==================== design 1
Figure 1. Metal 2 (design 1).
Cells faint in the background.
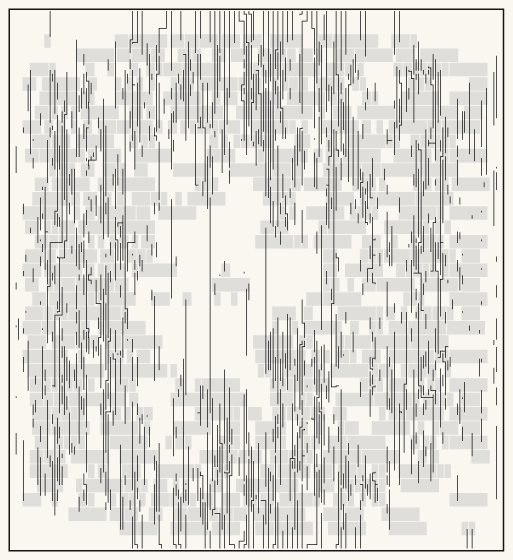

$ cat config.mk
export PLATFORM = sky130hd
export DESIGN_NAME = fetch_unit
export DESIGN_NICKNAME = d
export VERILOG_FILES = /design/src/rtl/rv32ima_pkg.sv /design/src/rtl/fetch_unit.sv
export SDC_FILE = /design/constraint.sdc
export NUM_CORES = 1
export LEC_CHECK = 0
export ABC_AREA = 1
export ABC_CLOCK_PERIOD_IN_PS = 2400
export CORE_ASPECT_RATIO = 1.1
export CORE_MARGIN = 2
export CORE_UTILIZATION = 42
export CTS_BUF_LIST = sky130_fd_sc_hd__clkbuf_2
export DETAILED_ROUTE_END_ITERATION = 10
export PLACE_DENSITY = 0.81
export REMOVE_ABC_BUFFERS = 1
export SLEW_MARGIN = 20
export SYNTH_ARGS = -nofsm -noshare
export SYNTH_HDL_FRONTEND = slang
export SYNTH_SLANG_ARGS = --single-unit
$ cat constraint.sdc
create_clock -name clk -period 2.4 [get_ports clk]
set_input_delay 0.48 -clock clk [delete_from_list [all_inputs] [get_ports clk]]
set_output_delay 0.48 -clock clk [all_outputs]
set_load 0.1 [all_outputs]
$ cat src/rtl/rv32ima_pkg.sv
// Shared RV32IMA core types and constants.
// Holds the fetch FSM state encoding and the canonical NOP word.
package rv32ima_pkg;

    localparam int XLEN = 32;

    typedef logic [XLEN-1:0] word_t;

    // addi x0, x0, 0
    localparam word_t NOP_INST = 32'h0000_0013;

    typedef enum logic [1:0] {
        IDLE,
        REQ,
        DRAIN,
        HOLD
    } fetch_state_t;

endpackage

$ cat src/rtl/fetch_unit.sv
// Instruction-fetch stage: req/ack handshake to imem, holds the word until the
// datapath takes it. Define FETCH_MISALIGN_CHECK_EN to trap misaligned PCs.
module fetch_unit #(
    parameter int                ADDR_W   = 32,
    parameter int                DATA_W   = 32,
    parameter logic [DATA_W-1:0] NOP_INST = rv32ima_pkg::NOP_INST
) (
    input  logic              clk,
    input  logic              nrst,
    input  logic [ADDR_W-1:0] curr_pc,
    input  logic              next_pc_en,
    output logic              inst_ready,
    output logic              imem_req,
    output logic [ADDR_W-1:0] imem_addr,
    input  logic              imem_ack,
    input  logic [DATA_W-1:0] imem_rdata,
    output logic              inst_valid,
    output logic [DATA_W-1:0] inst,
    output logic [ADDR_W-1:0] inst_pc,
`ifdef FETCH_MISALIGN_CHECK_EN
    output logic              inst_fault,
`endif
    input  logic              dp_ready,
    input  logic              flush
);

    import rv32ima_pkg::*;

    fetch_state_t      state_q,    state_d;
    logic [ADDR_W-1:0] req_addr_q, req_addr_d;
    logic [DATA_W-1:0] inst_q,     inst_d;
    logic [ADDR_W-1:0] inst_pc_q,  inst_pc_d;

`ifdef FETCH_MISALIGN_CHECK_EN
    logic fault_q, fault_d;
    logic misaligned;

    assign misaligned = |curr_pc[1:0];
`else
    logic pc_lsbs_unused;

    assign pc_lsbs_unused = ^curr_pc[1:0];
`endif

    // NOTE: every variable is given its hold value before the case, so no
    // path through this block leaves one unassigned and no latch is inferred.
    always_comb begin
        state_d    = state_q;
        req_addr_d = req_addr_q;
        inst_d     = inst_q;
        inst_pc_d  = inst_pc_q;
        inst_ready = 1'b0;
`ifdef FETCH_MISALIGN_CHECK_EN
        fault_d    = fault_q;
`endif

        case (state_q)
            IDLE: begin
                if (next_pc_en) begin
`ifdef FETCH_MISALIGN_CHECK_EN
                    if (misaligned) begin
                        state_d   = HOLD;
                        inst_d    = NOP_INST;
                        inst_pc_d = curr_pc;
                        fault_d   = 1'b1;
                    end else
`endif
                    begin
                        req_addr_d = {curr_pc[ADDR_W-1:2], 2'b00};
                        state_d    = REQ;
                    end
                end
            end

            REQ: begin
                if (imem_ack) begin
                    if (flush) begin
                        inst_ready = 1'b1;
                        state_d    = IDLE;
                    end else begin
                        inst_d    = imem_rdata;
                        inst_pc_d = req_addr_q;
                        state_d   = HOLD;
                    end
                end else if (flush) begin
                    state_d = DRAIN;
                end
            end

            // The request cannot be withdrawn; wait for its ack and drop the word.
            DRAIN: begin
                if (imem_ack) begin
                    inst_ready = 1'b1;
                    state_d    = IDLE;
                end
            end

            HOLD: begin
                if (dp_ready || flush) begin
                    inst_ready = 1'b1;
                    state_d    = IDLE;
`ifdef FETCH_MISALIGN_CHECK_EN
                    fault_d    = 1'b0;
`endif
                end
            end

            default: state_d = IDLE;
        endcase
    end

    // NOTE: sequential state uses non-blocking assignments so every register
    // samples the pre-edge values regardless of statement order.
    always_ff @(posedge clk) begin
        if (!nrst) begin
            state_q    <= IDLE;
            req_addr_q <= '0;
            inst_q     <= NOP_INST;
            inst_pc_q  <= '0;
`ifdef FETCH_MISALIGN_CHECK_EN
            fault_q    <= 1'b0;
`endif
        end else begin
            state_q    <= state_d;
            req_addr_q <= req_addr_d;
            inst_q     <= inst_d;
            inst_pc_q  <= inst_pc_d;
`ifdef FETCH_MISALIGN_CHECK_EN
            fault_q    <= fault_d;
`endif
        end
    end

    assign imem_req   = (state_q == REQ) || (state_q == DRAIN);
    assign imem_addr  = req_addr_q;
    assign inst_valid = (state_q == HOLD);
    assign inst       = inst_valid ? inst_q : NOP_INST;
    assign inst_pc    = inst_pc_q;
`ifdef FETCH_MISALIGN_CHECK_EN
    assign inst_fault = fault_q;
`endif

endmodule

==================== design 2
[src/rtl/instr_fetch_unit_if.sv]
// Bus between the instruction fetch unit, its program ROM and the execute stage.
// The master modport is the fetch unit's side; the slave modport is the environment's side.
interface instr_fetch_unit_if;
  logic [7:0] rom_address;
  logic [7:0] rom_data;
  logic       instr_valid;
  logic       instr_ready;
  logic [7:0] instr_opcode;
  logic [7:0] instr_operand;
  logic       instr_has_operand;
  logic [7:0] instr_pc;
  logic       instr_illegal;
  logic       branch_taken;
  logic [7:0] branch_target;
  logic       fetch_fault;

  modport master (
    output rom_address,
    input  rom_data,
    output instr_valid,
    input  instr_ready,
    output instr_opcode,
    output instr_operand,
    output instr_has_operand,
    output instr_pc,
    output instr_illegal,
    input  branch_taken,
    input  branch_target,
    output fetch_fault
  );

  modport slave (
    input  rom_address,
    output rom_data,
    input  instr_valid,
    output instr_ready,
    input  instr_opcode,
    input  instr_operand,
    input  instr_has_operand,
    input  instr_pc,
    input  instr_illegal,
    output branch_taken,
    output branch_target,
    input  fetch_fault
  );
endinterface

[src/rtl/instr_fetch_unit.sv]
// Instruction fetch unit: reads one- or two-byte instructions from a synchronous ROM,
// issues them to the execute stage with a valid/ready handshake, and supports redirects.
module instr_fetch_unit (
  input logic                 clk,
  input logic                 reset_n,
  instr_fetch_unit_if.master  bus
);

  typedef enum logic [2:0] {
    StFetchOp,
    StLatchOp,
    StFetchOpnd,
    StLatchOpnd,
    StIssue,
    StFault
  } state_e;

  state_e     state_q, state_d;
  logic [7:0] pc_q, pc_d;
  logic [7:0] opcode_q, opcode_d;
  logic [7:0] operand_q, operand_d;
  logic       has_opnd_q, has_opnd_d;
  logic [7:0] ipc_q, ipc_d;
  logic       illegal_q, illegal_d;
  logic       fault_q, fault_d;

  logic       op_two_byte;
  logic       op_one_byte;

  // Decode the byte arriving from the ROM; only meaningful in StLatchOp.
  always_comb begin
    op_two_byte = ((bus.rom_data >= 8'h10) && (bus.rom_data <= 8'h15)) ||
                  ((bus.rom_data >= 8'h30) && (bus.rom_data <= 8'h38));
    op_one_byte = (bus.rom_data >= 8'h20) && (bus.rom_data <= 8'h27);
  end

  always_comb begin
    state_d    = state_q;
    pc_d       = pc_q;
    opcode_d   = opcode_q;
    operand_d  = operand_q;
    has_opnd_d = has_opnd_q;
    ipc_d      = ipc_q;
    illegal_d  = illegal_q;
    fault_d    = fault_q;

    if (bus.branch_taken) begin
      // Redirect wins over everything; a bundle accepted this edge is already gone.
      state_d = StFetchOp;
      pc_d    = bus.branch_target;
      fault_d = 1'b0;
    end else begin
      unique case (state_q)
        StFetchOp, StFetchOpnd: begin
          if (pc_q >= 8'h80) begin
            state_d = StFault;
            fault_d = 1'b1;
          end else begin
            state_d = (state_q == StFetchOp) ? StLatchOp : StLatchOpnd;
          end
        end
        StLatchOp: begin
          opcode_d   = bus.rom_data;
          operand_d  = 8'h00;
          ipc_d      = pc_q;
          pc_d       = pc_q + 8'd1;
          has_opnd_d = op_two_byte;
          illegal_d  = !(op_two_byte || op_one_byte);
          state_d    = op_two_byte ? StFetchOpnd : StIssue;
        end
        StLatchOpnd: begin
          operand_d = bus.rom_data;
          pc_d      = pc_q + 8'd1;
          state_d   = StIssue;
        end
        StIssue: begin
          if (bus.instr_ready) begin
            state_d = StFetchOp;
          end
        end
        StFault: begin
          state_d = StFault;
        end
        default: begin
          state_d = StFetchOp;
        end
      endcase
    end
  end

  always_ff @(posedge clk or negedge reset_n) begin
    if (!reset_n) begin
      state_q    <= StFetchOp;
      pc_q       <= 8'h00;
      opcode_q   <= 8'h00;
      operand_q  <= 8'h00;
      has_opnd_q <= 1'b0;
      ipc_q      <= 8'h00;
      illegal_q  <= 1'b0;
      fault_q    <= 1'b0;
    end else begin
      state_q    <= state_d;
      pc_q       <= pc_d;
      opcode_q   <= opcode_d;
      operand_q  <= operand_d;
      has_opnd_q <= has_opnd_d;
      ipc_q      <= ipc_d;
      illegal_q  <= illegal_d;
      fault_q    <= fault_d;
    end
  end

  assign bus.rom_address       = pc_q;
  assign bus.instr_valid       = (state_q == StIssue);
  assign bus.instr_opcode      = opcode_q;
  assign bus.instr_operand     = operand_q;
  assign bus.instr_has_operand = has_opnd_q;
  assign bus.instr_pc          = ipc_q;
  assign bus.instr_illegal     = illegal_q;
  assign bus.fetch_fault       = fault_q;

endmodule

[src/flat_wrapper.sv]
// flat-port wrapper written by rule: the top's interface ports become plain ports
module instr_fetch_unit_flat 
  (clk, reset_n, bus_rom_address, bus_rom_data, bus_instr_valid, bus_instr_ready, bus_instr_opcode, bus_instr_operand, bus_instr_has_operand, bus_instr_pc, bus_instr_illegal, bus_branch_taken, bus_branch_target, bus_fetch_fault);
  instr_fetch_unit_if bus_i ();
  input logic clk;
  input logic reset_n;
  output wire logic [$bits(bus_i.rom_address)-1:0] bus_rom_address;
  input wire logic [$bits(bus_i.rom_data)-1:0] bus_rom_data;
  output wire logic [$bits(bus_i.instr_valid)-1:0] bus_instr_valid;
  input wire logic [$bits(bus_i.instr_ready)-1:0] bus_instr_ready;
  output wire logic [$bits(bus_i.instr_opcode)-1:0] bus_instr_opcode;
  output wire logic [$bits(bus_i.instr_operand)-1:0] bus_instr_operand;
  output wire logic [$bits(bus_i.instr_has_operand)-1:0] bus_instr_has_operand;
  output wire logic [$bits(bus_i.instr_pc)-1:0] bus_instr_pc;
  output wire logic [$bits(bus_i.instr_illegal)-1:0] bus_instr_illegal;
  input wire logic [$bits(bus_i.branch_taken)-1:0] bus_branch_taken;
  input wire logic [$bits(bus_i.branch_target)-1:0] bus_branch_target;
  output wire logic [$bits(bus_i.fetch_fault)-1:0] bus_fetch_fault;
  assign bus_rom_address = bus_i.rom_address;
  assign bus_i.rom_data = bus_rom_data;
  assign bus_instr_valid = bus_i.instr_valid;
  assign bus_i.instr_ready = bus_instr_ready;
  assign bus_instr_opcode = bus_i.instr_opcode;
  assign bus_instr_operand = bus_i.instr_operand;
  assign bus_instr_has_operand = bus_i.instr_has_operand;
  assign bus_instr_pc = bus_i.instr_pc;
  assign bus_instr_illegal = bus_i.instr_illegal;
  assign bus_i.branch_taken = bus_branch_taken;
  assign bus_i.branch_target = bus_branch_target;
  assign bus_fetch_fault = bus_i.fetch_fault;
  instr_fetch_unit u_core (.clk(clk), .reset_n(reset_n), .bus(bus_i));
endmodule
[config.mk]
export PLATFORM = sky130hd
export DESIGN_NAME = instr_fetch_unit_flat
export DESIGN_NICKNAME = d
export VERILOG_FILES = /design/src/rtl/instr_fetch_unit_if.sv /design/src/rtl/instr_fetch_unit.sv /design/src/flat_wrapper.sv
export SDC_FILE = /design/constraint.sdc
export NUM_CORES = 1
export LEC_CHECK = 0
export ABC_AREA = 1
export CAP_MARGIN = 20
export CORE_MARGIN = 4
export CORE_UTILIZATION = 35
export DETAILED_ROUTE_END_ITERATION = 16
export PLACE_DENSITY = 0.6
export SLEW_MARGIN = 20
export SYNTH_ARGS = -nofsm -noshare
export SYNTH_HDL_FRONTEND = slang
export SYNTH_SLANG_ARGS = --single-unit
[constraint.sdc]
create_clock -name clk -period 1.7 [get_ports clk]
set_input_delay 0.255 -clock clk [delete_from_list [all_inputs] [get_ports clk]]
set_output_delay 0.255 -clock clk [all_outputs]
set_load 0.01 [all_outputs]
==================== design 3
<file path="src/rtl/aes_sched_pkg.sv">
// Shared types and sizing for the AES S-box scheduler and its tag pipeline.
package aes_sched_pkg;

    localparam int unsigned NB_DATA = 16;
    localparam int unsigned NB_KEY  = 4;
    localparam int unsigned IDX_W   = 4;
    localparam int unsigned BYTE_W  = 8;
    localparam int unsigned DATA_W  = NB_DATA * BYTE_W;
    localparam int unsigned KEY_W   = NB_KEY * BYTE_W;

    typedef enum logic [1:0] {IDLE, ISSUE, DRAIN, DONE} state_t;

    typedef enum logic {REQ_DATA, REQ_KEY} req_t;

    // Travels alongside each byte through the S-box latency.
    typedef struct packed {
        logic             vld;
        logic [IDX_W-1:0] idx;
    } tag_t;

    function automatic logic [IDX_W-1:0] last_idx(input req_t req);
        return (req == REQ_DATA) ? IDX_W'(NB_DATA - 1) : IDX_W'(NB_KEY - 1);
    endfunction

endpackage

</file>
<file path="src/rtl/sbox_tag_pipe.sv">
// LAT-deep shift register of {vld, idx} tags matching the shared S-box latency.
// LAT = 0 degenerates to a wire for a combinational S-box.
module sbox_tag_pipe
    import aes_sched_pkg::*;
#(
    parameter int unsigned LAT = 2
) (
    input  logic clk,
    input  logic rst,
    input  tag_t tag_in,
    output tag_t tag_out,
    output logic pending_c
);

    generate
        if (LAT == 0) begin : g_pass
            assign tag_out   = tag_in;
            assign pending_c = 1'b0;
        end else begin : g_pipe
            tag_t stage_q [LAT];

            always_ff @(posedge clk or posedge rst) begin
                if (rst) begin
                    for (int i = 0; i < int'(LAT); i++) begin
                        stage_q[i] <= '0;
                    end
                end else begin
                    stage_q[0] <= tag_in;
                    for (int i = 1; i < int'(LAT); i++) begin
                        stage_q[i] <= stage_q[i-1];
                    end
                end
            end

            assign tag_out = stage_q[LAT-1];

            // Tags that will still be in flight after this cycle's capture.
            always_comb begin
                pending_c = 1'b0;
                for (int i = 0; i < int'(LAT) - 1; i++) begin
                    pending_c = pending_c | stage_q[i].vld;
                end
            end
        end
    endgenerate

endmodule

</file>
<file path="src/rtl/sbox_scheduler.sv">
// Arbitrates one shared S-box between SubBytes (16 B) and SubWord (4 B), one byte per cycle.
// Optional SBOX_SCHED_INV_EN adds d_inv / sbox_inv for inverse-S-box data requests.
module sbox_scheduler
    import aes_sched_pkg::*;
#(
    parameter int unsigned SBOX_LAT = 2
) (
    input  logic              clk,
    input  logic              rst,
    input  logic              d_valid,
    output logic              d_ready,
    input  logic [DATA_W-1:0] d_state,
    output logic              d_done,
    output logic [DATA_W-1:0] d_result,
    input  logic              k_valid,
    output logic              k_ready,
    input  logic [KEY_W-1:0]  k_word,
    output logic              k_done,
    output logic [KEY_W-1:0]  k_result,
    output logic [BYTE_W-1:0] sbox_in,
    output logic              sbox_vld,
    input  logic [BYTE_W-1:0] sbox_out,
`ifdef SBOX_SCHED_INV_EN
    input  logic              d_inv,
    output logic              sbox_inv,
`endif
    output logic              busy
);

    state_t            state_q, state_d;
    req_t              req_q, req_d;
    req_t              last_grant_q, last_grant_d;
    logic [DATA_W-1:0] operand_q, operand_d;
    logic [DATA_W-1:0] shadow_q, shadow_d;
    logic [IDX_W-1:0]  issue_idx_q, issue_idx_d;
    logic              issue_vld_d;
    logic [BYTE_W-1:0] issue_byte_d;
    logic              d_grant_c, k_grant_c;
    tag_t              tag_in, tag_out;
    logic              pending_c;
`ifdef SBOX_SCHED_INV_EN
    logic              inv_q, inv_d;
`endif

    // Round-robin on ties: the requester not served last wins.
    always_comb begin
        d_grant_c = d_valid & (~k_valid | (last_grant_q == REQ_KEY));
        k_grant_c = k_valid & ~d_grant_c;
        d_ready   = (state_q == IDLE) & d_grant_c & ~rst;
        k_ready   = (state_q == IDLE) & k_grant_c & ~rst;
    end

    assign tag_in = '{vld: sbox_vld, idx: issue_idx_q};

    sbox_tag_pipe #(.LAT(SBOX_LAT)) u_tag_pipe (
        .clk       (clk),
        .rst       (rst),
        .tag_in    (tag_in),
        .tag_out   (tag_out),
        .pending_c (pending_c)
    );

    always_comb begin
        state_d      = state_q;
        req_d        = req_q;
        last_grant_d = last_grant_q;
        operand_d    = operand_q;
        issue_vld_d  = 1'b0;
        issue_idx_d  = '0;
        issue_byte_d = '0;
        shadow_d     = shadow_q;
`ifdef SBOX_SCHED_INV_EN
        inv_d        = inv_q;
`endif
        if (tag_out.vld) begin
            shadow_d[32'(tag_out.idx) * BYTE_W +: BYTE_W] = sbox_out;
        end

        case (state_q)
            IDLE: begin
                if (d_ready | k_ready) begin
                    req_d        = d_ready ? REQ_DATA : REQ_KEY;
                    last_grant_d = req_d;
                    operand_d    = d_ready ? d_state : DATA_W'(k_word);
`ifdef SBOX_SCHED_INV_EN
                    inv_d        = d_ready & d_inv;
`endif
                    issue_vld_d  = 1'b1;
                    issue_byte_d = operand_d[BYTE_W-1:0];
                    state_d      = ISSUE;
                end
            end
            ISSUE: begin
                if (issue_idx_q == last_idx(req_q)) begin
                    state_d = (SBOX_LAT == 0) ? DONE : DRAIN;
                end else begin
                    issue_vld_d  = 1'b1;
                    issue_idx_d  = issue_idx_q + IDX_W'(1);
                    issue_byte_d = operand_q[32'(issue_idx_d) * BYTE_W +: BYTE_W];
                end
            end
            DRAIN: begin
                if (!pending_c) begin
                    state_d = DONE;
                end
            end
            DONE: begin
                state_d = IDLE;
            end
            default: begin
                state_d = IDLE;
            end
        endcase
    end

    always_ff @(posedge clk or posedge rst) begin
        if (rst) begin
            state_q <= IDLE;
        end else begin
            state_q <= state_d;
        end
    end

    // Datapath and registered outputs; the shadow merge is forwarded into the result on DONE entry.
    always_ff @(posedge clk or posedge rst) begin
        if (rst) begin
            req_q        <= REQ_DATA;
            last_grant_q <= REQ_KEY;
            operand_q    <= '0;
            shadow_q     <= '0;
            issue_idx_q  <= '0;
            sbox_vld     <= 1'b0;
            sbox_in      <= '0;
            d_done       <= 1'b0;
            k_done       <= 1'b0;
            d_result     <= '0;
            k_result     <= '0;
            busy         <= 1'b0;
`ifdef SBOX_SCHED_INV_EN
            inv_q        <= 1'b0;
            sbox_inv     <= 1'b0;
`endif
        end else begin
            req_q        <= req_d;
            last_grant_q <= last_grant_d;
            operand_q    <= operand_d;
            shadow_q     <= shadow_d;
            issue_idx_q  <= issue_idx_d;
            sbox_vld     <= issue_vld_d;
            sbox_in      <= issue_byte_d;
            busy         <= (state_d != IDLE);
            d_done       <= 1'b0;
            k_done       <= 1'b0;
`ifdef SBOX_SCHED_INV_EN
            inv_q        <= inv_d;
            sbox_inv     <= issue_vld_d & inv_d;
`endif
            if (state_d == DONE) begin
                if (req_q == REQ_DATA) begin
                    d_done   <= 1'b1;
                    d_result <= shadow_d;
                end else begin
                    k_done   <= 1'b1;
                    k_result <= shadow_d[KEY_W-1:0];
                end
            end
        end
    end

endmodule

</file>
<file path="config.mk">
export PLATFORM = sky130hd
export DESIGN_NAME = sbox_scheduler
export DESIGN_NICKNAME = d
export VERILOG_FILES = /design/src/rtl/aes_sched_pkg.sv /design/src/rtl/sbox_tag_pipe.sv /design/src/rtl/sbox_scheduler.sv
export SDC_FILE = /design/constraint.sdc
export NUM_CORES = 1
export LEC_CHECK = 0
export ABC_AREA = 1
export CAP_MARGIN = 20
export CORE_MARGIN = 2
export CORE_UTILIZATION = 40
export DETAILED_ROUTE_END_ITERATION = 8
export GPL_ROUTABILITY_DRIVEN = 0
export PLACE_DENSITY_LB_ADDON = 0.08
export RECOVER_POWER = 25
export SETUP_SLACK_MARGIN = 0.1
export SLEW_MARGIN = 15
export SYNTH_ARGS = -nofsm -noshare
export SYNTH_HDL_FRONTEND = slang
export SYNTH_SLANG_ARGS = --single-unit
export TNS_END_PERCENT = 30
</file>
<file path="constraint.sdc">
create_clock -name clk -period 28.1 [get_ports clk]
set_clock_uncertainty 0.1 [all_clocks]
set_input_delay 4.215 -clock clk [delete_from_list [all_inputs] [get_ports clk]]
set_output_delay 4.215 -clock clk [all_outputs]
set_load 0.03 [all_outputs]
</file>
Figure 2. Port wiring (design 2).
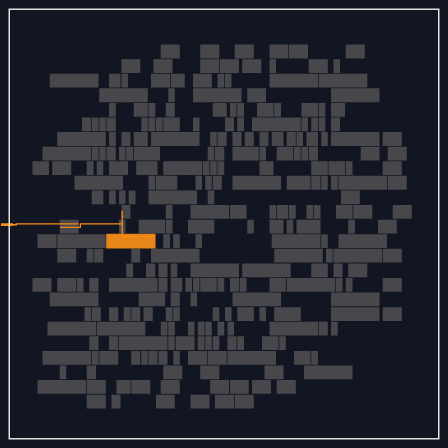
colour	port	bits	direction	edge	end cells	wire
orange	`bus_instr_has_operand`	1	output	left	1	35.3 um

==> summary.rpt, design 2 <==
STATUS
--------------------------------------------------------------------------------
Run status                                                          complete, no violations

ROUTING
--------------------------------------------------------------------------------
Vias after detailed routing                                                 1553
First-pass iteration count of the detailed router                              4
Number of remaining DRC errors                                                 0
Routed length on met3                                                     181 um

LOGIC SYNTHESIS
--------------------------------------------------------------------------------
Seq share, synth                                                           52.7%

PLACEMENT
--------------------------------------------------------------------------------
DP Worst Slack                                                           40.7 ps

WORST SETUP PATH
--------------------------------------------------------------------------------
Nature of the critical path endpoint                                 output port
Endpoint of the most critical setup path                            bus_rom_address[2]
Buffers plus inverters on the worst setup path                                 1
FF-to-FF End                                                        u_core.bus.instr_opcode[4]

GLOBAL ROUTING
--------------------------------------------------------------------------------
Number of antenna violations at the first check in global routing              0
GR Overflow Total                                                              0
Highest-utilization routing layer at the global route stage                 met2

FINAL TIMING
--------------------------------------------------------------------------------
Fin Clk Skew                                                             7.28 ps
F_max                                                                    642 MHz
Number of pins with negative max-slew slack in the final report                0

LAYOUT
--------------------------------------------------------------------------------
Combinational Area                                                      692 um^2
Fraction of the core area covered by cells at the end of the flow          52.6%

FLOORPLANNING
--------------------------------------------------------------------------------
Number of top-level pins                                                      56
Placement row count                                                           25

POWER
--------------------------------------------------------------------------------
Worst VDD drop                                                            702 uV

design 2: timing repair:
action,CTS,global route
resized,2,0
hold endpoints to repair,0,0
hold buffers,0,0
endpoints found under the setup margin,1,0
design 2: cells by family after synthesis:
kind of cell / count (synthesis) / synth area share, %
fa+ha+maj: 2 / 1.39
buf+inv: 38 / 9.29
flops: 38 / 52.7
compound gates: 49 / 17.0
xor+xnor: 1 / 0.485
simple gates: 83 / 19.1
design 2: state kept, by name (all words and copies together) (netlist names):
signal,cells
u_core.bus.fetch_fault,1
u_core.bus.instr_has_operand,1
u_core.bus.instr_illegal,1
u_core.bus.instr_opcode,8
u_core.bus.instr_operand,8
u_core.bus.instr_pc,8
u_core.bus.rom_address,8
u_core.state_q,3
design 2: layout make-up:
class                      instances  share of cell area [%]
clock buffer                       6                    3.24
clock inverter                     2                   0.491
inverter                          32                    4.71
multi-input combinational        135                    27.1
sequential                        38                    37.3
tap                               67                    3.29
timing repair buffer              60                    23.8
design 2: power breakdown:
| group | switching, uW | internal, uW |
|---|---|---|
| sequential | 255 | 1270 |
| clock | 318 | 326 |
| combinational | 758 | 937 |
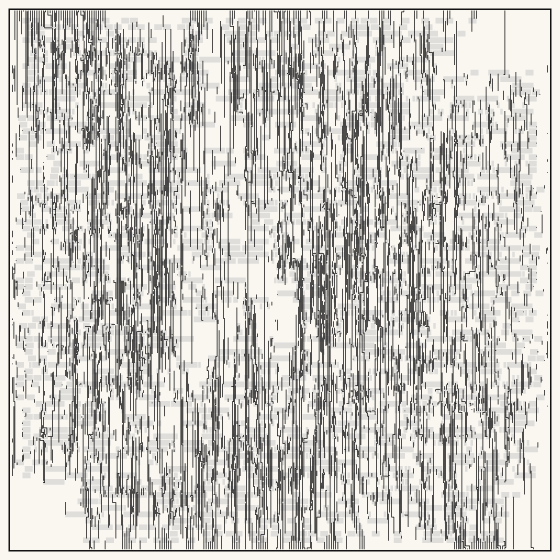
Figure 3: design 3, metal 2.
Cells faint in the background.
share of all routed wire	49%
longest straight run	130 um
nets with wire on the layer	2201
wire length on this layer	29.8 mm
main direction	vertical
met2 track utilization from global routing: 39.6%
vias after detailed routing: 16500
Routed WL: 61200 um

==> summary.rpt, design 3 <==
WORST SETUP PATH
------------------------------------------------------------------------------
FF-to-FF End                                                      d_result[61]
Dominant delay contributor by cell family on the critical path    buffers and inverters
Endpoint of the most critical setup path                               d_ready
Buffers plus inverters on the worst setup path                               4
CP cell instances                                                 dlygate4sd3_1 -> nor3_1 -> nand2_1 -> buf_4 -> clkinv_2 -> clkdlybuf4s50_1
Worst path required time                                              23780 ps

LOGIC SYNTHESIS
------------------------------------------------------------------------------
Post-synthesis compound-gate area fraction                               8.28%
Mux share                                                                   0%
Adder Share, Synth                                                      0.190%

ROUTING
------------------------------------------------------------------------------
Number of DRC violations after detailed-routing iteration 0               1381
First-pass iteration count of the detailed router                            6

CTS
------------------------------------------------------------------------------
H-tree level count                                                           2
Post_cts resized                                                             0

FLOORPLANNING
------------------------------------------------------------------------------
Tap cell count                                                             664

POWER
------------------------------------------------------------------------------
Overall power                                                          3010 uW

LAYOUT
------------------------------------------------------------------------------
Register area                                                       11200 um^2
Net count reported at finish                                              2748

STATUS
------------------------------------------------------------------------------
Violations in the final reports                                   capacitance limit, slew limit
Run status                                                        complete, but fails checks

JOB
------------------------------------------------------------------------------
Max_cap viols                                                                7

HOLD PATH
------------------------------------------------------------------------------
Startpoint of the worst hold path                                 u_tag_pipe.g_pipe.stage_q[6]

GLOBAL ROUTING
------------------------------------------------------------------------------
First-pass GRT wire length                                            95000 um

PLACEMENT
------------------------------------------------------------------------------
Post-detail-place hpwl                                                41900 um

FINAL TIMING
------------------------------------------------------------------------------
Tightest slew margin relative to the limit                               -203%
Number of pins with negative max-slew slack in the final report            468

-- design 3: power by group --
group | total (uW) | switching (uW) | leakage, uW | internal, uW
combinational | 1300 | 834 | 0.00570 | 469
sequential | 1070 | 153 | 0.00541 | 921
clock | 633 | 257 | 0.000759 | 376
total | 3010 | 1240 | 0.0119 | 1770
-- design 3: cells in the mapped netlist (all sizes together) --
library cell / instances / area (um^2)
nor2: 80 / 370
clkbuf: 56 / 210
or2: 8 / 50.1
ha: 3 / 37.5
and2: 120 / 751
a21boi: 1 / 7.51
a21oi: 36 / 195
clkinv: 2 / 7.51
dfstp: 1 / 26.3
a22o: 48 / 420
nand2: 654 / 2460
dfrtp: 445 / 11100
nand4: 52 / 363
nor3: 3 / 15.0
xor2: 1 / 8.76
o211ai: 30 / 225
nand3: 288 / 1450
inv: 230 / 863
buf: 66 / 353
o21ai: 157 / 786
-- design 3: routing by layer --
metal	GRT usage, %	share of wire, %	vias to the layer above
met4	8.15	3.0	2
li1	-	-	7923
met1	32.8	43	7950
met5	0	0.020	-
met3	3.92	5.5	95
met2	39.6	49	516
Figure 4. Placement by cell class (design 1).
Fill, decap, tap and diode cells in grey.
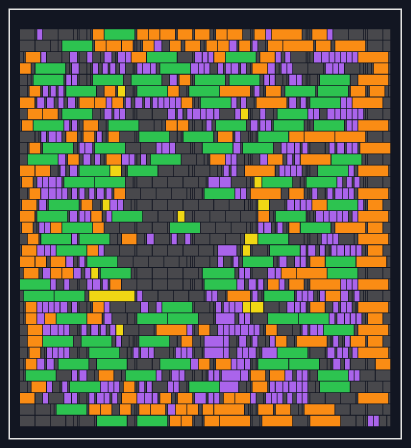
colour	class	cells	share of their area
green	sequential cells	94	34%
orange	remaining buffers and delay cells	172	34%
yellow	clock drivers and dummy loads	14	1.9%
purple	combinational and other logic	383	29%

About Figure 1:
longest straight run	45.2 um
nets with wire on the layer	586
share of all routed wire	50%
Routed WL: 9850 um
met2 track utilization from global routing: 36.7%
vias after detailed routing: 3672

==> summary.rpt, design 1 <==
CTS
--------------------------------------------------------------------------------
Number of setup buffers added after CTS                                        0
Insertion delay to the later sink of the worst-skew pair                  520 ps
Number of hold buffers added after CTS                                         0
TritonCTS clock tree                                                       built

LAYOUT
--------------------------------------------------------------------------------
Max reg flops                                                                 32
Area added between synthesis and finish                                    53.1%
Flip-flops                                                                    94
Count of non-CTS buffers in the layout                                       172
Register area                                                          1880 um^2
Layout buffering overhead excluding clock cells                            33.6%
Biggest Area Class                                                  non-clock buffers

LOGIC SYNTHESIS
--------------------------------------------------------------------------------
Cell Type Count                                                               18
Post-synthesis instance total                                                511
Post-synthesis compound-gate area fraction                                 13.4%
Synth warn                                                                     0
Mux share                                                                     0%

POWER
--------------------------------------------------------------------------------
Internal Dissipation                                                     2650 uW
Power per standard cell area                                         946 nW/um^2

ROUTING
--------------------------------------------------------------------------------
First-pass iteration count of the detailed router                              4

GLOBAL ROUTING
--------------------------------------------------------------------------------
Number of antenna violations at the first check in global routing              0

PLACEMENT
--------------------------------------------------------------------------------
DP Worst Slack                                                            246 ps

STATUS
--------------------------------------------------------------------------------
Run status                                                          complete, no violations

FINAL TIMING
--------------------------------------------------------------------------------
Number of pins with negative max-slew slack in the final report                0

## design 1: worst reg2reg max path: stages, from the launching register on
cell                      delay [ps]
sky130_fd_sc_hd__dfxtp_2         420
sky130_fd_sc_hd__inv_1            70
sky130_fd_sc_hd__ha_1            230
sky130_fd_sc_hd__nand3_2         130
sky130_fd_sc_hd__buf_12          260
sky130_fd_sc_hd__nand2_1         150
sky130_fd_sc_hd__inv_1            80
sky130_fd_sc_hd__nand3_1          80
sky130_fd_sc_hd__nand2_1          80
sky130_fd_sc_hd__nor2_1           40
## design 1: worst min-delay path by stage
stage,endpoint,slack (ps)
floorplan,inst_q[10],450
global placement,inst_q[16],450
detailed placement,inst_q[9],460
CTS,inst_q[11],430
global route,inst_q[2],420
finish,inst_pc[27],480
## design 1: power by group through the flow
stage | Combinational, uW | Sequential [uW] | Clock (uW)
floorplan | 807 | 3130 | 0
global placement | 2620 | 1970 | 0
detailed placement | 2660 | 1980 | 0
CTS | 2670 | 1950 | 765
global route | 2800 | 1990 | 836
finish | 2670 | 1950 | 733
## design 1: layer usage
metal,GRT usage (%),vias up,part of all wire [%]
li1,-,1867,-
met1,24.2,1663,41
met2,36.7,126,50
met3,5.31,16,7.9
met4,8.03,0,1.4
met5,0,-,0

==> layout pictures side by side <==
Cell placement.
shot_01.png
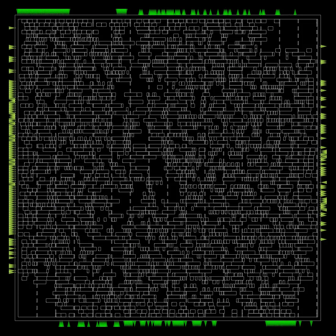
shot_02.png
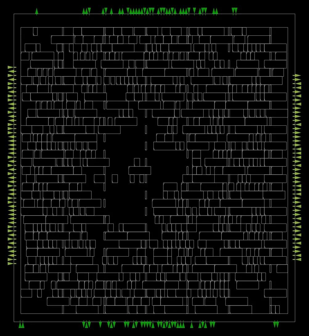
shot_03.png
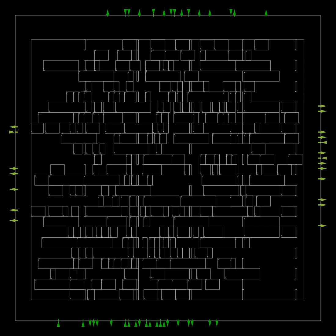
shot_02.png -> design 1
shot_03.png -> design 2
shot_01.png -> design 3
- fewest cells: shot_03.png
- most cells: shot_01.png


==================== design 4
Figure 5. M3 wires (design 4).
Scale bar: 50 um.
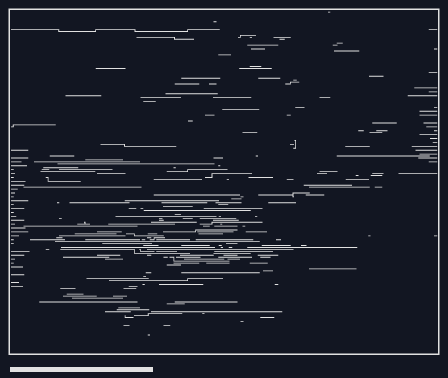

`src/rtl/ifetch_prefetch.sv`:
```
`default_nettype none
// ============================================================================
// Module   : ifetch_prefetch
// Brief    : Instruction prefetch queue feeding the datapath IF stage; drops
//            stale words on PC redirect. Define IFETCH_BYPASS_EN for the
//            same-cycle response-to-instr_out bypass.
// Revision : 1.0 - initial release
// ============================================================================
module ifetch_prefetch #(
    parameter int          DEPTH     = 4,
    parameter logic [31:0] NOP_INSTR = 32'h0000_0013
) (
    input  logic        clk,
    input  logic        rst,
    input  logic [31:0] pc_in,
    input  logic        stall_in,
    output logic        imem_req,
    output logic [31:0] imem_addr,
    input  logic        imem_ready,
    input  logic        imem_rvalid,
    input  logic [31:0] imem_rdata,
    output logic [31:0] instr_out,
    output logic        fetch_stall
);

    localparam int c_PTR_W = $clog2(DEPTH);
    localparam int c_CNT_W = c_PTR_W + 1;
    localparam int c_SUM_W = c_CNT_W + 2;
    localparam logic [c_SUM_W-1:0] c_DEPTH_SUM = c_SUM_W'(DEPTH);
    localparam logic [c_CNT_W-1:0] c_ONE       = c_CNT_W'(1);

    logic [31:0]        r_mem [DEPTH];
    logic [c_PTR_W-1:0] r_rd_ptr;
    logic [c_PTR_W-1:0] r_wr_ptr;
    logic [c_CNT_W-1:0] r_count;
    logic [c_CNT_W-1:0] r_outstanding;
    logic [c_CNT_W-1:0] r_drop_cnt;
    logic [31:0]        r_base_addr;
    logic [31:0]        r_fetch_addr;

    logic               w_mismatch;
    logic               w_hit;
    logic [c_SUM_W-1:0] w_in_use;
    logic               w_drop_rsp;
    logic               w_rsp;
    logic               w_bypass;
    logic               w_byp_take;
    logic               w_push;
    logic               w_pop;
    logic               w_accept;

    assign w_mismatch = (pc_in != r_base_addr);
    assign w_hit      = !w_mismatch && (r_count != '0);
    assign w_in_use   = c_SUM_W'(r_count) + c_SUM_W'(r_outstanding) + c_SUM_W'(r_drop_cnt);

    // A response with nothing outstanding or dropping matches neither term and is ignored.
    assign w_drop_rsp = imem_rvalid && (r_drop_cnt != '0);
    assign w_rsp      = imem_rvalid && (r_drop_cnt == '0) && (r_outstanding != '0);

`ifdef IFETCH_BYPASS_EN
    assign w_bypass   = w_rsp && !w_mismatch && (r_count == '0);
`else
    assign w_bypass   = 1'b0;
`endif

    assign w_byp_take = w_bypass && !stall_in;
    assign w_push     = w_rsp && !w_mismatch && !w_byp_take;
    assign w_pop      = w_hit && !stall_in;

    assign imem_req   = !rst && !w_mismatch && (w_in_use < c_DEPTH_SUM);
    assign imem_addr  = r_fetch_addr;
    assign w_accept   = imem_req && imem_ready;

    assign instr_out   = w_hit ? r_mem[r_rd_ptr] : (w_bypass ? imem_rdata : NOP_INSTR);
    assign fetch_stall = !(w_hit || w_bypass);

    always_ff @(posedge clk) begin
        if (rst) begin
            r_rd_ptr      <= '0;
            r_wr_ptr      <= '0;
            r_count       <= '0;
            r_outstanding <= '0;
            r_drop_cnt    <= '0;
            r_base_addr   <= '0;
            r_fetch_addr  <= '0;
        end else if (w_mismatch) begin
            // Everything in flight becomes stale; a response landing now is one of them.
            r_rd_ptr      <= '0;
            r_wr_ptr      <= '0;
            r_count       <= '0;
            r_outstanding <= '0;
            r_drop_cnt    <= r_drop_cnt + r_outstanding - ((w_drop_rsp || w_rsp) ? c_ONE : '0);
            r_base_addr   <= pc_in;
            r_fetch_addr  <= pc_in;
        end else begin
            r_count       <= r_count + c_CNT_W'(w_push) - c_CNT_W'(w_pop);
            r_outstanding <= r_outstanding + c_CNT_W'(w_accept) - c_CNT_W'(w_rsp);
            r_drop_cnt    <= r_drop_cnt - c_CNT_W'(w_drop_rsp);
            if (w_accept) begin
                r_fetch_addr <= r_fetch_addr + 32'd4;
            end
            if (w_pop || w_byp_take) begin
                r_base_addr <= r_base_addr + 32'd4;
            end
            if (w_push) begin
                r_wr_ptr <= r_wr_ptr + c_PTR_W'(1);
            end
            if (w_pop) begin
                r_rd_ptr <= r_rd_ptr + c_PTR_W'(1);
            end
        end
    end

    always_ff @(posedge clk) begin
        if (!rst && w_push) begin
            r_mem[r_wr_ptr] <= imem_rdata;
        end
    end

endmodule
`default_nettype wire

```
`config.mk`:
```
export PLATFORM = sky130hd
export DESIGN_NAME = ifetch_prefetch
export DESIGN_NICKNAME = d
export VERILOG_FILES = /design/src/rtl/ifetch_prefetch.sv
export SDC_FILE = /design/constraint.sdc
export NUM_CORES = 1
export LEC_CHECK = 0
export CAP_MARGIN = 20
export CORE_ASPECT_RATIO = 0.8
export CORE_UTILIZATION = 55
export CTS_BUF_LIST = sky130_fd_sc_hd__clkbuf_4 sky130_fd_sc_hd__clkbuf_8 sky130_fd_sc_hd__clkbuf_16
export DETAILED_ROUTE_END_ITERATION = 7
export GPL_TIMING_DRIVEN = 0
export HOLD_SLACK_MARGIN = 0.06
export PLACE_DENSITY = 0.88
export SETUP_SLACK_MARGIN = 0.02
export SLEW_MARGIN = 20
export SYNTH_ARGS = -nofsm -noshare
export SYNTH_HDL_FRONTEND = slang
export SYNTH_SLANG_ARGS = --single-unit
```
`constraint.sdc`:
```
create_clock -name clk -period 10.6 [get_ports clk]
set_clock_uncertainty 0.05 [all_clocks]
set_input_delay 1.59 -clock clk [delete_from_list [all_inputs] [get_ports clk]]
set_output_delay 1.59 -clock clk [all_outputs]
set_load 0.01 [all_outputs]
```
==================== design 5
`src/rtl/note_pkg.sv`:
```
// rtl/note_pkg.sv - note codes, nominal half-periods and the shared classifier
package note_pkg;

  typedef enum logic [2:0] {
    NOTE_REST    = 3'd0,
    NOTE_D4      = 3'd1,
    NOTE_DS4     = 3'd2,
    NOTE_E4      = 3'd3,
    NOTE_F4      = 3'd4,
    NOTE_FS4     = 3'd5,
    NOTE_G4      = 3'd6,
    NOTE_UNKNOWN = 3'd7
  } note_code_t;

  // Half-periods in 50 MHz ticks, shared with the tone sequencer
  localparam int unsigned NOM_D4  = 85131;
  localparam int unsigned NOM_DS4 = 80353;
  localparam int unsigned NOM_E4  = 75843;
  localparam int unsigned NOM_F4  = 71586;
  localparam int unsigned NOM_FS4 = 67568;
  localparam int unsigned NOM_G4  = 63776;

  localparam int unsigned DEF_TOL_TICKS     = 1024;
  localparam int unsigned DEF_TIMEOUT_TICKS = 200_000;

  function automatic int unsigned nominal_ticks(input note_code_t c, input int unsigned div);
    case (c)
      NOTE_D4:  return NOM_D4 / div;
      NOTE_DS4: return NOM_DS4 / div;
      NOTE_E4:  return NOM_E4 / div;
      NOTE_F4:  return NOM_F4 / div;
      NOTE_FS4: return NOM_FS4 / div;
      NOTE_G4:  return NOM_G4 / div;
      default:  return 0;
    endcase
  endfunction

  function automatic note_code_t classify(input logic [19:0] measured, input int unsigned tol,
                                          input int unsigned div);
    int unsigned m;
    int unsigned nom;
    int unsigned diff;
    note_code_t  cls;
    m   = {12'd0, measured};
    cls = NOTE_UNKNOWN;
    for (int i = 1; i <= 6; i++) begin
      nom  = nominal_ticks(note_code_t'(i[2:0]), div);
      diff = (m >= nom) ? m - nom : nom - m;
      if (cls == NOTE_UNKNOWN && diff <= tol) cls = note_code_t'(i[2:0]);
    end
    return cls;
  endfunction

endpackage

```
`src/rtl/note_decoder_meter.sv`:
```
// rtl/note_decoder_meter.sv - tone_period_meter: synchronizer, edge detect, saturating half-period counter
module tone_period_meter
  import note_pkg::*;
#(
  parameter int unsigned TIMEOUT_TICKS = DEF_TIMEOUT_TICKS
) (
  input  logic        clk,
  input  logic        rst,
  input  logic        tone_in,
  output logic        edge_stb,
  output logic [19:0] measured,
  output logic        timeout_stb
);

  localparam logic [19:0] TMO = 20'(TIMEOUT_TICKS);

  logic        sync1_q, sync1_d;
  logic        sync2_q, sync2_d;
  logic        prev_q, prev_d;
  logic [19:0] cnt_q, cnt_d;

  always_ff @(posedge clk or posedge rst) begin
    if (rst) begin
      sync1_q <= 1'b0;
      sync2_q <= 1'b0;
      prev_q  <= 1'b0;
      cnt_q   <= '0;
    end else begin
      sync1_q <= sync1_d;
      sync2_q <= sync2_d;
      prev_q  <= prev_d;
      cnt_q   <= cnt_d;
    end
  end

  always_comb begin
    sync1_d     = tone_in;
    sync2_d     = sync1_q;
    prev_d      = sync2_q;
    edge_stb    = sync2_q ^ prev_q;
    measured    = cnt_q + 20'd1;
    // Fires once, on the cycle the counter would reach the limit; an edge suppresses it
    timeout_stb = !edge_stb && (cnt_q == TMO - 20'd1);
    cnt_d       = cnt_q;
    if (edge_stb) cnt_d = '0;
    else if (cnt_q != TMO) cnt_d = cnt_q + 20'd1;
  end

endmodule

```
`src/rtl/note_decoder.sv`:
```
// rtl/note_decoder.sv - classifies measured half-periods and locks onto a note after repeated agreement
module note_decoder
  import note_pkg::*;
#(
  parameter int unsigned TOL_TICKS     = DEF_TOL_TICKS,
  parameter int unsigned TIMEOUT_TICKS = DEF_TIMEOUT_TICKS,
  parameter int unsigned CONFIRM_COUNT = 3,
  // Divides the nominal table; 1 for the real 50 MHz tones
  parameter int unsigned NOM_DIV       = 1
) (
  input  logic        clk,
  input  logic        rst,
  input  logic        tone_in,
  output logic [2:0]  note_code,
  output logic        note_valid,
  output logic        note_change,
  output logic [19:0] period_out
);

  typedef enum logic [1:0] {ST_IDLE, ST_ARM, ST_TRACK} state_t;

  localparam int MW = $clog2(CONFIRM_COUNT + 1);
  localparam logic [MW-1:0] CONFIRM = MW'(CONFIRM_COUNT);

  logic        edge_stb, timeout_stb;
  logic [19:0] measured;
  note_code_t  cls;

  state_t      state_q, state_d;
  note_code_t  cand_q, cand_d;
  logic [MW-1:0] match_q, match_d;
  note_code_t  code_q, code_d;
  logic        valid_q, valid_d;
  logic        change_q, change_d;
  logic [19:0] period_q, period_d;

  tone_period_meter #(.TIMEOUT_TICKS(TIMEOUT_TICKS)) u_meter (
    .clk         (clk),
    .rst         (rst),
    .tone_in     (tone_in),
    .edge_stb    (edge_stb),
    .measured    (measured),
    .timeout_stb (timeout_stb)
  );

  always_ff @(posedge clk or posedge rst) begin
    if (rst) begin
      state_q  <= ST_IDLE;
      cand_q   <= NOTE_REST;
      match_q  <= '0;
      code_q   <= NOTE_REST;
      valid_q  <= 1'b0;
      change_q <= 1'b0;
      period_q <= '0;
    end else begin
      state_q  <= state_d;
      cand_q   <= cand_d;
      match_q  <= match_d;
      code_q   <= code_d;
      valid_q  <= valid_d;
      change_q <= change_d;
      period_q <= period_d;
    end
  end

  always_comb begin
    state_d  = state_q;
    cand_d   = cand_q;
    match_d  = match_q;
    code_d   = code_q;
    change_d = 1'b0;
    period_d = period_q;
    cls      = classify(measured, TOL_TICKS, NOM_DIV);
    if (timeout_stb) begin
      state_d  = ST_IDLE;
      code_d   = NOTE_REST;
      change_d = (code_q != NOTE_REST);
      cand_d   = NOTE_REST;
      match_d  = '0;
    end else if (edge_stb) begin
      if (state_q == ST_IDLE) begin
        state_d = ST_ARM;
      end else begin
        period_d = measured;
        if (cls == cand_q) begin
          if (match_q != CONFIRM) match_d = match_q + 1'b1;
        end else begin
          cand_d  = cls;
          match_d = MW'(1);
        end
        if (match_d == CONFIRM && cand_d != code_q) begin
          code_d   = cand_d;
          change_d = 1'b1;
          state_d  = ST_TRACK;
        end
      end
    end
    valid_d = (state_d == ST_TRACK) && (code_d != NOTE_REST) && (code_d != NOTE_UNKNOWN);
  end

  assign note_code   = code_q;
  assign note_valid  = valid_q;
  assign note_change = change_q;
  assign period_out  = period_q;

endmodule

```
`config.mk`:
```
export PLATFORM = sky130hd
export DESIGN_NAME = note_decoder
export DESIGN_NICKNAME = d
export VERILOG_FILES = /design/src/rtl/note_pkg.sv /design/src/rtl/note_decoder_meter.sv /design/src/rtl/note_decoder.sv
export SDC_FILE = /design/constraint.sdc
export NUM_CORES = 1
export LEC_CHECK = 0
export CAP_MARGIN = 20
export CORE_AREA = 2 2 134 136
export CTS_CLUSTER_DIAMETER = 100
export DETAILED_ROUTE_END_ITERATION = 10
export DIE_AREA = 0 0 136 138
export PLACE_DENSITY_LB_ADDON = 0.05
export SLEW_MARGIN = 10
export SYNTH_ARGS = -nofsm -noshare
export SYNTH_HDL_FRONTEND = slang
export SYNTH_SLANG_ARGS = --single-unit
```
`constraint.sdc`:
```
create_clock -name clk -period 5.21 [get_ports clk]
set_clock_uncertainty 0.05 [all_clocks]
set_input_delay 0.521 -clock clk [delete_from_list [all_inputs] [get_ports clk]]
set_output_delay 0.521 -clock clk [all_outputs]
set_load 0.03 [all_outputs]
```
==================== design 6
--- config.mk ---
export PLATFORM = sky130hd
export DESIGN_NAME = parking_meter
export DESIGN_NICKNAME = d
export VERILOG_FILES = /design/src/rtl/parking_meter_pkg.sv /design/src/rtl/seg7_decoder.sv /design/src/rtl/parking_meter.sv
export SDC_FILE = /design/constraint.sdc
export NUM_CORES = 1
export LEC_CHECK = 0
export CAP_MARGIN = 20
export CORE_AREA = 2 2 124 126
export CTS_CLUSTER_DIAMETER = 60
export DETAILED_ROUTE_END_ITERATION = 8
export DIE_AREA = 0 0 126 128
export GPL_ROUTABILITY_DRIVEN = 0
export PLACE_DENSITY = 0.72
export SLEW_MARGIN = 30
export SYNTH_ARGS = -nofsm -noshare
export SYNTH_HDL_FRONTEND = slang
export SYNTH_SLANG_ARGS = --single-unit
export TNS_END_PERCENT = 50
--- constraint.sdc ---
create_clock -name clk -period 14 [get_ports clk]
set_input_delay 2.8 -clock clk [delete_from_list [all_inputs] [get_ports clk]]
set_output_delay 2.8 -clock clk [all_outputs]
set_load 0.01 [all_outputs]
--- src/rtl/parking_meter_pkg.sv ---
// Shared constants, types and helpers for the parking meter.
//   secs_t      : remaining time in seconds (0..9999), binary
//   disp_mode_e : how the display behaves for a given remaining time
//   sat_add     : saturating add of a credit amount onto the remaining time
//   bin_to_bcd  : binary seconds to four packed BCD digits {th, hu, te, on}
package parking_meter_pkg;

    localparam int unsigned ADD1_S   = 60;
    localparam int unsigned ADD2_S   = 120;
    localparam int unsigned ADD3_S   = 180;
    localparam int unsigned ADD4_S   = 300;
    localparam int unsigned LOAD1_S  = 16;
    localparam int unsigned LOAD2_S  = 150;
    localparam int unsigned MAX_S    = 9999;
    localparam int unsigned STEADY_S = 180;

    typedef logic [13:0] secs_t;

    typedef enum logic [1:0] {
        DispSteady,
        DispBlink,
        DispFlash
    } disp_mode_e;

    function automatic disp_mode_e disp_mode(input secs_t t);
        if (t == '0) begin
            return DispFlash;
        end else if (t >= secs_t'(STEADY_S)) begin
            return DispSteady;
        end else begin
            return DispBlink;
        end
    endfunction

    // T + 300 never exceeds 14 bits, but the sum is formed one bit wider anyway.
    function automatic secs_t sat_add(input secs_t t, input int unsigned amt);
        logic [14:0] sum;
        sum = {1'b0, t} + 15'(amt);
        if (sum > 15'(MAX_S)) begin
            return secs_t'(MAX_S);
        end
        return sum[13:0];
    endfunction

    // Double dabble: 14-bit binary in the low bits, BCD grows in the high bits.
    function automatic logic [15:0] bin_to_bcd(input secs_t bin);
        logic [29:0] sr;
        sr = {16'd0, bin};
        for (int i = 0; i < 14; i++) begin
            for (int d = 0; d < 4; d++) begin
                if (sr[14 + 4 * d +: 4] >= 4'd5) begin
                    sr[14 + 4 * d +: 4] = sr[14 + 4 * d +: 4] + 4'd3;
                end
            end
            sr = sr << 1;
        end
        return sr[29:14];
    endfunction

endpackage

--- src/rtl/seg7_decoder.sv ---
// Combinational BCD to 7-segment decoder, active-low outputs.
//   bcd : 4-bit BCD digit
//   seg : segments, bit6 = g .. bit0 = a, 0 = lit; non-BCD codes are blank
module seg7_decoder (
    input  logic [3:0] bcd,
    output logic [6:0] seg
);

    always_comb begin
        seg = 7'h7F;
        case (bcd)
            4'd0:    seg = 7'h40;
            4'd1:    seg = 7'h79;
            4'd2:    seg = 7'h24;
            4'd3:    seg = 7'h30;
            4'd4:    seg = 7'h19;
            4'd5:    seg = 7'h12;
            4'd6:    seg = 7'h02;
            4'd7:    seg = 7'h78;
            4'd8:    seg = 7'h00;
            4'd9:    seg = 7'h10;
            default: seg = 7'h7F;
        endcase
    end

endmodule

--- src/rtl/parking_meter.sv ---
// Parking meter: button-credited countdown with a multiplexed 4-digit display.
//   clk, rst            : clock, asynchronous active-high reset
//   add1..add4          : level buttons adding 60/120/180/300 s (rising edge acts)
//   rst1, rst2          : level buttons loading 16 s / 150 s (rising edge acts)
//   led_seg             : registered active-low segments of the scanned digit
//   a1..a4              : registered active-low anodes (thousands..ones)
//   val1..val4          : BCD of remaining time (thousands..ones)
module parking_meter #(
    parameter int unsigned CLK_HZ   = 100,
    parameter int unsigned SCAN_DIV = 1
) (
    input  logic       clk,
    input  logic       rst,
    input  logic       add1,
    input  logic       add2,
    input  logic       add3,
    input  logic       add4,
    input  logic       rst1,
    input  logic       rst2,
    output logic [6:0] led_seg,
    output logic       a1,
    output logic       a2,
    output logic       a3,
    output logic       a4,
    output logic [3:0] val1,
    output logic [3:0] val2,
    output logic [3:0] val3,
    output logic [3:0] val4
);

    import parking_meter_pkg::*;

    localparam int unsigned PW = (CLK_HZ > 1) ? $clog2(CLK_HZ) : 1;
    localparam int unsigned SW = (SCAN_DIV > 1) ? $clog2(SCAN_DIV) : 1;
    localparam logic [PW-1:0] PRESC_LAST = PW'(CLK_HZ - 1);
    localparam logic [PW-1:0] PRESC_HALF = PW'(CLK_HZ / 2);
    localparam logic [SW-1:0] SCAN_LAST  = SW'(SCAN_DIV - 1);

    // Button order, MSB = highest priority.
    logic [5:0]    btn, btn_q, rise;
    logic          armed_q;
    logic [PW-1:0] presc_q, presc_d;
    logic [SW-1:0] sdiv_q, sdiv_d;
    logic [1:0]    scan_q, scan_d;
    secs_t         t_q, t_d;
    logic          tick;
    logic [15:0]   bcd;
    logic [3:0]    digit;
    logic [6:0]    seg_raw, seg_q, seg_d;
    logic [3:0]    an_raw, an_q, an_d;
    logic          blank;

    assign btn = {rst1, rst2, add4, add3, add2, add1};
    // armed_q stays low for the first cycle after reset so a button held
    // through reset release is absorbed into btn_q without firing.
    assign rise = btn & ~btn_q & {6{armed_q}};
    assign tick = (presc_q == PRESC_LAST);

    always_ff @(posedge clk or posedge rst) begin
        if (rst) begin
            btn_q   <= '0;
            armed_q <= 1'b0;
            presc_q <= '0;
            sdiv_q  <= '0;
            scan_q  <= '0;
            t_q     <= '0;
            seg_q   <= 7'h7F;
            an_q    <= 4'hF;
        end else begin
            btn_q   <= btn;
            armed_q <= 1'b1;
            presc_q <= presc_d;
            sdiv_q  <= sdiv_d;
            scan_q  <= scan_d;
            t_q     <= t_d;
            seg_q   <= seg_d;
            an_q    <= an_d;
        end
    end

    always_comb begin
        presc_d = tick ? '0 : presc_q + 1'b1;
        sdiv_d  = (sdiv_q == SCAN_LAST) ? '0 : sdiv_q + 1'b1;
        scan_d  = (sdiv_q == SCAN_LAST) ? scan_q + 2'd1 : scan_q;
    end

    // A button event in the same cycle as a tick swallows that tick.
    always_comb begin
        t_d = t_q;
        if (rise[5]) begin
            t_d = secs_t'(LOAD1_S);
        end else if (rise[4]) begin
            t_d = secs_t'(LOAD2_S);
        end else if (rise[3]) begin
            t_d = sat_add(t_q, ADD4_S);
        end else if (rise[2]) begin
            t_d = sat_add(t_q, ADD3_S);
        end else if (rise[1]) begin
            t_d = sat_add(t_q, ADD2_S);
        end else if (rise[0]) begin
            t_d = sat_add(t_q, ADD1_S);
        end else if (tick && t_q != '0) begin
            t_d = t_q - 1'b1;
        end
    end

    assign bcd = bin_to_bcd(t_q);

    always_comb begin
        digit  = bcd[15:12];
        an_raw = 4'b0111;
        unique case (scan_q)
            2'd0: begin digit = bcd[15:12]; an_raw = 4'b0111; end
            2'd1: begin digit = bcd[11:8];  an_raw = 4'b1011; end
            2'd2: begin digit = bcd[7:4];   an_raw = 4'b1101; end
            2'd3: begin digit = bcd[3:0];   an_raw = 4'b1110; end
        endcase
    end

    seg7_decoder u_dec (
        .bcd (digit),
        .seg (seg_raw)
    );

    always_comb begin
        unique case (disp_mode(t_q))
            DispBlink: blank = t_q[0];
            DispFlash: blank = (presc_q >= PRESC_HALF);
            default:   blank = 1'b0;
        endcase
        seg_d = blank ? 7'h7F : seg_raw;
        an_d  = blank ? 4'hF : an_raw;
    end

    assign led_seg          = seg_q;
    assign {a1, a2, a3, a4} = an_q;
    assign {val1, val2, val3, val4} = bcd;

endmodule

==================== design 7
## src/rtl/sdr_rx_ctrl.sv

```systemverilog
// Receive sequencer for the 8-bit SDR capture path: training lock, frame delimiting
// (SOF, length, payload) and a first-word-fall-through payload FIFO.
module sdr_rx_ctrl #(
  parameter logic [7:0]  TRAIN_PAT = 8'hA5,
  parameter int unsigned TRAIN_CNT = 8,
  parameter logic [7:0]  SOF       = 8'h7E,
  parameter int unsigned DEPTH     = 16
) (
  input  logic       sclk,
  input  logic       reset,
  input  logic       rx_en,
  input  logic [7:0] q,
  output logic       cap_en,
  output logic       locked,
  output logic [7:0] dout,
  output logic       dout_valid,
  output logic       dout_last,
  input  logic       dout_ready,
  output logic       err,
  output logic       ovf
);

  localparam int unsigned AW      = $clog2(DEPTH);
  localparam logic [AW:0] FullCnt = (AW+1)'(DEPTH);
  localparam logic [7:0]  LockCnt = 8'(TRAIN_CNT - 1);

  typedef enum logic [2:0] {StIdle, StTrain, StHunt, StLen, StPayload} state_e;

  state_e     r_state;
  logic [7:0] r_cnt;
  logic [7:0] r_rem;
  logic       r_cap_en;
  logic       r_locked;
  logic       r_err;

  logic [8:0]    r_mem [DEPTH];
  logic [AW-1:0] r_wr;
  logic [AW-1:0] r_rd;
  logic [AW:0]   r_count;
  logic          r_ovf;

  logic       w_push;
  logic       w_push_last;
  logic       w_empty;
  logic       w_full;
  logic       w_pop;
  logic       w_wr;
  logic [8:0] w_head;

  // Dropping rx_en abandons the frame immediately, so that cycle's byte is not pushed.
  assign w_push      = (r_state == StPayload) && rx_en;
  assign w_push_last = (r_rem == 8'd1);
  assign w_empty     = (r_count == '0);
  assign w_full      = (r_count == FullCnt);
  assign w_pop       = !w_empty && dout_ready;
  assign w_wr        = w_push && (!w_full || w_pop);
  assign w_head      = r_mem[r_rd];

  always_ff @(posedge sclk) begin
    if (reset) begin
      r_state  <= StIdle;
      r_cnt    <= 8'd0;
      r_rem    <= 8'd0;
      r_cap_en <= 1'b0;
      r_locked <= 1'b0;
      r_err    <= 1'b0;
    end else begin
      r_err <= 1'b0;
      if (r_state != StIdle && !rx_en) begin
        r_state  <= StIdle;
        r_locked <= 1'b0;
        r_cap_en <= 1'b0;
      end else begin
        case (r_state)
          StIdle: begin
            if (rx_en) begin
              r_state  <= StTrain;
              r_cnt    <= 8'd0;
              r_cap_en <= 1'b1;
            end
          end
          StTrain: begin
            if (q == TRAIN_PAT) begin
              if (r_cnt == LockCnt) begin
                r_state  <= StHunt;
                r_locked <= 1'b1;
                r_cnt    <= 8'd0;
              end else begin
                r_cnt <= r_cnt + 8'd1;
              end
            end else begin
              r_cnt <= 8'd0;
            end
          end
          StHunt: begin
            if (q == SOF) begin
              r_state <= StLen;
            end else if (q != TRAIN_PAT) begin
              r_state  <= StTrain;
              r_locked <= 1'b0;
              r_err    <= 1'b1;
              r_cnt    <= 8'd0;
            end
          end
          StLen: begin
            r_rem <= q;
            if (q == 8'd0) begin
              r_state <= StHunt;
              r_err   <= 1'b1;
            end else begin
              r_state <= StPayload;
            end
          end
          StPayload: begin
            r_rem <= r_rem - 8'd1;
            if (r_rem == 8'd1) r_state <= StHunt;
          end
          default: r_state <= StIdle;
        endcase
      end
    end
  end

  // Storage is not reset; the pointers and count define what is valid.
  always_ff @(posedge sclk) begin
    if (w_wr) r_mem[r_wr] <= {w_push_last, q};
  end

  always_ff @(posedge sclk) begin
    if (reset) begin
      r_wr    <= '0;
      r_rd    <= '0;
      r_count <= '0;
      r_ovf   <= 1'b0;
    end else begin
      if (w_wr)  r_wr <= r_wr + 1'b1;
      if (w_pop) r_rd <= r_rd + 1'b1;
      case ({w_wr, w_pop})
        2'b10:   r_count <= r_count + 1'b1;
        2'b01:   r_count <= r_count - 1'b1;
        default: r_count <= r_count;
      endcase
      if (w_push && !w_wr) r_ovf <= 1'b1;
    end
  end

  assign cap_en     = r_cap_en;
  assign locked     = r_locked;
  assign err        = r_err;
  assign ovf        = r_ovf;
  assign dout_valid = !w_empty;
  assign dout       = w_empty ? 8'h00 : w_head[7:0];
  assign dout_last  = !w_empty && w_head[8];

endmodule

```

## config.mk

```make
export PLATFORM = sky130hd
export DESIGN_NAME = sdr_rx_ctrl
export DESIGN_NICKNAME = d
export VERILOG_FILES = /design/src/rtl/sdr_rx_ctrl.sv
export SDC_FILE = /design/constraint.sdc
export NUM_CORES = 1
export LEC_CHECK = 0
export ABC_AREA = 1
export CAP_MARGIN = 30
export CORE_AREA = 8 8 163 119
export CTS_CLUSTER_DIAMETER = 100
export DETAILED_ROUTE_END_ITERATION = 12
export DIE_AREA = 0 0 171 127
export PLACE_DENSITY = 0.66
export SLEW_MARGIN = 10
export SYNTH_ARGS = -nofsm -noshare
export SYNTH_HDL_FRONTEND = slang
export SYNTH_SLANG_ARGS = --single-unit
```

## constraint.sdc

```tcl
create_clock -name sclk -period 2.89 [get_ports sclk]
set_input_delay 0.4335 -clock sclk [delete_from_list [all_inputs] [get_ports sclk]]
set_output_delay 0.4335 -clock sclk [all_outputs]
set_load 0.1 [all_outputs]
```

Figure 6. Cell placement (design 6).
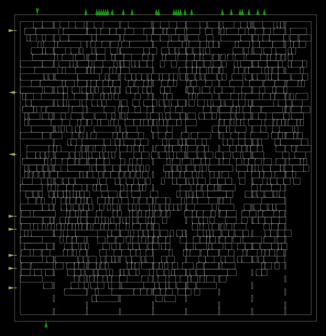
placement row count: 45
tap cell count: 188
share of the final layout cell area in sequential cells: 11.5%
flip-flops: 41

==> summary.rpt, design 6 <==
STATUS
--------------------------------------------------------------------------
Run status                                                    complete, no violations

LOGIC SYNTHESIS
--------------------------------------------------------------------------
Most frequent cell after synthesis                            sky130_fd_sc_hd__nand2_1
Synth warn                                                               0

LAYOUT
--------------------------------------------------------------------------
Top register by number of flip-flops                                   t_q
Biggest Area Class                                            combinational gates

WORST SETUP PATH
--------------------------------------------------------------------------
Worst path required time                                          11200 ps

CTS
--------------------------------------------------------------------------
Maximum buffer depth of the clock tree                                   2

GLOBAL ROUTING
--------------------------------------------------------------------------
GR Overflow Total                                                        0
Combined global-route utilization of all metal layers                28.4%

FINAL TIMING
--------------------------------------------------------------------------
Setup repair after global routing missed its margin                    yes
Worst-margin pin slew                                               893 ps

ROUTING
--------------------------------------------------------------------------
Number of DRC violations after detailed-routing iteration 0           1222
Remaining antenna violation count after routing                          0

HOLD PATH
--------------------------------------------------------------------------
Startpoint of the worst hold path                               presc_q[0]

-- design 6: layout by cell type, fill, tap and decap left out, drive strengths merged, types with 8 or more instances in the layout --
master	synthesis	layout
and2	15	15
nor2	87	87
a221oi	9	9
nand2b	13	13
o211ai	23	23
nand3	37	37
a32oi	9	9
a21oi	75	75
nor3	34	34
nor2b	16	16
or3	8	8
clkdlybuf4s50	0	29
and3	10	10
a211o	9	9
o21ai	68	68
inv	56	55
a21o	12	12
xor2	8	8
nor4	14	14
mux2i	20	20
o221ai	13	13
dfstp	11	11
a211oi	26	26
a2111oi	8	8
a31oi	24	24
xnor2	31	31
ha	56	56
nand4	21	21
buf	21	61
nand2	98	98
dfrtp	30	30
o22ai	12	12
mux2	13	13
-- design 6: metrics by stage --
| stage | TNS [ps] | cells |
|---|---|---|
| after floorplan | 0 | 1073 |
| after global placement | 0 | 1281 |
| after detailed placement | -1050 | 1281 |
| after CTS | 0 | 1292 |
| after global routing | -279 | 1304 |
| final | 0 | 1304 |
-- design 6: kinds of logic after synthesis --
logic type                 Yosys count
buffers and inverters              120
muxes                               34
xor gates and xnor gates            43
DFF                                 41
adders and majority gates           57
AOI/OAI and AO/OA                  390
other                                1
and+or+nand+nor                    387
Figure 7. Cell placement (design 4).
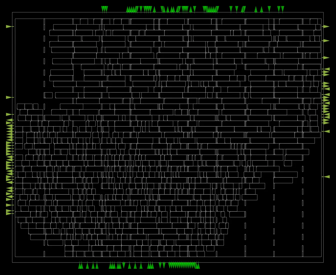
placement row count: 42
share of the final layout cell area in sequential cells: 45.1%
core outline area: 16800 um^2

## Picture notes: Figure 5
wire length on this layer	2400 um
nets with wire on the layer	191
vias after detailed routing: 7116
met3 Usage GRT: 5.78%
Routed WL: 25700 um

==> summary.rpt, design 4 <==
CTS
-------------------------------------------------------------------------------------
H-tree level count                                                                  1

WORST SETUP PATH
-------------------------------------------------------------------------------------
Worst Setup SP                                                              pc_in[16]
Largest stage delay on the critical path                                       590 ps
Worst reg2reg path depth                                                           16

STATUS
-------------------------------------------------------------------------------------
Run status                                                               complete, no violations

LAYOUT
-------------------------------------------------------------------------------------
Most frequent standard cell in the layout excluding fill and tap cells   sky130_fd_sc_hd__clkdlybuf4s50_1

FINAL TIMING
-------------------------------------------------------------------------------------
Share of the clock period used by the worst path after layout                   61.4%

LOGIC SYNTHESIS
-------------------------------------------------------------------------------------
Main logic family after synthesis                                        simple AND/OR/NAND/NOR gates
Simple-gate portion of the synthesized area                                     13.4%
Mux share                                                                       7.73%

ROUTING
-------------------------------------------------------------------------------------
Remaining antenna violation count after routing                                     0
First-pass iteration count of the detailed router                                   5

PLACEMENT
-------------------------------------------------------------------------------------
Placed Cells                                                                     1108

FLOORPLANNING
-------------------------------------------------------------------------------------
Number of top-level pins                                                          135

GLOBAL ROUTING
-------------------------------------------------------------------------------------
Largest net degree at the start of global routing                                  23

## design 4: metal layers
metal  vias up  share of wire (%)  global-route usage (%)
li1       3173                  -                       -
met1      3448                 41                    39.7
met2       417                 47                    46.0
met3        78                9.3                    5.78
met4         0                3.4                    10.1
met5         -                  0                       0
## design 4: worst reg2reg max path: cells and delay by family (launching register included)
family	cells	cell delay, ps
adder cells (fa/ha/maj)	5	1850
AND/OR/NAND/NOR	4	780
buffers and inverters	4	470
flip-flops	1	410
XOR/XNOR	2	360
AND-OR/OR-AND	1	290
## design 4: metrics by stage
step / utilization (%)
3_3_place_gp: 66.6
5_1_grt: 71.1
2_1_floorplan: -
6_report: 71.1
3_5_place_dp: 67.3
4_1_cts: 71.0
## design 4: area by class of cell
class	instances	share of cell area, %
clock buffer	25	4.65
buffer	48	1.67
inverter	25	0.785
tap	220	2.30
timing repair buffer	138	12.1
multi-input combinational	472	32.7
clock inverter	10	0.649
sequential	205	45.1
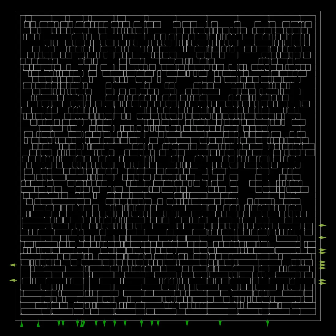
Figure 8: design 5, cell placement.
core outline area: 17500 um^2
flip-flops: 55

==> summary.rpt, design 5 <==
FLOORPLANNING
-------------------------------------------------------------------------------------
Horizontal die dimension                                                       136 um
Chip area                                                                  18800 um^2

ROUTING
-------------------------------------------------------------------------------------
Highest layer used for signal routing                                            met4
Number of remaining DRC errors                                                      0

LOGIC SYNTHESIS
-------------------------------------------------------------------------------------
Xor and xnor area share after synthesis                                         7.87%
Adder Share, Synth                                                              2.66%
Flops out of synthesis                                                             55

CTS
-------------------------------------------------------------------------------------
Clock buffers created by TritonCTS                                                  5
Post_cts resized                                                                   13

GLOBAL ROUTING
-------------------------------------------------------------------------------------
Number of antenna violations at the first check in global routing                   0
GR Overflow Total                                                                   0
First-pass GRT wire length                                                   55900 um
Highest-utilization routing layer at the global route stage                      met2

STATUS
-------------------------------------------------------------------------------------
Run status                                                               complete, no violations

LAYOUT
-------------------------------------------------------------------------------------
Most frequently placed logic cells in the final layout                   sky130_fd_sc_hd__buf_4 (204), sky130_fd_sc_hd__nand2_1 (109), sky130_fd_sc_hd__nor2_1 (88)
Most frequent standard cell in the layout excluding fill and tap cells   sky130_fd_sc_hd__buf_4
Net count reported at finish                                                     1290

FINAL TIMING
-------------------------------------------------------------------------------------
Number of pins with negative max-slew slack in the final report                     0

WORST SETUP PATH
-------------------------------------------------------------------------------------
Dominant delay contributor by cell family on the critical path           simple AND/OR/NAND/NOR gates
Worst Setup SP                                                           u_meter.cnt_q[1]

design 5: registers in the layout (all words and copies together), names as in the netlist:
signal / flops
cand_q: 3
match_q: 2
note_change: 1
note_code: 3
note_valid: 1
period_out: 20
state_q: 2
u_meter.cnt_q: 20
u_meter.prev_d: 1
u_meter.prev_q: 1
u_meter.sync1_q: 1
design 5: final timing paths:
path	endpoint	cells after the start
min reg2reg	u_meter.prev_d	0
max in group asynchronous	u_meter.cnt_q[4]	3
min in group asynchronous	period_out[1]	3
min	u_meter.prev_d	0
max reg2reg	note_valid	18
max	note_valid	18
design 5: cell type report:
class | count | area (um^2) | area share [%]
Clock inverter | 2 | 37.5 | 0.359
Timing Repair Buffer | 240 | 1950 | 18.6
Multi-Input combinational cell | 944 | 6590 | 63.0
Clock buffer | 5 | 125 | 1.20
Sequential cell | 55 | 1380 | 13.2
Inverter | 24 | 91.3 | 0.873
Tap cell | 229 | 287 | 2.74
Figure 9. Metal 2 (design 7).
Cells faint in the background.
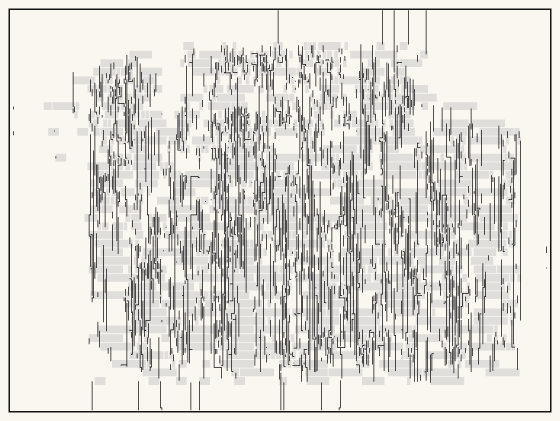
share of all routed wire	42%
wire length on this layer	8480 um
nets with wire on the layer	665
longest straight run	64.6 um
main direction	vertical
Routed WL: 20300 um
met2 track utilization from global routing: 25.8%
vias after detailed routing: 6054

Figure 10. Cell placement (design 7).
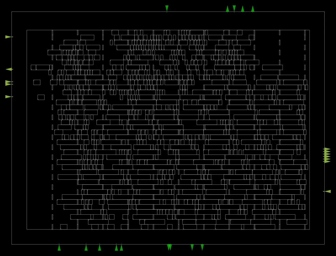
core outline area: 16800 um^2
FILL cells: 1421
fraction of the core area covered by cells at the end of the flow: 57.4%

==> summary.rpt, design 7 <==
FINAL TIMING
--------------------------------------------------------------------
Final setup viols                                                  0
Setup repair after global routing missed its margin               no
Worst-margin pin slew                                         813 ps

WORST SETUP PATH
--------------------------------------------------------------------
Stages on worst setup path                                         5
Endpoint of the most critical setup path                     dout[7]
Worst endpoint data arrival time                             2260 ps
FF-to-FF End                                              r_count[4]

ROUTING
--------------------------------------------------------------------
Routed length per instance                                   17.9 um
Remaining antenna violation count after routing                    0

PLACEMENT
--------------------------------------------------------------------
Buffers on Ports                                                  25

LAYOUT
--------------------------------------------------------------------
Register area                                              5130 um^2
Layout clock buffer count                                         19
Biggest Area Class                                      flip-flops and latches
Final non-filler cell area                                 9650 um^2

GLOBAL ROUTING
--------------------------------------------------------------------
Combined global-route utilization of all metal layers          19.4%

STATUS
--------------------------------------------------------------------
Run status                                              complete, no violations

FLOORPLANNING
--------------------------------------------------------------------
Starting Density                                               49.1%

CTS
--------------------------------------------------------------------
Post_cts resized                                                   0

-- design 7: cells in the mapped netlist (7+ instances only) --
master / count
sky130_fd_sc_hd__a21oi_1: 43
sky130_fd_sc_hd__buf_2: 19
sky130_fd_sc_hd__clkbuf_1: 7
sky130_fd_sc_hd__dfxtp_1: 40
sky130_fd_sc_hd__edfxtp_1: 144
sky130_fd_sc_hd__ha_1: 11
sky130_fd_sc_hd__inv_1: 43
sky130_fd_sc_hd__inv_2: 9
sky130_fd_sc_hd__nand2_1: 223
sky130_fd_sc_hd__nand2_2: 7
sky130_fd_sc_hd__nand3_1: 133
sky130_fd_sc_hd__nor2_1: 74
sky130_fd_sc_hd__o21a_1: 11
sky130_fd_sc_hd__o21ai_0: 13
sky130_fd_sc_hd__o21ai_1: 9
-- design 7: layer usage --
metal	vias up	GRT usage, %	share of wire, %
met3	14	5.29	8.9
met2	216	25.8	42
met5	-	0	0
met4	0	5.86	0.96
li1	2952	-	-
met1	2872	29.7	48

==> layout pictures side by side <==
Port wiring.
image #1
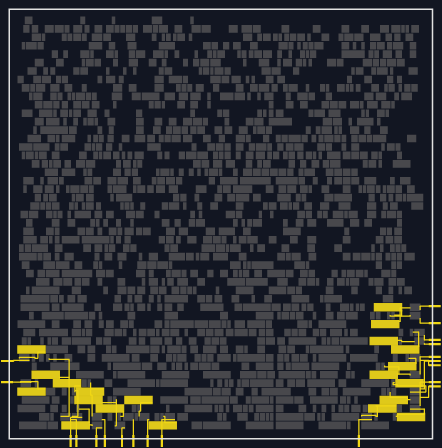
image #2
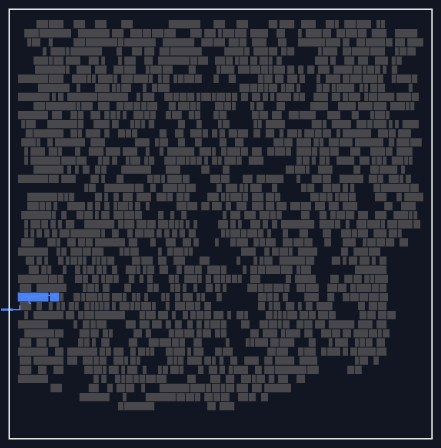
image #3
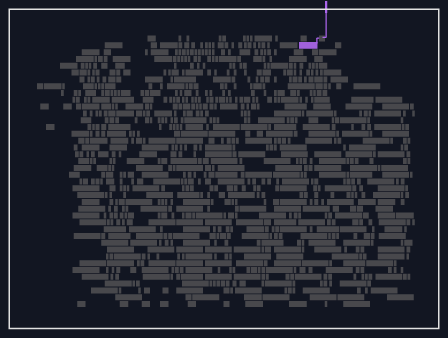
image #4
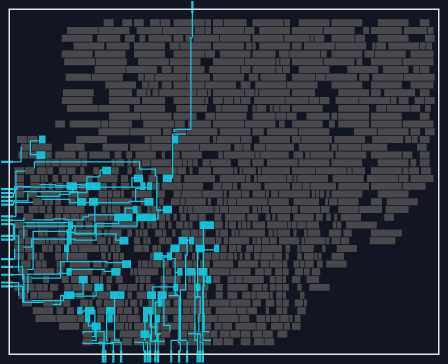
image #3 -> design 7
image #2 -> design 6
image #4 -> design 4
image #1 -> design 5


==================== design 8
Figure 11. Placement by cell class (design 8).
Fill, decap, tap and diode cells in grey.
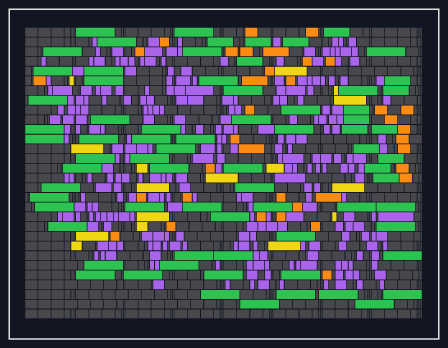

`config.mk`:
```
export PLATFORM = sky130hd
export DESIGN_NAME = btn_debounce
export DESIGN_NICKNAME = d
export VERILOG_FILES = /design/src/rtl/btn_debounce.sv
export SDC_FILE = /design/constraint.sdc
export NUM_CORES = 1
export LEC_CHECK = 0
export CAP_MARGIN = 10
export CORE_ASPECT_RATIO = 0.75
export CORE_MARGIN = 4
export CORE_UTILIZATION = 40
export DETAILED_ROUTE_END_ITERATION = 8
export PLACE_DENSITY = 0.55
export SETUP_SLACK_MARGIN = 0.1
export SLEW_MARGIN = 10
export SYNTH_ARGS = -nofsm -noshare
export SYNTH_HDL_FRONTEND = slang
export SYNTH_SLANG_ARGS = --single-unit
```
`constraint.sdc`:
```
create_clock -name CLK -period 2.2 [get_ports CLK]
set_input_delay 0.55 -clock CLK [delete_from_list [all_inputs] [get_ports CLK]]
set_output_delay 0.55 -clock CLK [all_outputs]
set_load 0.005 [all_outputs]
```
`src/rtl/btn_debounce.sv`:
```
// Push-button input conditioning: 2-FF synchroniser plus a per-channel debounce FSM.
// Produces a clean level and single-cycle press/release pulses for each button.
module btn_debounce #(
  parameter int NUM_BTN         = 3,
  parameter int DEBOUNCE_CYCLES = 120000,
  parameter int CNT_W           = 17,
  parameter int INVERT          = 0
) (
  input  logic               CLK,
  input  logic               RST,
  input  logic [NUM_BTN-1:0] btn_raw,
  output logic [NUM_BTN-1:0] btn_level,
  output logic [NUM_BTN-1:0] btn_press,
  output logic [NUM_BTN-1:0] btn_release
);

  typedef enum logic [1:0] {UP, WAIT_DOWN, DOWN, WAIT_UP} state_t;

  localparam logic [CNT_W-1:0] CNT_LAST = CNT_W'(DEBOUNCE_CYCLES - 1);

  state_t             state [NUM_BTN];
  logic [CNT_W-1:0]   cnt   [NUM_BTN];
  logic [NUM_BTN-1:0] sync1;
  logic [NUM_BTN-1:0] sync2;
  logic [NUM_BTN-1:0] raw_pol;

  // Active-low pins are flipped before synchronisation so everything downstream sees 1 = pressed.
  assign raw_pol = (INVERT != 0) ? ~btn_raw : btn_raw;

  always_ff @(posedge CLK) begin
    if (RST) begin
      sync1       <= '0;
      sync2       <= '0;
      btn_level   <= '0;
      btn_press   <= '0;
      btn_release <= '0;
      for (int i = 0; i < NUM_BTN; i++) begin
        state[i] <= UP;
        cnt[i]   <= '0;
      end
    end else begin
      sync1       <= raw_pol;
      sync2       <= sync1;
      btn_press   <= '0;
      btn_release <= '0;
      for (int i = 0; i < NUM_BTN; i++) begin
        case (state[i])
          UP: begin
            if (sync2[i]) begin
              state[i] <= WAIT_DOWN;
              cnt[i]   <= '0;
            end
          end
          // A bounce back to the old level wins over a counter that has just completed.
          WAIT_DOWN: begin
            if (!sync2[i]) begin
              state[i] <= UP;
              cnt[i]   <= '0;
            end else if (cnt[i] == CNT_LAST) begin
              state[i]     <= DOWN;
              cnt[i]       <= '0;
              btn_level[i] <= 1'b1;
              btn_press[i] <= 1'b1;
            end else begin
              cnt[i] <= cnt[i] + 1'b1;
            end
          end
          DOWN: begin
            if (!sync2[i]) begin
              state[i] <= WAIT_UP;
              cnt[i]   <= '0;
            end
          end
          WAIT_UP: begin
            if (sync2[i]) begin
              state[i] <= DOWN;
              cnt[i]   <= '0;
            end else if (cnt[i] == CNT_LAST) begin
              state[i]       <= UP;
              cnt[i]         <= '0;
              btn_level[i]   <= 1'b0;
              btn_release[i] <= 1'b1;
            end else begin
              cnt[i] <= cnt[i] + 1'b1;
            end
          end
          default: begin
            state[i] <= UP;
            cnt[i]   <= '0;
          end
        endcase
      end
    end
  end

endmodule
```
==================== design 9
## config.mk

```make
export PLATFORM = sky130hd
export DESIGN_NAME = simon_sequencer
export DESIGN_NICKNAME = d
export VERILOG_FILES = /design/src/rtl/simon_pkg.sv /design/src/rtl/tick_timer.sv /design/src/rtl/simon_sequencer.sv
export SDC_FILE = /design/constraint.sdc
export NUM_CORES = 1
export LEC_CHECK = 0
export CAP_MARGIN = 20
export CELL_PAD_IN_SITES_DETAIL_PLACEMENT = 1
export CELL_PAD_IN_SITES_GLOBAL_PLACEMENT = 2
export CORE_MARGIN = 2
export CORE_UTILIZATION = 41
export DETAILED_ROUTE_END_ITERATION = 10
export DONT_BUFFER_PORTS = 1
export GPL_TIMING_DRIVEN = 0
export PLACE_DENSITY = 0.93
export SLEW_MARGIN = 20
export SYNTH_ARGS = -nofsm -noshare
export SYNTH_HDL_FRONTEND = slang
export SYNTH_SLANG_ARGS = --single-unit
```

## constraint.sdc

```tcl
create_clock -name clk -period 5 [get_ports clk]
set_input_delay 0.5 -clock clk [delete_from_list [all_inputs] [get_ports clk]]
set_output_delay 0.5 -clock clk [all_outputs]
set_load 0.05 [all_outputs]
```

## src/rtl/simon_pkg.sv

```systemverilog
// simon_pkg: shared state encoding and colour helpers for the Simon sequencer.
package simon_pkg;
  localparam int COLOUR_W = 2;
  localparam int NUM_COLOURS = 4;
  typedef enum logic [3:0] {
    S_IDLE, S_REWIND, S_SETTLE, S_SHOW, S_ADV, S_GAP,
    S_REWIND_IN, S_SETTLE_IN, S_WAIT_IN, S_ADV_IN, S_DONE
  } state_t;
  function automatic logic [NUM_COLOURS-1:0] colour_led(input logic [COLOUR_W-1:0] c);
    return NUM_COLOURS'(1) << c;
  endfunction
endpackage

```

## src/rtl/tick_timer.sv

```systemverilog
// tick_timer: loadable down-counter; done on the last of N enabled cycles.
module tick_timer #(
  parameter int W = 8
) (
  input  logic         clk,
  input  logic         reset,
  input  logic         load_i,
  input  logic         en_i,
  input  logic [W-1:0] val_i,
  output logic         done_o
);
  logic [W-1:0] cnt_q, cnt_d;
  always_comb cnt_d = load_i ? val_i : (en_i && cnt_q != '0) ? cnt_q - 1'b1 : cnt_q;
  always_ff @(posedge clk) cnt_q <= reset ? '0 : cnt_d;
  assign done_o = en_i && (cnt_q < W'(2));
endmodule

```

## src/rtl/simon_sequencer.sv

```systemverilog
// simon_sequencer: plays an LFSR-derived colour sequence, then checks the player's presses.
module simon_sequencer
  import simon_pkg::*;
#(
  parameter int ON_TICKS      = 25_000_000,
  parameter int OFF_TICKS     = 12_500_000,
  parameter int TIMEOUT_TICKS = 250_000_000
) (
  input  logic       clk,
  input  logic       reset,
  input  logic       start,
  input  logic [4:0] level,
  input  logic       random,
  input  logic [2:0] next_random,
  input  logic [3:0] btn,
  output logic       lfsr_step,
  output logic       lfsr_rerun,
  output logic [3:0] led,
  output logic       busy,
  output logic       pass,
  output logic       fail
);
  localparam int MAX_A = ON_TICKS > OFF_TICKS ? ON_TICKS : OFF_TICKS;
  localparam int MAX_T = MAX_A > TIMEOUT_TICKS ? MAX_A : TIMEOUT_TICKS;
  localparam int TW = $clog2(MAX_T + 1);
  state_t state_q, state_d;
  logic [4:0] idx_q, idx_d, len_q, len_d;
  logic [COLOUR_W-1:0] colour_q, colour_d, colour_now;
  logic ph_q, ph_d;
  logic t_load, t_en, t_done, good, bad;
  logic [TW-1:0] t_val;
  logic unused_bits;
  assign unused_bits = ^next_random[2:1];
  assign colour_now = {next_random[0], random};
  assign good = btn == colour_led(colour_now);
  assign bad = !good && (|btn || t_done);
  tick_timer #(.W(TW)) u_timer (
    .clk(clk), .reset(reset), .load_i(t_load), .en_i(t_en), .val_i(t_val), .done_o(t_done)
  );
  always_comb begin
    state_d = state_q;
    idx_d = idx_q;
    len_d = len_q;
    colour_d = colour_q;
    ph_d = ph_q;
    t_load = 1'b0;
    t_val = '0;
    t_en = 1'b0;
    led = '0;
    busy = state_q != S_IDLE;
    pass = 1'b0;
    fail = 1'b0;
    lfsr_step = 1'b0;
    lfsr_rerun = 1'b0;
    case (state_q)
      S_IDLE: if (start) begin
        state_d = S_REWIND;
        len_d = (level == 5'd0) ? 5'd1 : level;
        idx_d = '0;
      end
      S_REWIND, S_REWIND_IN: begin
        lfsr_rerun = 1'b1;
        state_d = (state_q == S_REWIND) ? S_SETTLE : S_SETTLE_IN;
      end
      S_SETTLE: begin
        state_d = S_SHOW;
        colour_d = colour_now;
        t_load = 1'b1;
        t_val = TW'(ON_TICKS);
      end
      S_SHOW: begin
        led = colour_led(colour_q);
        t_en = 1'b1;
        state_d = t_done ? S_ADV : S_SHOW;
      end
      S_ADV, S_ADV_IN: begin
        lfsr_step = 1'b1;
        ph_d = !ph_q;
        if (ph_q) begin
          idx_d = idx_q + 5'd1;
          t_load = state_q == S_ADV || idx_d < len_q;
          t_val = (state_q == S_ADV) ? TW'(OFF_TICKS) : TW'(TIMEOUT_TICKS);
          state_d = (state_q == S_ADV) ? S_GAP : (idx_d < len_q) ? S_WAIT_IN : S_DONE;
        end
      end
      S_GAP: begin
        t_en = 1'b1;
        if (t_done && idx_q < len_q) begin
          state_d = S_SHOW;
          colour_d = colour_now;
          t_load = 1'b1;
          t_val = TW'(ON_TICKS);
        end else if (t_done) begin
          state_d = S_REWIND_IN;
          idx_d = '0;
        end
      end
      S_SETTLE_IN: begin
        state_d = S_WAIT_IN;
        t_load = 1'b1;
        t_val = TW'(TIMEOUT_TICKS);
      end
      S_WAIT_IN: begin
        t_en = 1'b1;
        led = good ? btn : '0;
        fail = bad;
        state_d = good ? S_ADV_IN : bad ? S_IDLE : S_WAIT_IN;
      end
      S_DONE: begin
        pass = 1'b1;
        state_d = S_IDLE;
      end
      default: state_d = S_IDLE;
    endcase
  end
  always_ff @(posedge clk) begin
    if (reset) begin
      state_q <= S_IDLE;
      idx_q <= '0;
      len_q <= '0;
      colour_q <= '0;
      ph_q <= 1'b0;
    end else begin
      state_q <= state_d;
      idx_q <= idx_d;
      len_q <= len_d;
      colour_q <= colour_d;
      ph_q <= ph_d;
    end
  end
endmodule

```

==================== design 10
**src/rtl/awgn_pkg.sv**
```systemverilog
// rtl/awgn_pkg.sv - shared sizes, Q4.4 gain format and scheduler state encoding
package awgn_pkg;

  localparam int SAMPLE_W_DFLT = 16;
  localparam int LEN_W_DFLT    = 16;
  localparam int WARMUP_DFLT   = 8;
  localparam int GAIN_W        = 8;
  localparam int FRAC_BITS     = 4;

  typedef enum logic [2:0] {
    ST_IDLE,
    ST_WARMUP,
    ST_FETCH,
    ST_EMIT0,
    ST_EMIT1,
    ST_FIN
  } state_e;

endpackage

```
**src/rtl/awgn_burst_scheduler_if.sv**
```systemverilog
// rtl/awgn_burst_scheduler_if.sv - serialised sample stream between scheduler and consumer
interface awgn_burst_scheduler_if #(
  parameter int SAMPLE_W = 16
);

  logic [SAMPLE_W-1:0] out_data;
  logic                out_valid;
  logic                out_ready;

  modport master (output out_data, output out_valid, input out_ready);
  modport slave  (input out_data, input out_valid, output out_ready);

endinterface

```
**src/rtl/awgn_gain_sat.sv**
```systemverilog
// rtl/awgn_gain_sat.sv - combinational Q4.4 gain: (x*gain)>>>4, saturated to SAMPLE_W
module awgn_gain_sat
  import awgn_pkg::*;
#(
  parameter int SAMPLE_W = SAMPLE_W_DFLT
) (
  input  logic [SAMPLE_W-1:0] x,
  input  logic [GAIN_W-1:0]   gain,
  output logic [SAMPLE_W-1:0] y
);

  // One guard bit above the full product so the unsigned gain never flips the sign.
  localparam int PW = SAMPLE_W + GAIN_W + 1;
  localparam logic signed [PW-1:0] MAXV = {{(PW-SAMPLE_W+1){1'b0}}, {(SAMPLE_W-1){1'b1}}};
  localparam logic signed [PW-1:0] MINV = {{(PW-SAMPLE_W+1){1'b1}}, {(SAMPLE_W-1){1'b0}}};

  logic signed [PW-1:0] xs;
  logic signed [PW-1:0] gs;
  logic signed [PW-1:0] prod;
  logic signed [PW-1:0] shr;

  always_comb begin
    xs   = {{(PW-SAMPLE_W){x[SAMPLE_W-1]}}, x};
    gs   = {{(PW-GAIN_W){1'b0}}, gain};
    prod = xs * gs;
    shr  = prod >>> FRAC_BITS;
    if (shr > MAXV) begin
      y = MAXV[SAMPLE_W-1:0];
    end else if (shr < MINV) begin
      y = MINV[SAMPLE_W-1:0];
    end else begin
      y = shr[SAMPLE_W-1:0];
    end
  end

endmodule

```
**src/rtl/awgn_burst_scheduler.sv**
```systemverilog
// rtl/awgn_burst_scheduler.sv - warms up the AWGN core and serialises (x0,x1) pairs into a burst
// AWGN_GAIN_EN adds the gain port and applies Q4.4 gain with saturation at pair capture.
module awgn_burst_scheduler
  import awgn_pkg::*;
#(
  parameter int SAMPLE_W = SAMPLE_W_DFLT,
  parameter int LEN_W    = LEN_W_DFLT,
  parameter int WARMUP   = WARMUP_DFLT
) (
  input  logic                clk,
  input  logic                reset,
  input  logic                start,
  input  logic                abort,
  input  logic [LEN_W-1:0]    burst_len,
  output logic                core_en,
  input  logic [SAMPLE_W-1:0] core_x0,
  input  logic [SAMPLE_W-1:0] core_x1,
  output logic                busy,
  output logic                done,
`ifdef AWGN_GAIN_EN
  input  logic [GAIN_W-1:0]   gain,
`endif
  awgn_burst_scheduler_if.master out_if
);

  localparam int WC_W = $clog2(WARMUP + 1);

  state_e              state_q, state_d;
  logic [LEN_W-1:0]    rem_q, rem_d;
  logic [WC_W-1:0]     warm_q, warm_d;
  logic [SAMPLE_W-1:0] x1_r, x1_d;
  logic [SAMPLE_W-1:0] out_data_q, out_data_d;
  logic                core_en_q, core_en_d;
  logic                out_valid_q, out_valid_d;
  logic                busy_q, busy_d;
  logic                done_q, done_d;
  logic [SAMPLE_W-1:0] x0_cap, x1_cap;
  logic                hs;

`ifdef AWGN_GAIN_EN
  logic [GAIN_W-1:0] gain_q;

  always_ff @(posedge clk or negedge reset) begin
    if (!reset) begin
      gain_q <= '0;
    end else if (state_q == ST_IDLE && start) begin
      gain_q <= gain;
    end
  end

  awgn_gain_sat #(.SAMPLE_W(SAMPLE_W)) u_sat0 (.x(core_x0), .gain(gain_q), .y(x0_cap));
  awgn_gain_sat #(.SAMPLE_W(SAMPLE_W)) u_sat1 (.x(core_x1), .gain(gain_q), .y(x1_cap));
`else
  assign x0_cap = core_x0;
  assign x1_cap = core_x1;
`endif

  assign hs = out_valid_q & out_if.out_ready;

  always_comb begin
    state_d    = state_q;
    rem_d      = rem_q;
    warm_d     = warm_q;
    x1_d       = x1_r;
    out_data_d = out_data_q;
    if (abort && state_q != ST_IDLE) begin
      state_d = ST_IDLE;
    end else begin
      case (state_q)
        ST_IDLE: begin
          if (start) begin
            rem_d = burst_len;
            if (burst_len != '0) begin
              state_d = ST_WARMUP;
              warm_d  = WC_W'(WARMUP - 1);
            end else begin
              state_d = ST_FIN;
            end
          end
        end
        ST_WARMUP: begin
          if (warm_q == '0) begin
            state_d = ST_FETCH;
          end else begin
            warm_d = warm_q - WC_W'(1);
          end
        end
        // The output register doubles as the x0 holding register during EMIT0.
        ST_FETCH: begin
          out_data_d = x0_cap;
          x1_d       = x1_cap;
          state_d    = ST_EMIT0;
        end
        ST_EMIT0: begin
          if (hs) begin
            rem_d = rem_q - LEN_W'(1);
            if (rem_q == LEN_W'(1)) begin
              state_d = ST_FIN;
            end else begin
              state_d    = ST_EMIT1;
              out_data_d = x1_r;
            end
          end
        end
        ST_EMIT1: begin
          if (hs) begin
            rem_d   = rem_q - LEN_W'(1);
            state_d = (rem_q == LEN_W'(1)) ? ST_FIN : ST_FETCH;
          end
        end
        ST_FIN:  state_d = ST_IDLE;
        default: state_d = ST_IDLE;
      endcase
    end
    // Outputs are decoded from the next state so they leave the flops aligned with it.
    core_en_d   = (state_d == ST_WARMUP) || (state_d == ST_FETCH);
    out_valid_d = (state_d == ST_EMIT0) || (state_d == ST_EMIT1);
    busy_d      = (state_d != ST_IDLE);
    done_d      = (state_d == ST_FIN);
  end

  always_ff @(posedge clk or negedge reset) begin
    if (!reset) begin
      state_q     <= ST_IDLE;
      rem_q       <= '0;
      warm_q      <= '0;
      x1_r        <= '0;
      out_data_q  <= '0;
      core_en_q   <= 1'b0;
      out_valid_q <= 1'b0;
      busy_q      <= 1'b0;
      done_q      <= 1'b0;
    end else begin
      state_q     <= state_d;
      rem_q       <= rem_d;
      warm_q      <= warm_d;
      x1_r        <= x1_d;
      out_data_q  <= out_data_d;
      core_en_q   <= core_en_d;
      out_valid_q <= out_valid_d;
      busy_q      <= busy_d;
      done_q      <= done_d;
    end
  end

  assign core_en          = core_en_q;
  assign busy             = busy_q;
  assign done             = done_q;
  assign out_if.out_data  = out_data_q;
  assign out_if.out_valid = out_valid_q;

endmodule
```
**src/flat_wrapper.sv**
```systemverilog
// flat-port wrapper written by rule: the top's interface ports become plain ports
module awgn_burst_scheduler_flat import awgn_pkg::*;
#(
  parameter int SAMPLE_W = SAMPLE_W_DFLT,
  parameter int LEN_W    = LEN_W_DFLT,
  parameter int WARMUP   = WARMUP_DFLT
)
  (clk, reset, start, abort, burst_len, core_en, core_x0, core_x1, busy, done, out_if_out_data, out_if_out_valid, out_if_out_ready);
  awgn_burst_scheduler_if #(.SAMPLE_W(SAMPLE_W)) out_if_i ();
  input  logic clk;
  input  logic reset;
  input  logic start;
  input  logic abort;
  input  logic [LEN_W-1:0] burst_len;
  output logic core_en;
  input  logic [SAMPLE_W-1:0] core_x0;
  input  logic [SAMPLE_W-1:0] core_x1;
  output logic busy;
  output logic done;
  output wire logic [$bits(out_if_i.out_data)-1:0] out_if_out_data;
  output wire logic [$bits(out_if_i.out_valid)-1:0] out_if_out_valid;
  input wire logic [$bits(out_if_i.out_ready)-1:0] out_if_out_ready;
  assign out_if_out_data = out_if_i.out_data;
  assign out_if_out_valid = out_if_i.out_valid;
  assign out_if_i.out_ready = out_if_out_ready;
  awgn_burst_scheduler #(.SAMPLE_W(SAMPLE_W), .LEN_W(LEN_W), .WARMUP(WARMUP)) u_core (.clk(clk), .reset(reset), .start(start), .abort(abort), .burst_len(burst_len), .core_en(core_en), .core_x0(core_x0), .core_x1(core_x1), .busy(busy), .done(done), .out_if(out_if_i));
endmodule
```
**config.mk**
```make
export PLATFORM = sky130hd
export DESIGN_NAME = awgn_burst_scheduler_flat
export DESIGN_NICKNAME = d
export VERILOG_FILES = /design/src/rtl/awgn_pkg.sv /design/src/rtl/awgn_burst_scheduler_if.sv /design/src/rtl/awgn_gain_sat.sv /design/src/rtl/awgn_burst_scheduler.sv /design/src/flat_wrapper.sv
export SDC_FILE = /design/constraint.sdc
export NUM_CORES = 1
export LEC_CHECK = 0
export CORE_AREA = 2 2 81 83
export CTS_BUF_LIST = sky130_fd_sc_hd__clkbuf_8
export DETAILED_ROUTE_END_ITERATION = 8
export DIE_AREA = 0 0 83 85
export GPL_TIMING_DRIVEN = 0
export PLACE_DENSITY_LB_ADDON = 0.3
export SLEW_MARGIN = 20
export SYNTH_ARGS = -nofsm -noshare
export SYNTH_HDL_FRONTEND = slang
export SYNTH_HIERARCHICAL = 1
export SYNTH_SLANG_ARGS = --single-unit
```
**constraint.sdc**
```tcl
create_clock -name clk -period 3.1 [get_ports clk]
set_input_delay 0.465 -clock clk [delete_from_list [all_inputs] [get_ports clk]]
set_output_delay 0.465 -clock clk [all_outputs]
set_load 0.005 [all_outputs]
```
Figure 12. M3 wires (design 8).
Scale bar: 20 um.
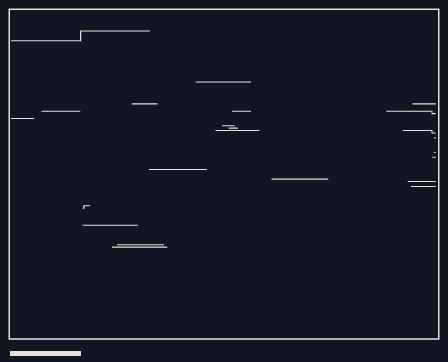
wire length on this layer	226 um
main direction	horizontal
longest straight run	19.3 um

Notes on Figure 11 above:
colour	class	cells	share of their area
purple	combinational and other logic	273	40%
yellow	clock drivers and dummy loads	16	6.3%
orange	remaining buffers and delay cells	36	8.0%
green	sequential cells	72	46%

==> summary.rpt, design 8 <==
LAYOUT
--------------------------------------------------------------------------------
Fraction of the core area covered by cells at the end of the flow          50.0%
Flip-flops                                                                    72
Layout clock buffer count                                                     12
Combinational Area                                                     1710 um^2
Clock network area share                                                   6.08%

POWER
--------------------------------------------------------------------------------
Switching part of the total                                                32.6%

FINAL TIMING
--------------------------------------------------------------------------------
Fin Clk Skew                                                             11.1 ps
Number of failing hold endpoints at the final stage                            0

CTS
--------------------------------------------------------------------------------
Clock tree root driver cell                                         sky130_fd_sc_hd__clkbuf_16
CTS clk-pin slew, worst paths                                              60 ps

LOGIC SYNTHESIS
--------------------------------------------------------------------------------
Area fraction of the dominant cell type after synthesis                    45.6%
Post-synthesis instance total                                                358
Net count entering floorplan                                                 366

WORST SETUP PATH
--------------------------------------------------------------------------------
Worst reg2reg setup slack                                                 100 ps

FLOORPLANNING
--------------------------------------------------------------------------------
Starting Density                                                           41.3%
Tap cell count                                                               128

GLOBAL ROUTING
--------------------------------------------------------------------------------
First-pass GRT wire length                                              12400 um

PLACEMENT
--------------------------------------------------------------------------------
Post-detail-place hpwl                                                   4990 um

STATUS
--------------------------------------------------------------------------------
Run status                                                          complete, no violations

## design 8: metal layers
layer	GRT usage (%)	routed length, um	up-vias
met1	22.2	4100	1277
li1	-	-	1358
met5	0	0	-
met2	18.1	2910	35
met3	4.01	225	2
met4	5.15	38	0
## design 8: cells by family after synthesis
kind of cell,synth area share [%]
xor+xnor,11.2
simple gates,27.3
flops,53.6
fa+ha+maj,0.999
mux,0.266
compound gates,4.30
buf+inv,2.33
## design 8: sequential cells by signal, summed over array words and instances (netlist names)
signal	cells
btn_press	3
cnt	51
sync1	3
state	6
btn_level	3
sync2	3
btn_release	3
## design 8: power by group through the flow
stage,clock network (uW),registers [uW],logic [uW]
floorplan,0,2290,834
global placement,0,2410,1160
detailed placement,0,2420,1160
finish,1350,2410,1190
CTS,1390,2400,1180
global route,1450,2480,1330
## design 8: worst min path at each step
stage	from	end	slack, ps	depth (start not counted)
after CTS	sync1[1]	sync2[1]	450	1
after global routing	sync1[1]	sync2[1]	460	1
final	sync1[1]	sync2[1]	440	1
after detailed placement	sync1[0]	sync2[0]	440	1
after global placement	sync1[2]	sync2[2]	430	1
after floorplan	sync1[0]	sync2[0]	410	1
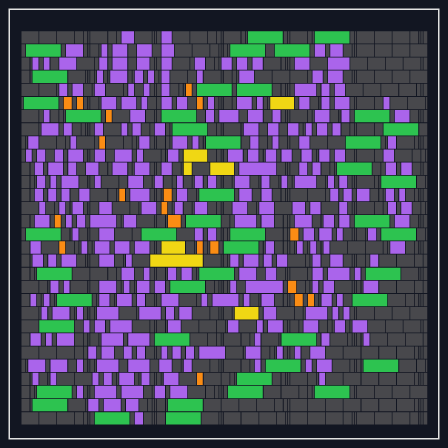
Figure 13: design 9, placement by cell class.
Fill, decap, tap and diode cells in grey.
colour	class	cells	share of their area
purple	combinational and other logic	293	64%
orange	remaining buffers and delay cells	19	2.7%
yellow	clock drivers and dummy loads	7	3.4%
green	sequential cells	45	30%
core outline area: 6870 um^2
share of the final layout cell area in sequential cells: 28.5%
placement row count: 30
final non-filler cell area: 3160 um^2
fraction of the core area covered by cells at the end of the flow: 46.0%

==> summary.rpt, design 9 <==
STATUS
------------------------------------------------------------------------------
Run status                                                        complete, no violations

FINAL TIMING
------------------------------------------------------------------------------
Final sum of negative setup slack                                         0 ps
Post-route worst hold slack                                             347 ps
Number of pins with negative max-slew slack in the final report              0
Clock period minus worst slack                                         3140 ps

WORST SETUP PATH
------------------------------------------------------------------------------
Worst flop-to-flop path startpoint                                  state_q[0]
Endpoint of the most critical setup path                                  fail
Largest stage delay on the critical path                                710 ps

POWER
------------------------------------------------------------------------------
Worst VDD drop                                                          214 uV

LAYOUT
------------------------------------------------------------------------------
Most frequently placed logic cells in the final layout            sky130_fd_sc_hd__dfxtp_1 (45), sky130_fd_sc_hd__nor2_1 (40), sky130_fd_sc_hd__a21oi_1 (22)
FILL cells                                                                 860

CTS
------------------------------------------------------------------------------
Number of sinks driven by the clock tree                                    45
Clock tree root driver cell                                       sky130_fd_sc_hd__clkbuf_8

LOGIC SYNTHESIS
------------------------------------------------------------------------------
Post-synth tally of flip-flops with integrated enable                        0
Flops out of synthesis                                                      45

ROUTING
------------------------------------------------------------------------------
Routed length per instance                                             17.7 um

PLACEMENT
------------------------------------------------------------------------------
Buffers on Ports                                                             0

FLOORPLANNING
------------------------------------------------------------------------------
Starting Density                                                         42.8%

-- design 9: sequential cells by signal, indices dropped and copies added (netlist names) --
| name | count |
|---|---|
| colour_q | 2 |
| idx_q | 5 |
| len_q | 5 |
| ph_q | 1 |
| state_q | 4 |
| u_timer.cnt_q | 28 |
-- design 9: routing by layer --
| layer | up-vias | wire length (um) |
|---|---|---|
| met5 | - | 0 |
| met4 | 0 | 170 |
| met2 | 44 | 4040 |
| met1 | 1332 | 3720 |
| li1 | 1338 | - |
| met3 | 15 | 227 |
-- design 9: power by group --
group	internal (uW)	switching, uW
clock network	146	128
registers	443	114
logic	339	566
total	927	809
-- design 9: cell type report --
| cell class | count | share of cell area (%) |
|---|---|---|
| multi-input combinational | 281 | 60.4 |
| sequential | 45 | 28.5 |
| tap | 96 | 3.80 |
| buffer | 19 | 2.61 |
| clock buffer | 5 | 2.18 |
| inverter | 12 | 1.43 |
| clock inverter | 2 | 1.11 |
-- design 9: kinds of logic (layout without fill, tap and decap cells) --
group	count (synthesis)	in the layout	share of synthesized area, %
mux	9	9	3.07
simple gates	152	152	29.1
fa+ha+maj	11	11	4.69
xor+xnor	26	26	7.75
compound gates	83	83	20.3
buf+inv	31	38	4.35
flops	45	45	30.7
Figure 14. M3 wires (design 10).
Scale bar: 20 um.
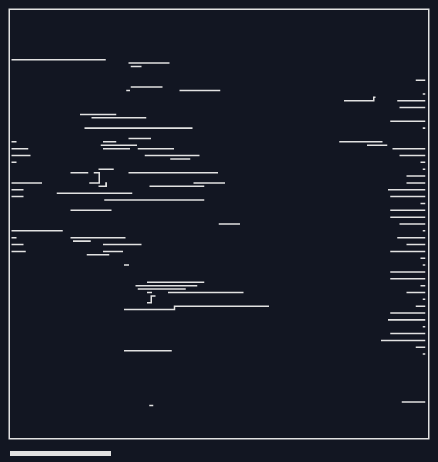
wire length on this layer	525 um
share of all routed wire	7.1%
longest straight run	21.2 um
vias after detailed routing: 2761
met3 Usage GRT: 6.13%
Routed WL: 7420 um

==> summary.rpt, design 10 <==
LOGIC SYNTHESIS
-----------------------------------------------------------------------------
Most frequent cell after synthesis                               sky130_fd_sc_hd__nand2_1
Mux share                                                               13.1%
Seq share, synth                                                        47.7%
Post-synthesis instance total                                             318
Yosys-reported design area after synthesis                          3090 um^2

CTS
-----------------------------------------------------------------------------
Number of sinks driven by the clock tree                                   59
Clock tree root driver cell                                      sky130_fd_sc_hd__clkbuf_8

FINAL TIMING
-----------------------------------------------------------------------------
Clock period minus worst slack                                        2460 ps
PnR worst setup slack                                                  637 ps
F_max                                                                 406 MHz

GLOBAL ROUTING
-----------------------------------------------------------------------------
Vias in the first global route                                           2662
First-pass GRT wire length                                           12500 um

PLACEMENT
-----------------------------------------------------------------------------
DP Worst Slack                                                         393 ps
Placed Cells                                                              468

ROUTING
-----------------------------------------------------------------------------
Remaining antenna violation count after routing                             0

WORST SETUP PATH
-----------------------------------------------------------------------------
Largest stage delay on the critical path                               420 ps
Dominant delay contributor by cell family on the critical path   simple AND/OR/NAND/NOR gates

POWER
-----------------------------------------------------------------------------
Overall power                                                         2990 uW

STATUS
-----------------------------------------------------------------------------
Run status                                                       complete, no violations

LAYOUT
-----------------------------------------------------------------------------
Layout cells sized above 1                                              16.2%

[design 10: cell families after synthesis]
logic type / count (synthesis)
and+or+nand+nor: 131
DFF: 59
buffers and inverters: 23
xor gates and xnor gates: 1
adders and majority gates: 3
muxes: 36
AOI/OAI and AO/OA: 65
[design 10: where the power goes]
part	leakage (uW)	internal (uW)	total, uW	switching, uW
sequential	0.000755	1070	1300	236
clock	0.000103	386	688	302
combinational	0.000947	564	997	433
total	0.00181	2010	2990	971
[design 10: cell type report]
cell class / count / area [um^2] / area share [%]
plain buffers: 14 / 61.3 / 1.48
clock buffers: 10 / 138 / 3.33
clock inverters: 6 / 56.3 / 1.36
inverters: 9 / 33.8 / 0.816
multi-input cells: 236 / 1520 / 36.8
flip-flops and latches: 59 / 1480 / 35.7
well taps: 77 / 96.3 / 2.33
repair buffers: 74 / 756 / 18.3
[design 10: routing by layer]
metal	global-route usage, %	wire length (um)	up-vias
met5	0	0	-
met4	7.45	101	0
met3	6.13	525	8
met2	34.2	3410	136
met1	29.8	3390	1296
li1	-	-	1321

==================== design 11
Figure 15. Cell placement (design 11).
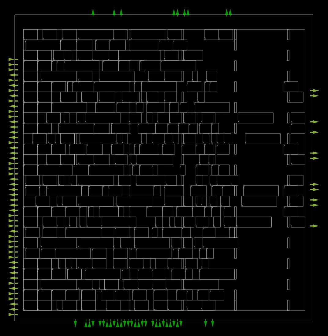

## src/rtl/loop_stack_ctrl.sv

```systemverilog
`default_nettype none
// ============================================================================
// Module   : loop_stack_ctrl
// Brief    : Loop-address stack controller with zero-latency TOS register and
//            one-cycle refill after a pop that exposes a lower entry.
// Revision : 1.0
// ============================================================================
module loop_stack_ctrl #(
    parameter int I_ADDR_WIDTH   = 16,
    parameter int MAX_LOOP_DEPTH = 32'h100,
    parameter int SP_WIDTH       = 8
) (
    input  logic                    clk,
    input  logic                    rst,
    input  logic                    cmd_valid,
    output logic                    cmd_ready,
    input  logic [1:0]              cmd_op,
    input  logic [I_ADDR_WIDTH-1:0] cmd_addr,
    output logic [I_ADDR_WIDTH-1:0] top,
    output logic                    top_valid,
    output logic [SP_WIDTH:0]       depth,
    output logic                    overflow,
    output logic                    underflow,
    output logic [SP_WIDTH-1:0]     ram_write_addr,
    output logic                    ram_write_en,
    output logic [I_ADDR_WIDTH-1:0] ram_write_data,
    output logic [SP_WIDTH-1:0]     ram_read_addr,
    input  logic [I_ADDR_WIDTH-1:0] ram_read_data
);

    localparam logic [1:0]        c_op_push  = 2'b01;
    localparam logic [1:0]        c_op_pop   = 2'b10;
    localparam logic [1:0]        c_op_clear = 2'b11;
    localparam logic [SP_WIDTH:0] c_max_depth = (SP_WIDTH+1)'(MAX_LOOP_DEPTH);
    localparam logic [SP_WIDTH:0] c_one       = (SP_WIDTH+1)'(1);

    typedef enum logic [0:0] {
        ST_IDLE   = 1'b0,
        ST_REFILL = 1'b1
    } state_t;

    state_t                    r_state;
    state_t                    w_state_nxt;
    logic [I_ADDR_WIDTH-1:0]   r_top;
    logic                      r_top_valid;
    logic [SP_WIDTH:0]         r_depth;
    logic                      r_overflow;
    logic                      r_underflow;
    logic [SP_WIDTH-1:0]       r_rd_addr;

    logic                      w_accept;
    logic                      w_push_ok;
    logic                      w_pop_any;
    logic                      w_pop_deep;
    logic [SP_WIDTH-1:0]       w_rd_addr;

    assign w_accept   = cmd_valid & (r_state == ST_IDLE);
    assign w_push_ok  = w_accept & (cmd_op == c_op_push) & (r_depth < c_max_depth);
    assign w_pop_any  = w_accept & (cmd_op == c_op_pop) & (r_depth != '0);
    assign w_pop_deep = w_pop_any & (r_depth > c_one);
    // Low bits suffice: depth-2 stays below 2**SP_WIDTH even when depth is at full capacity.
    assign w_rd_addr  = r_depth[SP_WIDTH-1:0] - SP_WIDTH'(2);

    assign cmd_ready      = (r_state == ST_IDLE);
    assign top            = r_top;
    assign top_valid      = r_top_valid;
    assign depth          = r_depth;
    assign overflow       = r_overflow;
    assign underflow      = r_underflow;
    assign ram_write_en   = w_push_ok;
    assign ram_write_addr = r_depth[SP_WIDTH-1:0];
    assign ram_write_data = cmd_addr;
    assign ram_read_addr  = w_pop_deep ? w_rd_addr : r_rd_addr;

    always_ff @(posedge clk or posedge rst) begin
        if (rst) begin
            r_state <= ST_IDLE;
        end else begin
            r_state <= w_state_nxt;
        end
    end

    always_comb begin
        w_state_nxt = r_state;
        case (r_state)
            ST_IDLE:   if (w_pop_deep) w_state_nxt = ST_REFILL;
            ST_REFILL: w_state_nxt = ST_IDLE;
            default:   w_state_nxt = ST_IDLE;
        endcase
    end

    always_ff @(posedge clk or posedge rst) begin
        if (rst) begin
            r_top       <= '0;
            r_top_valid <= 1'b0;
            r_depth     <= '0;
            r_overflow  <= 1'b0;
            r_underflow <= 1'b0;
            r_rd_addr   <= '0;
        end else if (r_state == ST_REFILL) begin
            r_top       <= ram_read_data;
            r_top_valid <= 1'b1;
        end else if (w_accept) begin
            case (cmd_op)
                c_op_push: begin
                    if (w_push_ok) begin
                        r_top       <= cmd_addr;
                        r_depth     <= r_depth + c_one;
                        r_top_valid <= 1'b1;
                    end else begin
                        r_overflow  <= 1'b1;
                    end
                end
                c_op_pop: begin
                    if (!w_pop_any) begin
                        r_underflow <= 1'b1;
                    end else begin
                        r_depth     <= r_depth - c_one;
                        r_top_valid <= 1'b0;
                        if (w_pop_deep) r_rd_addr <= w_rd_addr;
                    end
                end
                c_op_clear: begin
                    r_depth     <= '0;
                    r_top_valid <= 1'b0;
                    r_overflow  <= 1'b0;
                    r_underflow <= 1'b0;
                end
                default: ;
            endcase
        end
    end

endmodule
`default_nettype wire

```

## config.mk

```make
export PLATFORM = sky130hd
export DESIGN_NAME = loop_stack_ctrl
export DESIGN_NICKNAME = d
export VERILOG_FILES = /design/src/rtl/loop_stack_ctrl.sv
export SDC_FILE = /design/constraint.sdc
export NUM_CORES = 1
export LEC_CHECK = 0
export ABC_AREA = 0
export CAP_MARGIN = 10
export CORE_AREA = 2 2 76 78
export DETAILED_ROUTE_END_ITERATION = 8
export DIE_AREA = 0 0 78 80
export PLACE_DENSITY = 0.92
export SLEW_MARGIN = 5
export SYNTH_ARGS = -nofsm -noshare
export SYNTH_HDL_FRONTEND = slang
export SYNTH_SLANG_ARGS = --single-unit
```

## constraint.sdc

```tcl
create_clock -name clk -period 4.3 [get_ports clk]
set_input_delay 0.645 -clock clk [delete_from_list [all_inputs] [get_ports clk]]
set_output_delay 0.645 -clock clk [all_outputs]
set_load 0.01 [all_outputs]
```

==================== design 12
$ cat config.mk
export PLATFORM = sky130hd
export DESIGN_NAME = binary_sub_13_serial
export DESIGN_NICKNAME = d
export VERILOG_FILES = /design/src/rtl/binary_sub_13_serial.sv
export SDC_FILE = /design/constraint.sdc
export NUM_CORES = 1
export LEC_CHECK = 0
export CAP_MARGIN = 20
export CORE_ASPECT_RATIO = 1.75
export CORE_MARGIN = 2
export CORE_UTILIZATION = 60
export DETAILED_ROUTE_END_ITERATION = 6
export DONT_BUFFER_PORTS = 1
export GPL_TIMING_DRIVEN = 0
export PLACE_DENSITY = 0.76
export RECOVER_POWER = 100
export SYNTH_ARGS = -nofsm -noshare
export SYNTH_HDL_FRONTEND = slang
export SYNTH_SLANG_ARGS = --single-unit
$ cat constraint.sdc
create_clock -name clk -period 1.95 [get_ports clk]
set_input_delay 0.39 -clock clk [delete_from_list [all_inputs] [get_ports clk]]
set_output_delay 0.39 -clock clk [all_outputs]
set_load 0.02 [all_outputs]
$ cat src/rtl/binary_sub_13_serial.sv
// Bit-serial 13-bit unsigned subtractor: D = A - B, one bit per enabled clock,
// with a start/busy/done handshake and a registered borrow (A < B).
module binary_sub_13_serial (
  input  logic        clk,
  input  logic        rst_n,
  input  logic        en,
  input  logic        start,
  input  logic [12:0] A,
  input  logic [12:0] B,
  output logic [12:0] D,
  output logic        borrow,
  output logic        busy,
  output logic        done
);

  typedef enum logic [1:0] {
    IDLE = 2'd0,
    RUN  = 2'd1,
    DONE = 2'd2
  } state_t;

  state_t      state_q, state_d;
  logic [3:0]  cnt_q, cnt_d;
  logic [12:0] opa_q, opa_d;
  logic [12:0] opb_q, opb_d;
  logic [12:0] sr_q, sr_d;
  logic        bw_q, bw_d;
  logic [12:0] d_q, d_d;
  logic        borrow_q, borrow_d;
  logic        busy_q, busy_d;
  logic        done_q, done_d;

  logic        dbit;
  logic        bw_nx;

  // One-bit full subtractor on the current LSBs.
  always_comb begin
    dbit  = opa_q[0] ^ opb_q[0] ^ bw_q;
    bw_nx = (~opa_q[0] & opb_q[0]) | (~(opa_q[0] ^ opb_q[0]) & bw_q);
  end

  always_comb begin
    state_d  = state_q;
    cnt_d    = cnt_q;
    opa_d    = opa_q;
    opb_d    = opb_q;
    sr_d     = sr_q;
    bw_d     = bw_q;
    d_d      = d_q;
    borrow_d = borrow_q;

    if (en) begin
      unique case (state_q)
        IDLE: begin
          if (start) begin
            opa_d   = A;
            opb_d   = B;
            bw_d    = 1'b0;
            cnt_d   = '0;
            state_d = RUN;
          end
        end
        RUN: begin
          opa_d = {1'b0, opa_q[12:1]};
          opb_d = {1'b0, opb_q[12:1]};
          sr_d  = {dbit, sr_q[12:1]};
          bw_d  = bw_nx;
          cnt_d = cnt_q + 4'd1;
          // Last bit: publish the result directly from the shifter's next value.
          if (cnt_q == 4'd12) begin
            d_d      = {dbit, sr_q[12:1]};
            borrow_d = bw_nx;
            state_d  = DONE;
          end
        end
        DONE: state_d = IDLE;
        default: state_d = IDLE;
      endcase
    end

    busy_d = (state_d == RUN);
    done_d = (state_d == DONE);
  end

  always_ff @(posedge clk or negedge rst_n) begin
    if (!rst_n) begin
      state_q  <= IDLE;
      cnt_q    <= '0;
      opa_q    <= '0;
      opb_q    <= '0;
      sr_q     <= '0;
      bw_q     <= 1'b0;
      d_q      <= '0;
      borrow_q <= 1'b0;
      busy_q   <= 1'b0;
      done_q   <= 1'b0;
    end else begin
      state_q  <= state_d;
      cnt_q    <= cnt_d;
      opa_q    <= opa_d;
      opb_q    <= opb_d;
      sr_q     <= sr_d;
      bw_q     <= bw_d;
      d_q      <= d_d;
      borrow_q <= borrow_d;
      busy_q   <= busy_d;
      done_q   <= done_d;
    end
  end

  assign D      = d_q;
  assign borrow = borrow_q;
  assign busy   = busy_q;
  assign done   = done_q;

endmodule

Figure 16. Port wiring (design 12).
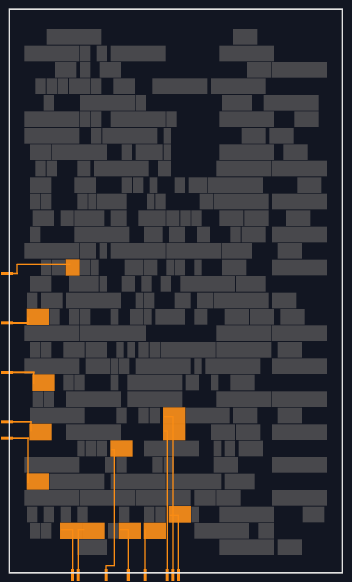
colour	port	bits	direction	edge	end cells	wire
orange	`B`	13	input	8 bottom, 5 left	13	147 um
Buffers on Ports: 0
number of top-level pins: 46

==> summary.rpt, design 12 <==
STATUS
--------------------------------------------------------------------------
Run status                                                    complete, no violations

FLOORPLANNING
--------------------------------------------------------------------------
Horizontal die dimension                                           54.8 um
Chip area                                                        5090 um^2
Starting Density                                                     62.0%

LAYOUT
--------------------------------------------------------------------------
Register area                                                    1530 um^2
Layout cells sized above 1                                           16.8%
Biggest Area Class                                            flip-flops and latches
Fraction of area in multi-input gates                                35.4%
Final non-filler cell area                                       2930 um^2
Combinational Area                                               1040 um^2
Clock network area share                                             6.15%
Count of inverters other than clock inverters in the layout              5

PLACEMENT
--------------------------------------------------------------------------
Area after DPL                                                   2770 um^2

LOGIC SYNTHESIS
--------------------------------------------------------------------------
Post-synth tally of flip-flops with integrated enable                    0
List of most frequent post-synthesis cells                    sky130_fd_sc_hd__dfrtp_1 (61), sky130_fd_sc_hd__o21ai_0 (49), sky130_fd_sc_hd__mux2i_1 (25)
Top cell type by total area after synthesis                   sky130_fd_sc_hd__dfrtp_1

ROUTING
--------------------------------------------------------------------------
Ratio of routed vias to standard cells                                5.84
Vias after detailed routing                                           1688

WORST SETUP PATH
--------------------------------------------------------------------------
Worst Setup Path Type                                              reg2reg
Worst path required time                                           2160 ps

HOLD PATH
--------------------------------------------------------------------------
Worst min path class                                                in2reg

FINAL TIMING
--------------------------------------------------------------------------
Final setup viols                                                        0
Setup repair after global routing missed its margin                     no
Clock period minus worst slack                                     1740 ps

POWER
--------------------------------------------------------------------------
Worst VDD drop                                                     1110 uV

CTS
--------------------------------------------------------------------------
Number of hold buffers added after CTS                                   2

## design 12: power breakdown
part | internal, uW | total (uW) | switching [uW]
Sequential | 1820 | 2320 | 504
Clock | 576 | 1050 | 470
Combinational | 704 | 1380 | 679
Total | 3100 | 4750 | 1650
## design 12: critical path: stages, from the launching register on
cell and delay [ps]:
sky130_fd_sc_hd__dfrtp_1 410, sky130_fd_sc_hd__inv_1 60, sky130_fd_sc_hd__ha_1 180, sky130_fd_sc_hd__and3_1 190
sky130_fd_sc_hd__and3_1 180, sky130_fd_sc_hd__buf_6 140, sky130_fd_sc_hd__buf_6 140, sky130_fd_sc_hd__mux2_1 310
## design 12: per-layer routing
metal	global-route usage (%)	vias to the layer above
met4	14.4	0
li1	-	808
met3	4.68	8
met2	36.9	40
met5	0	-
met1	26.0	832
## design 12: path summary, 6_finish.rpt
check	from	slack [ps]	endpoint	depth (start not counted)
worst max register to register	cnt_q[0]	210	D[6]	7
worst max-delay path	cnt_q[0]	210	D[6]	7
max in group asynchronous	rst_n	720	borrow	2
worst min register to register	sr_q[1]	500	sr_q[1]	1
worst min-delay path	B[10]	250	opb_q[10]	2
min in group asynchronous	rst_n	710	sr_q[8]	2
Figure 17. Port wiring (design 11).
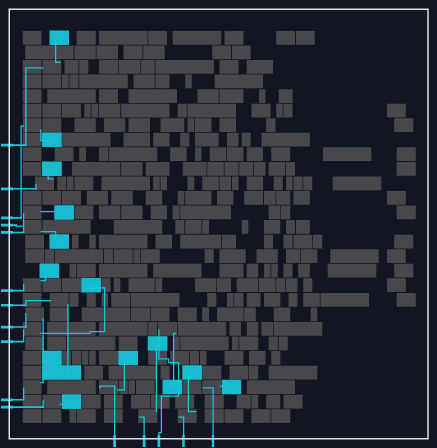
colour	port	bits	direction	edge	end cells	wire
cyan	`ram_read_data`	16	input	11 left, 5 bottom	16	256 um

Notes on Figure 15 above:
tap cell count: 72
fraction of the core area covered by cells at the end of the flow: 62.8%
FILL cells: 438
placement row count: 27
flip-flops: 37

==> summary.rpt, design 11 <==
FINAL TIMING
-----------------------------------------------------------------------
PnR worst setup slack                                            581 ps
Number of failing hold endpoints at the final stage                   0
Worst-margin pin slew                                            742 ps

HOLD PATH
-----------------------------------------------------------------------
Worst hold endpoint                                             top[14]

LOGIC SYNTHESIS
-----------------------------------------------------------------------
Post-synth tally of flip-flops with integrated enable                 0
Post-synthesis compound-gate area fraction                        14.3%

CTS
-----------------------------------------------------------------------
CTS clk-pin slew, worst paths                                     80 ps
Number of hold buffers added after CTS                                0
Insertion delay to the later sink of the worst-skew pair         300 ps

LAYOUT
-----------------------------------------------------------------------
Antenna Cells                                                         0
Net count reported at finish                                        361

PLACEMENT
-----------------------------------------------------------------------
Placer Congestion                                                 0.882

FLOORPLANNING
-----------------------------------------------------------------------
Core outline area                                             5410 um^2
Chip area                                                     6240 um^2

STATUS
-----------------------------------------------------------------------
Run status                                                 complete, no violations

-- design 11: per-layer routing --
layer | up-vias | part of all wire (%) | global-route usage [%]
li1 | 999 | - | -
met1 | 1004 | 42 | 24.7
met2 | 92 | 49 | 34.6
met3 | 14 | 7.1 | 5.32
met4 | 0 | 1.9 | 8.07
met5 | - | 0 | 0
-- design 11: critical path, stage by stage (launching register included) --
cell and delay (ps):
sky130_fd_sc_hd__dfrtp_1 560, sky130_fd_sc_hd__inv_1 110, sky130_fd_sc_hd__ha_1 260, sky130_fd_sc_hd__or2b_2 220, sky130_fd_sc_hd__o21ai_2 70, sky130_fd_sc_hd__a311oi_4 650, sky130_fd_sc_hd__mux2_2 410, sky130_fd_sc_hd__clkdlybuf4s50_1 490
-- design 11: registers in the layout, summed over array words and instances (netlist names) --
signal	flops
depth	9
overflow	1
r_rd_addr	8
r_state	1
top	16
top_valid	1
underflow	1
-- design 11: cells by family after synthesis --
family	count (synthesis)
AND/OR/NAND/NOR	65
AND-OR/OR-AND	53
buffers and inverters	49
flip-flops	37
multiplexers	33
XOR/XNOR	6
adder cells (fa/ha/maj)	5


==> layout pictures side by side <==
Cell placement.
(a)
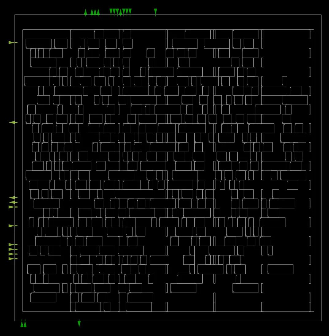
(b)
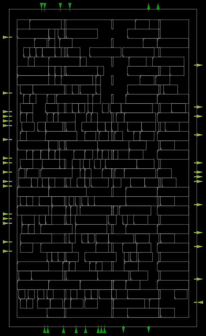
(c)
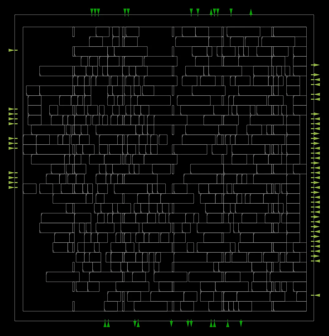
(d)
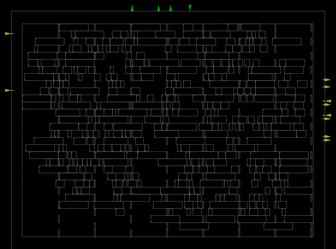
Design 12 is (b).
Design 10 is (c).
Design 9 is (a).
Design 8 is (d).


==> layout pictures side by side <==
Port wiring.
picture 1
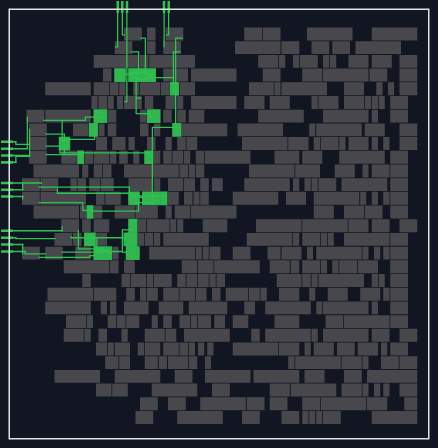
picture 2
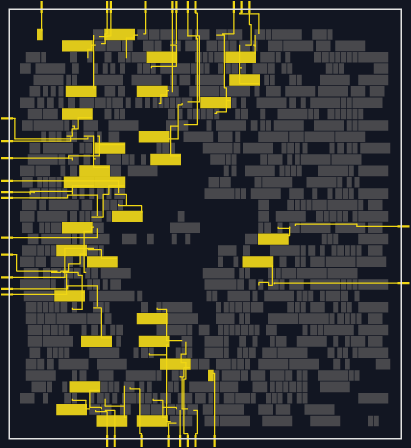
picture 3
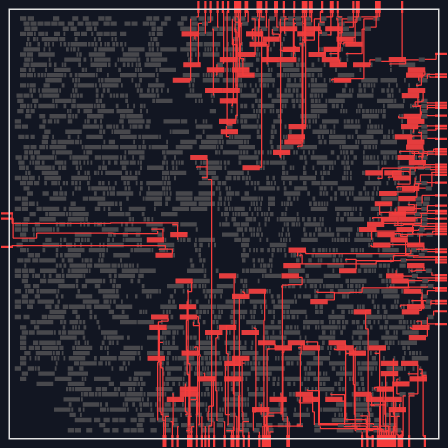
picture 4
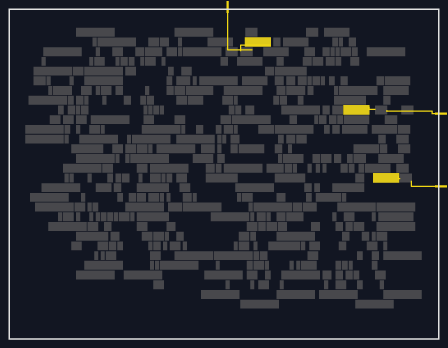
picture 5
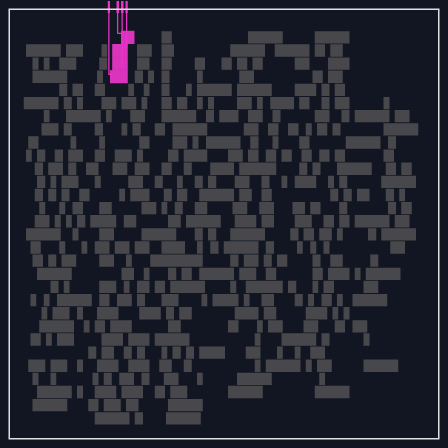
The one with the most cells is picture 3.
picture 1 -> design 10
picture 5 -> design 9
picture 2 -> design 1
picture 4 -> design 8
picture 3 -> design 3

Key to picture 5:
colour	port	bits	direction	edge	end cells	wire
magenta	`led`	4	output	top	4	38.0 um

Power and IR drop assume default switching activity.
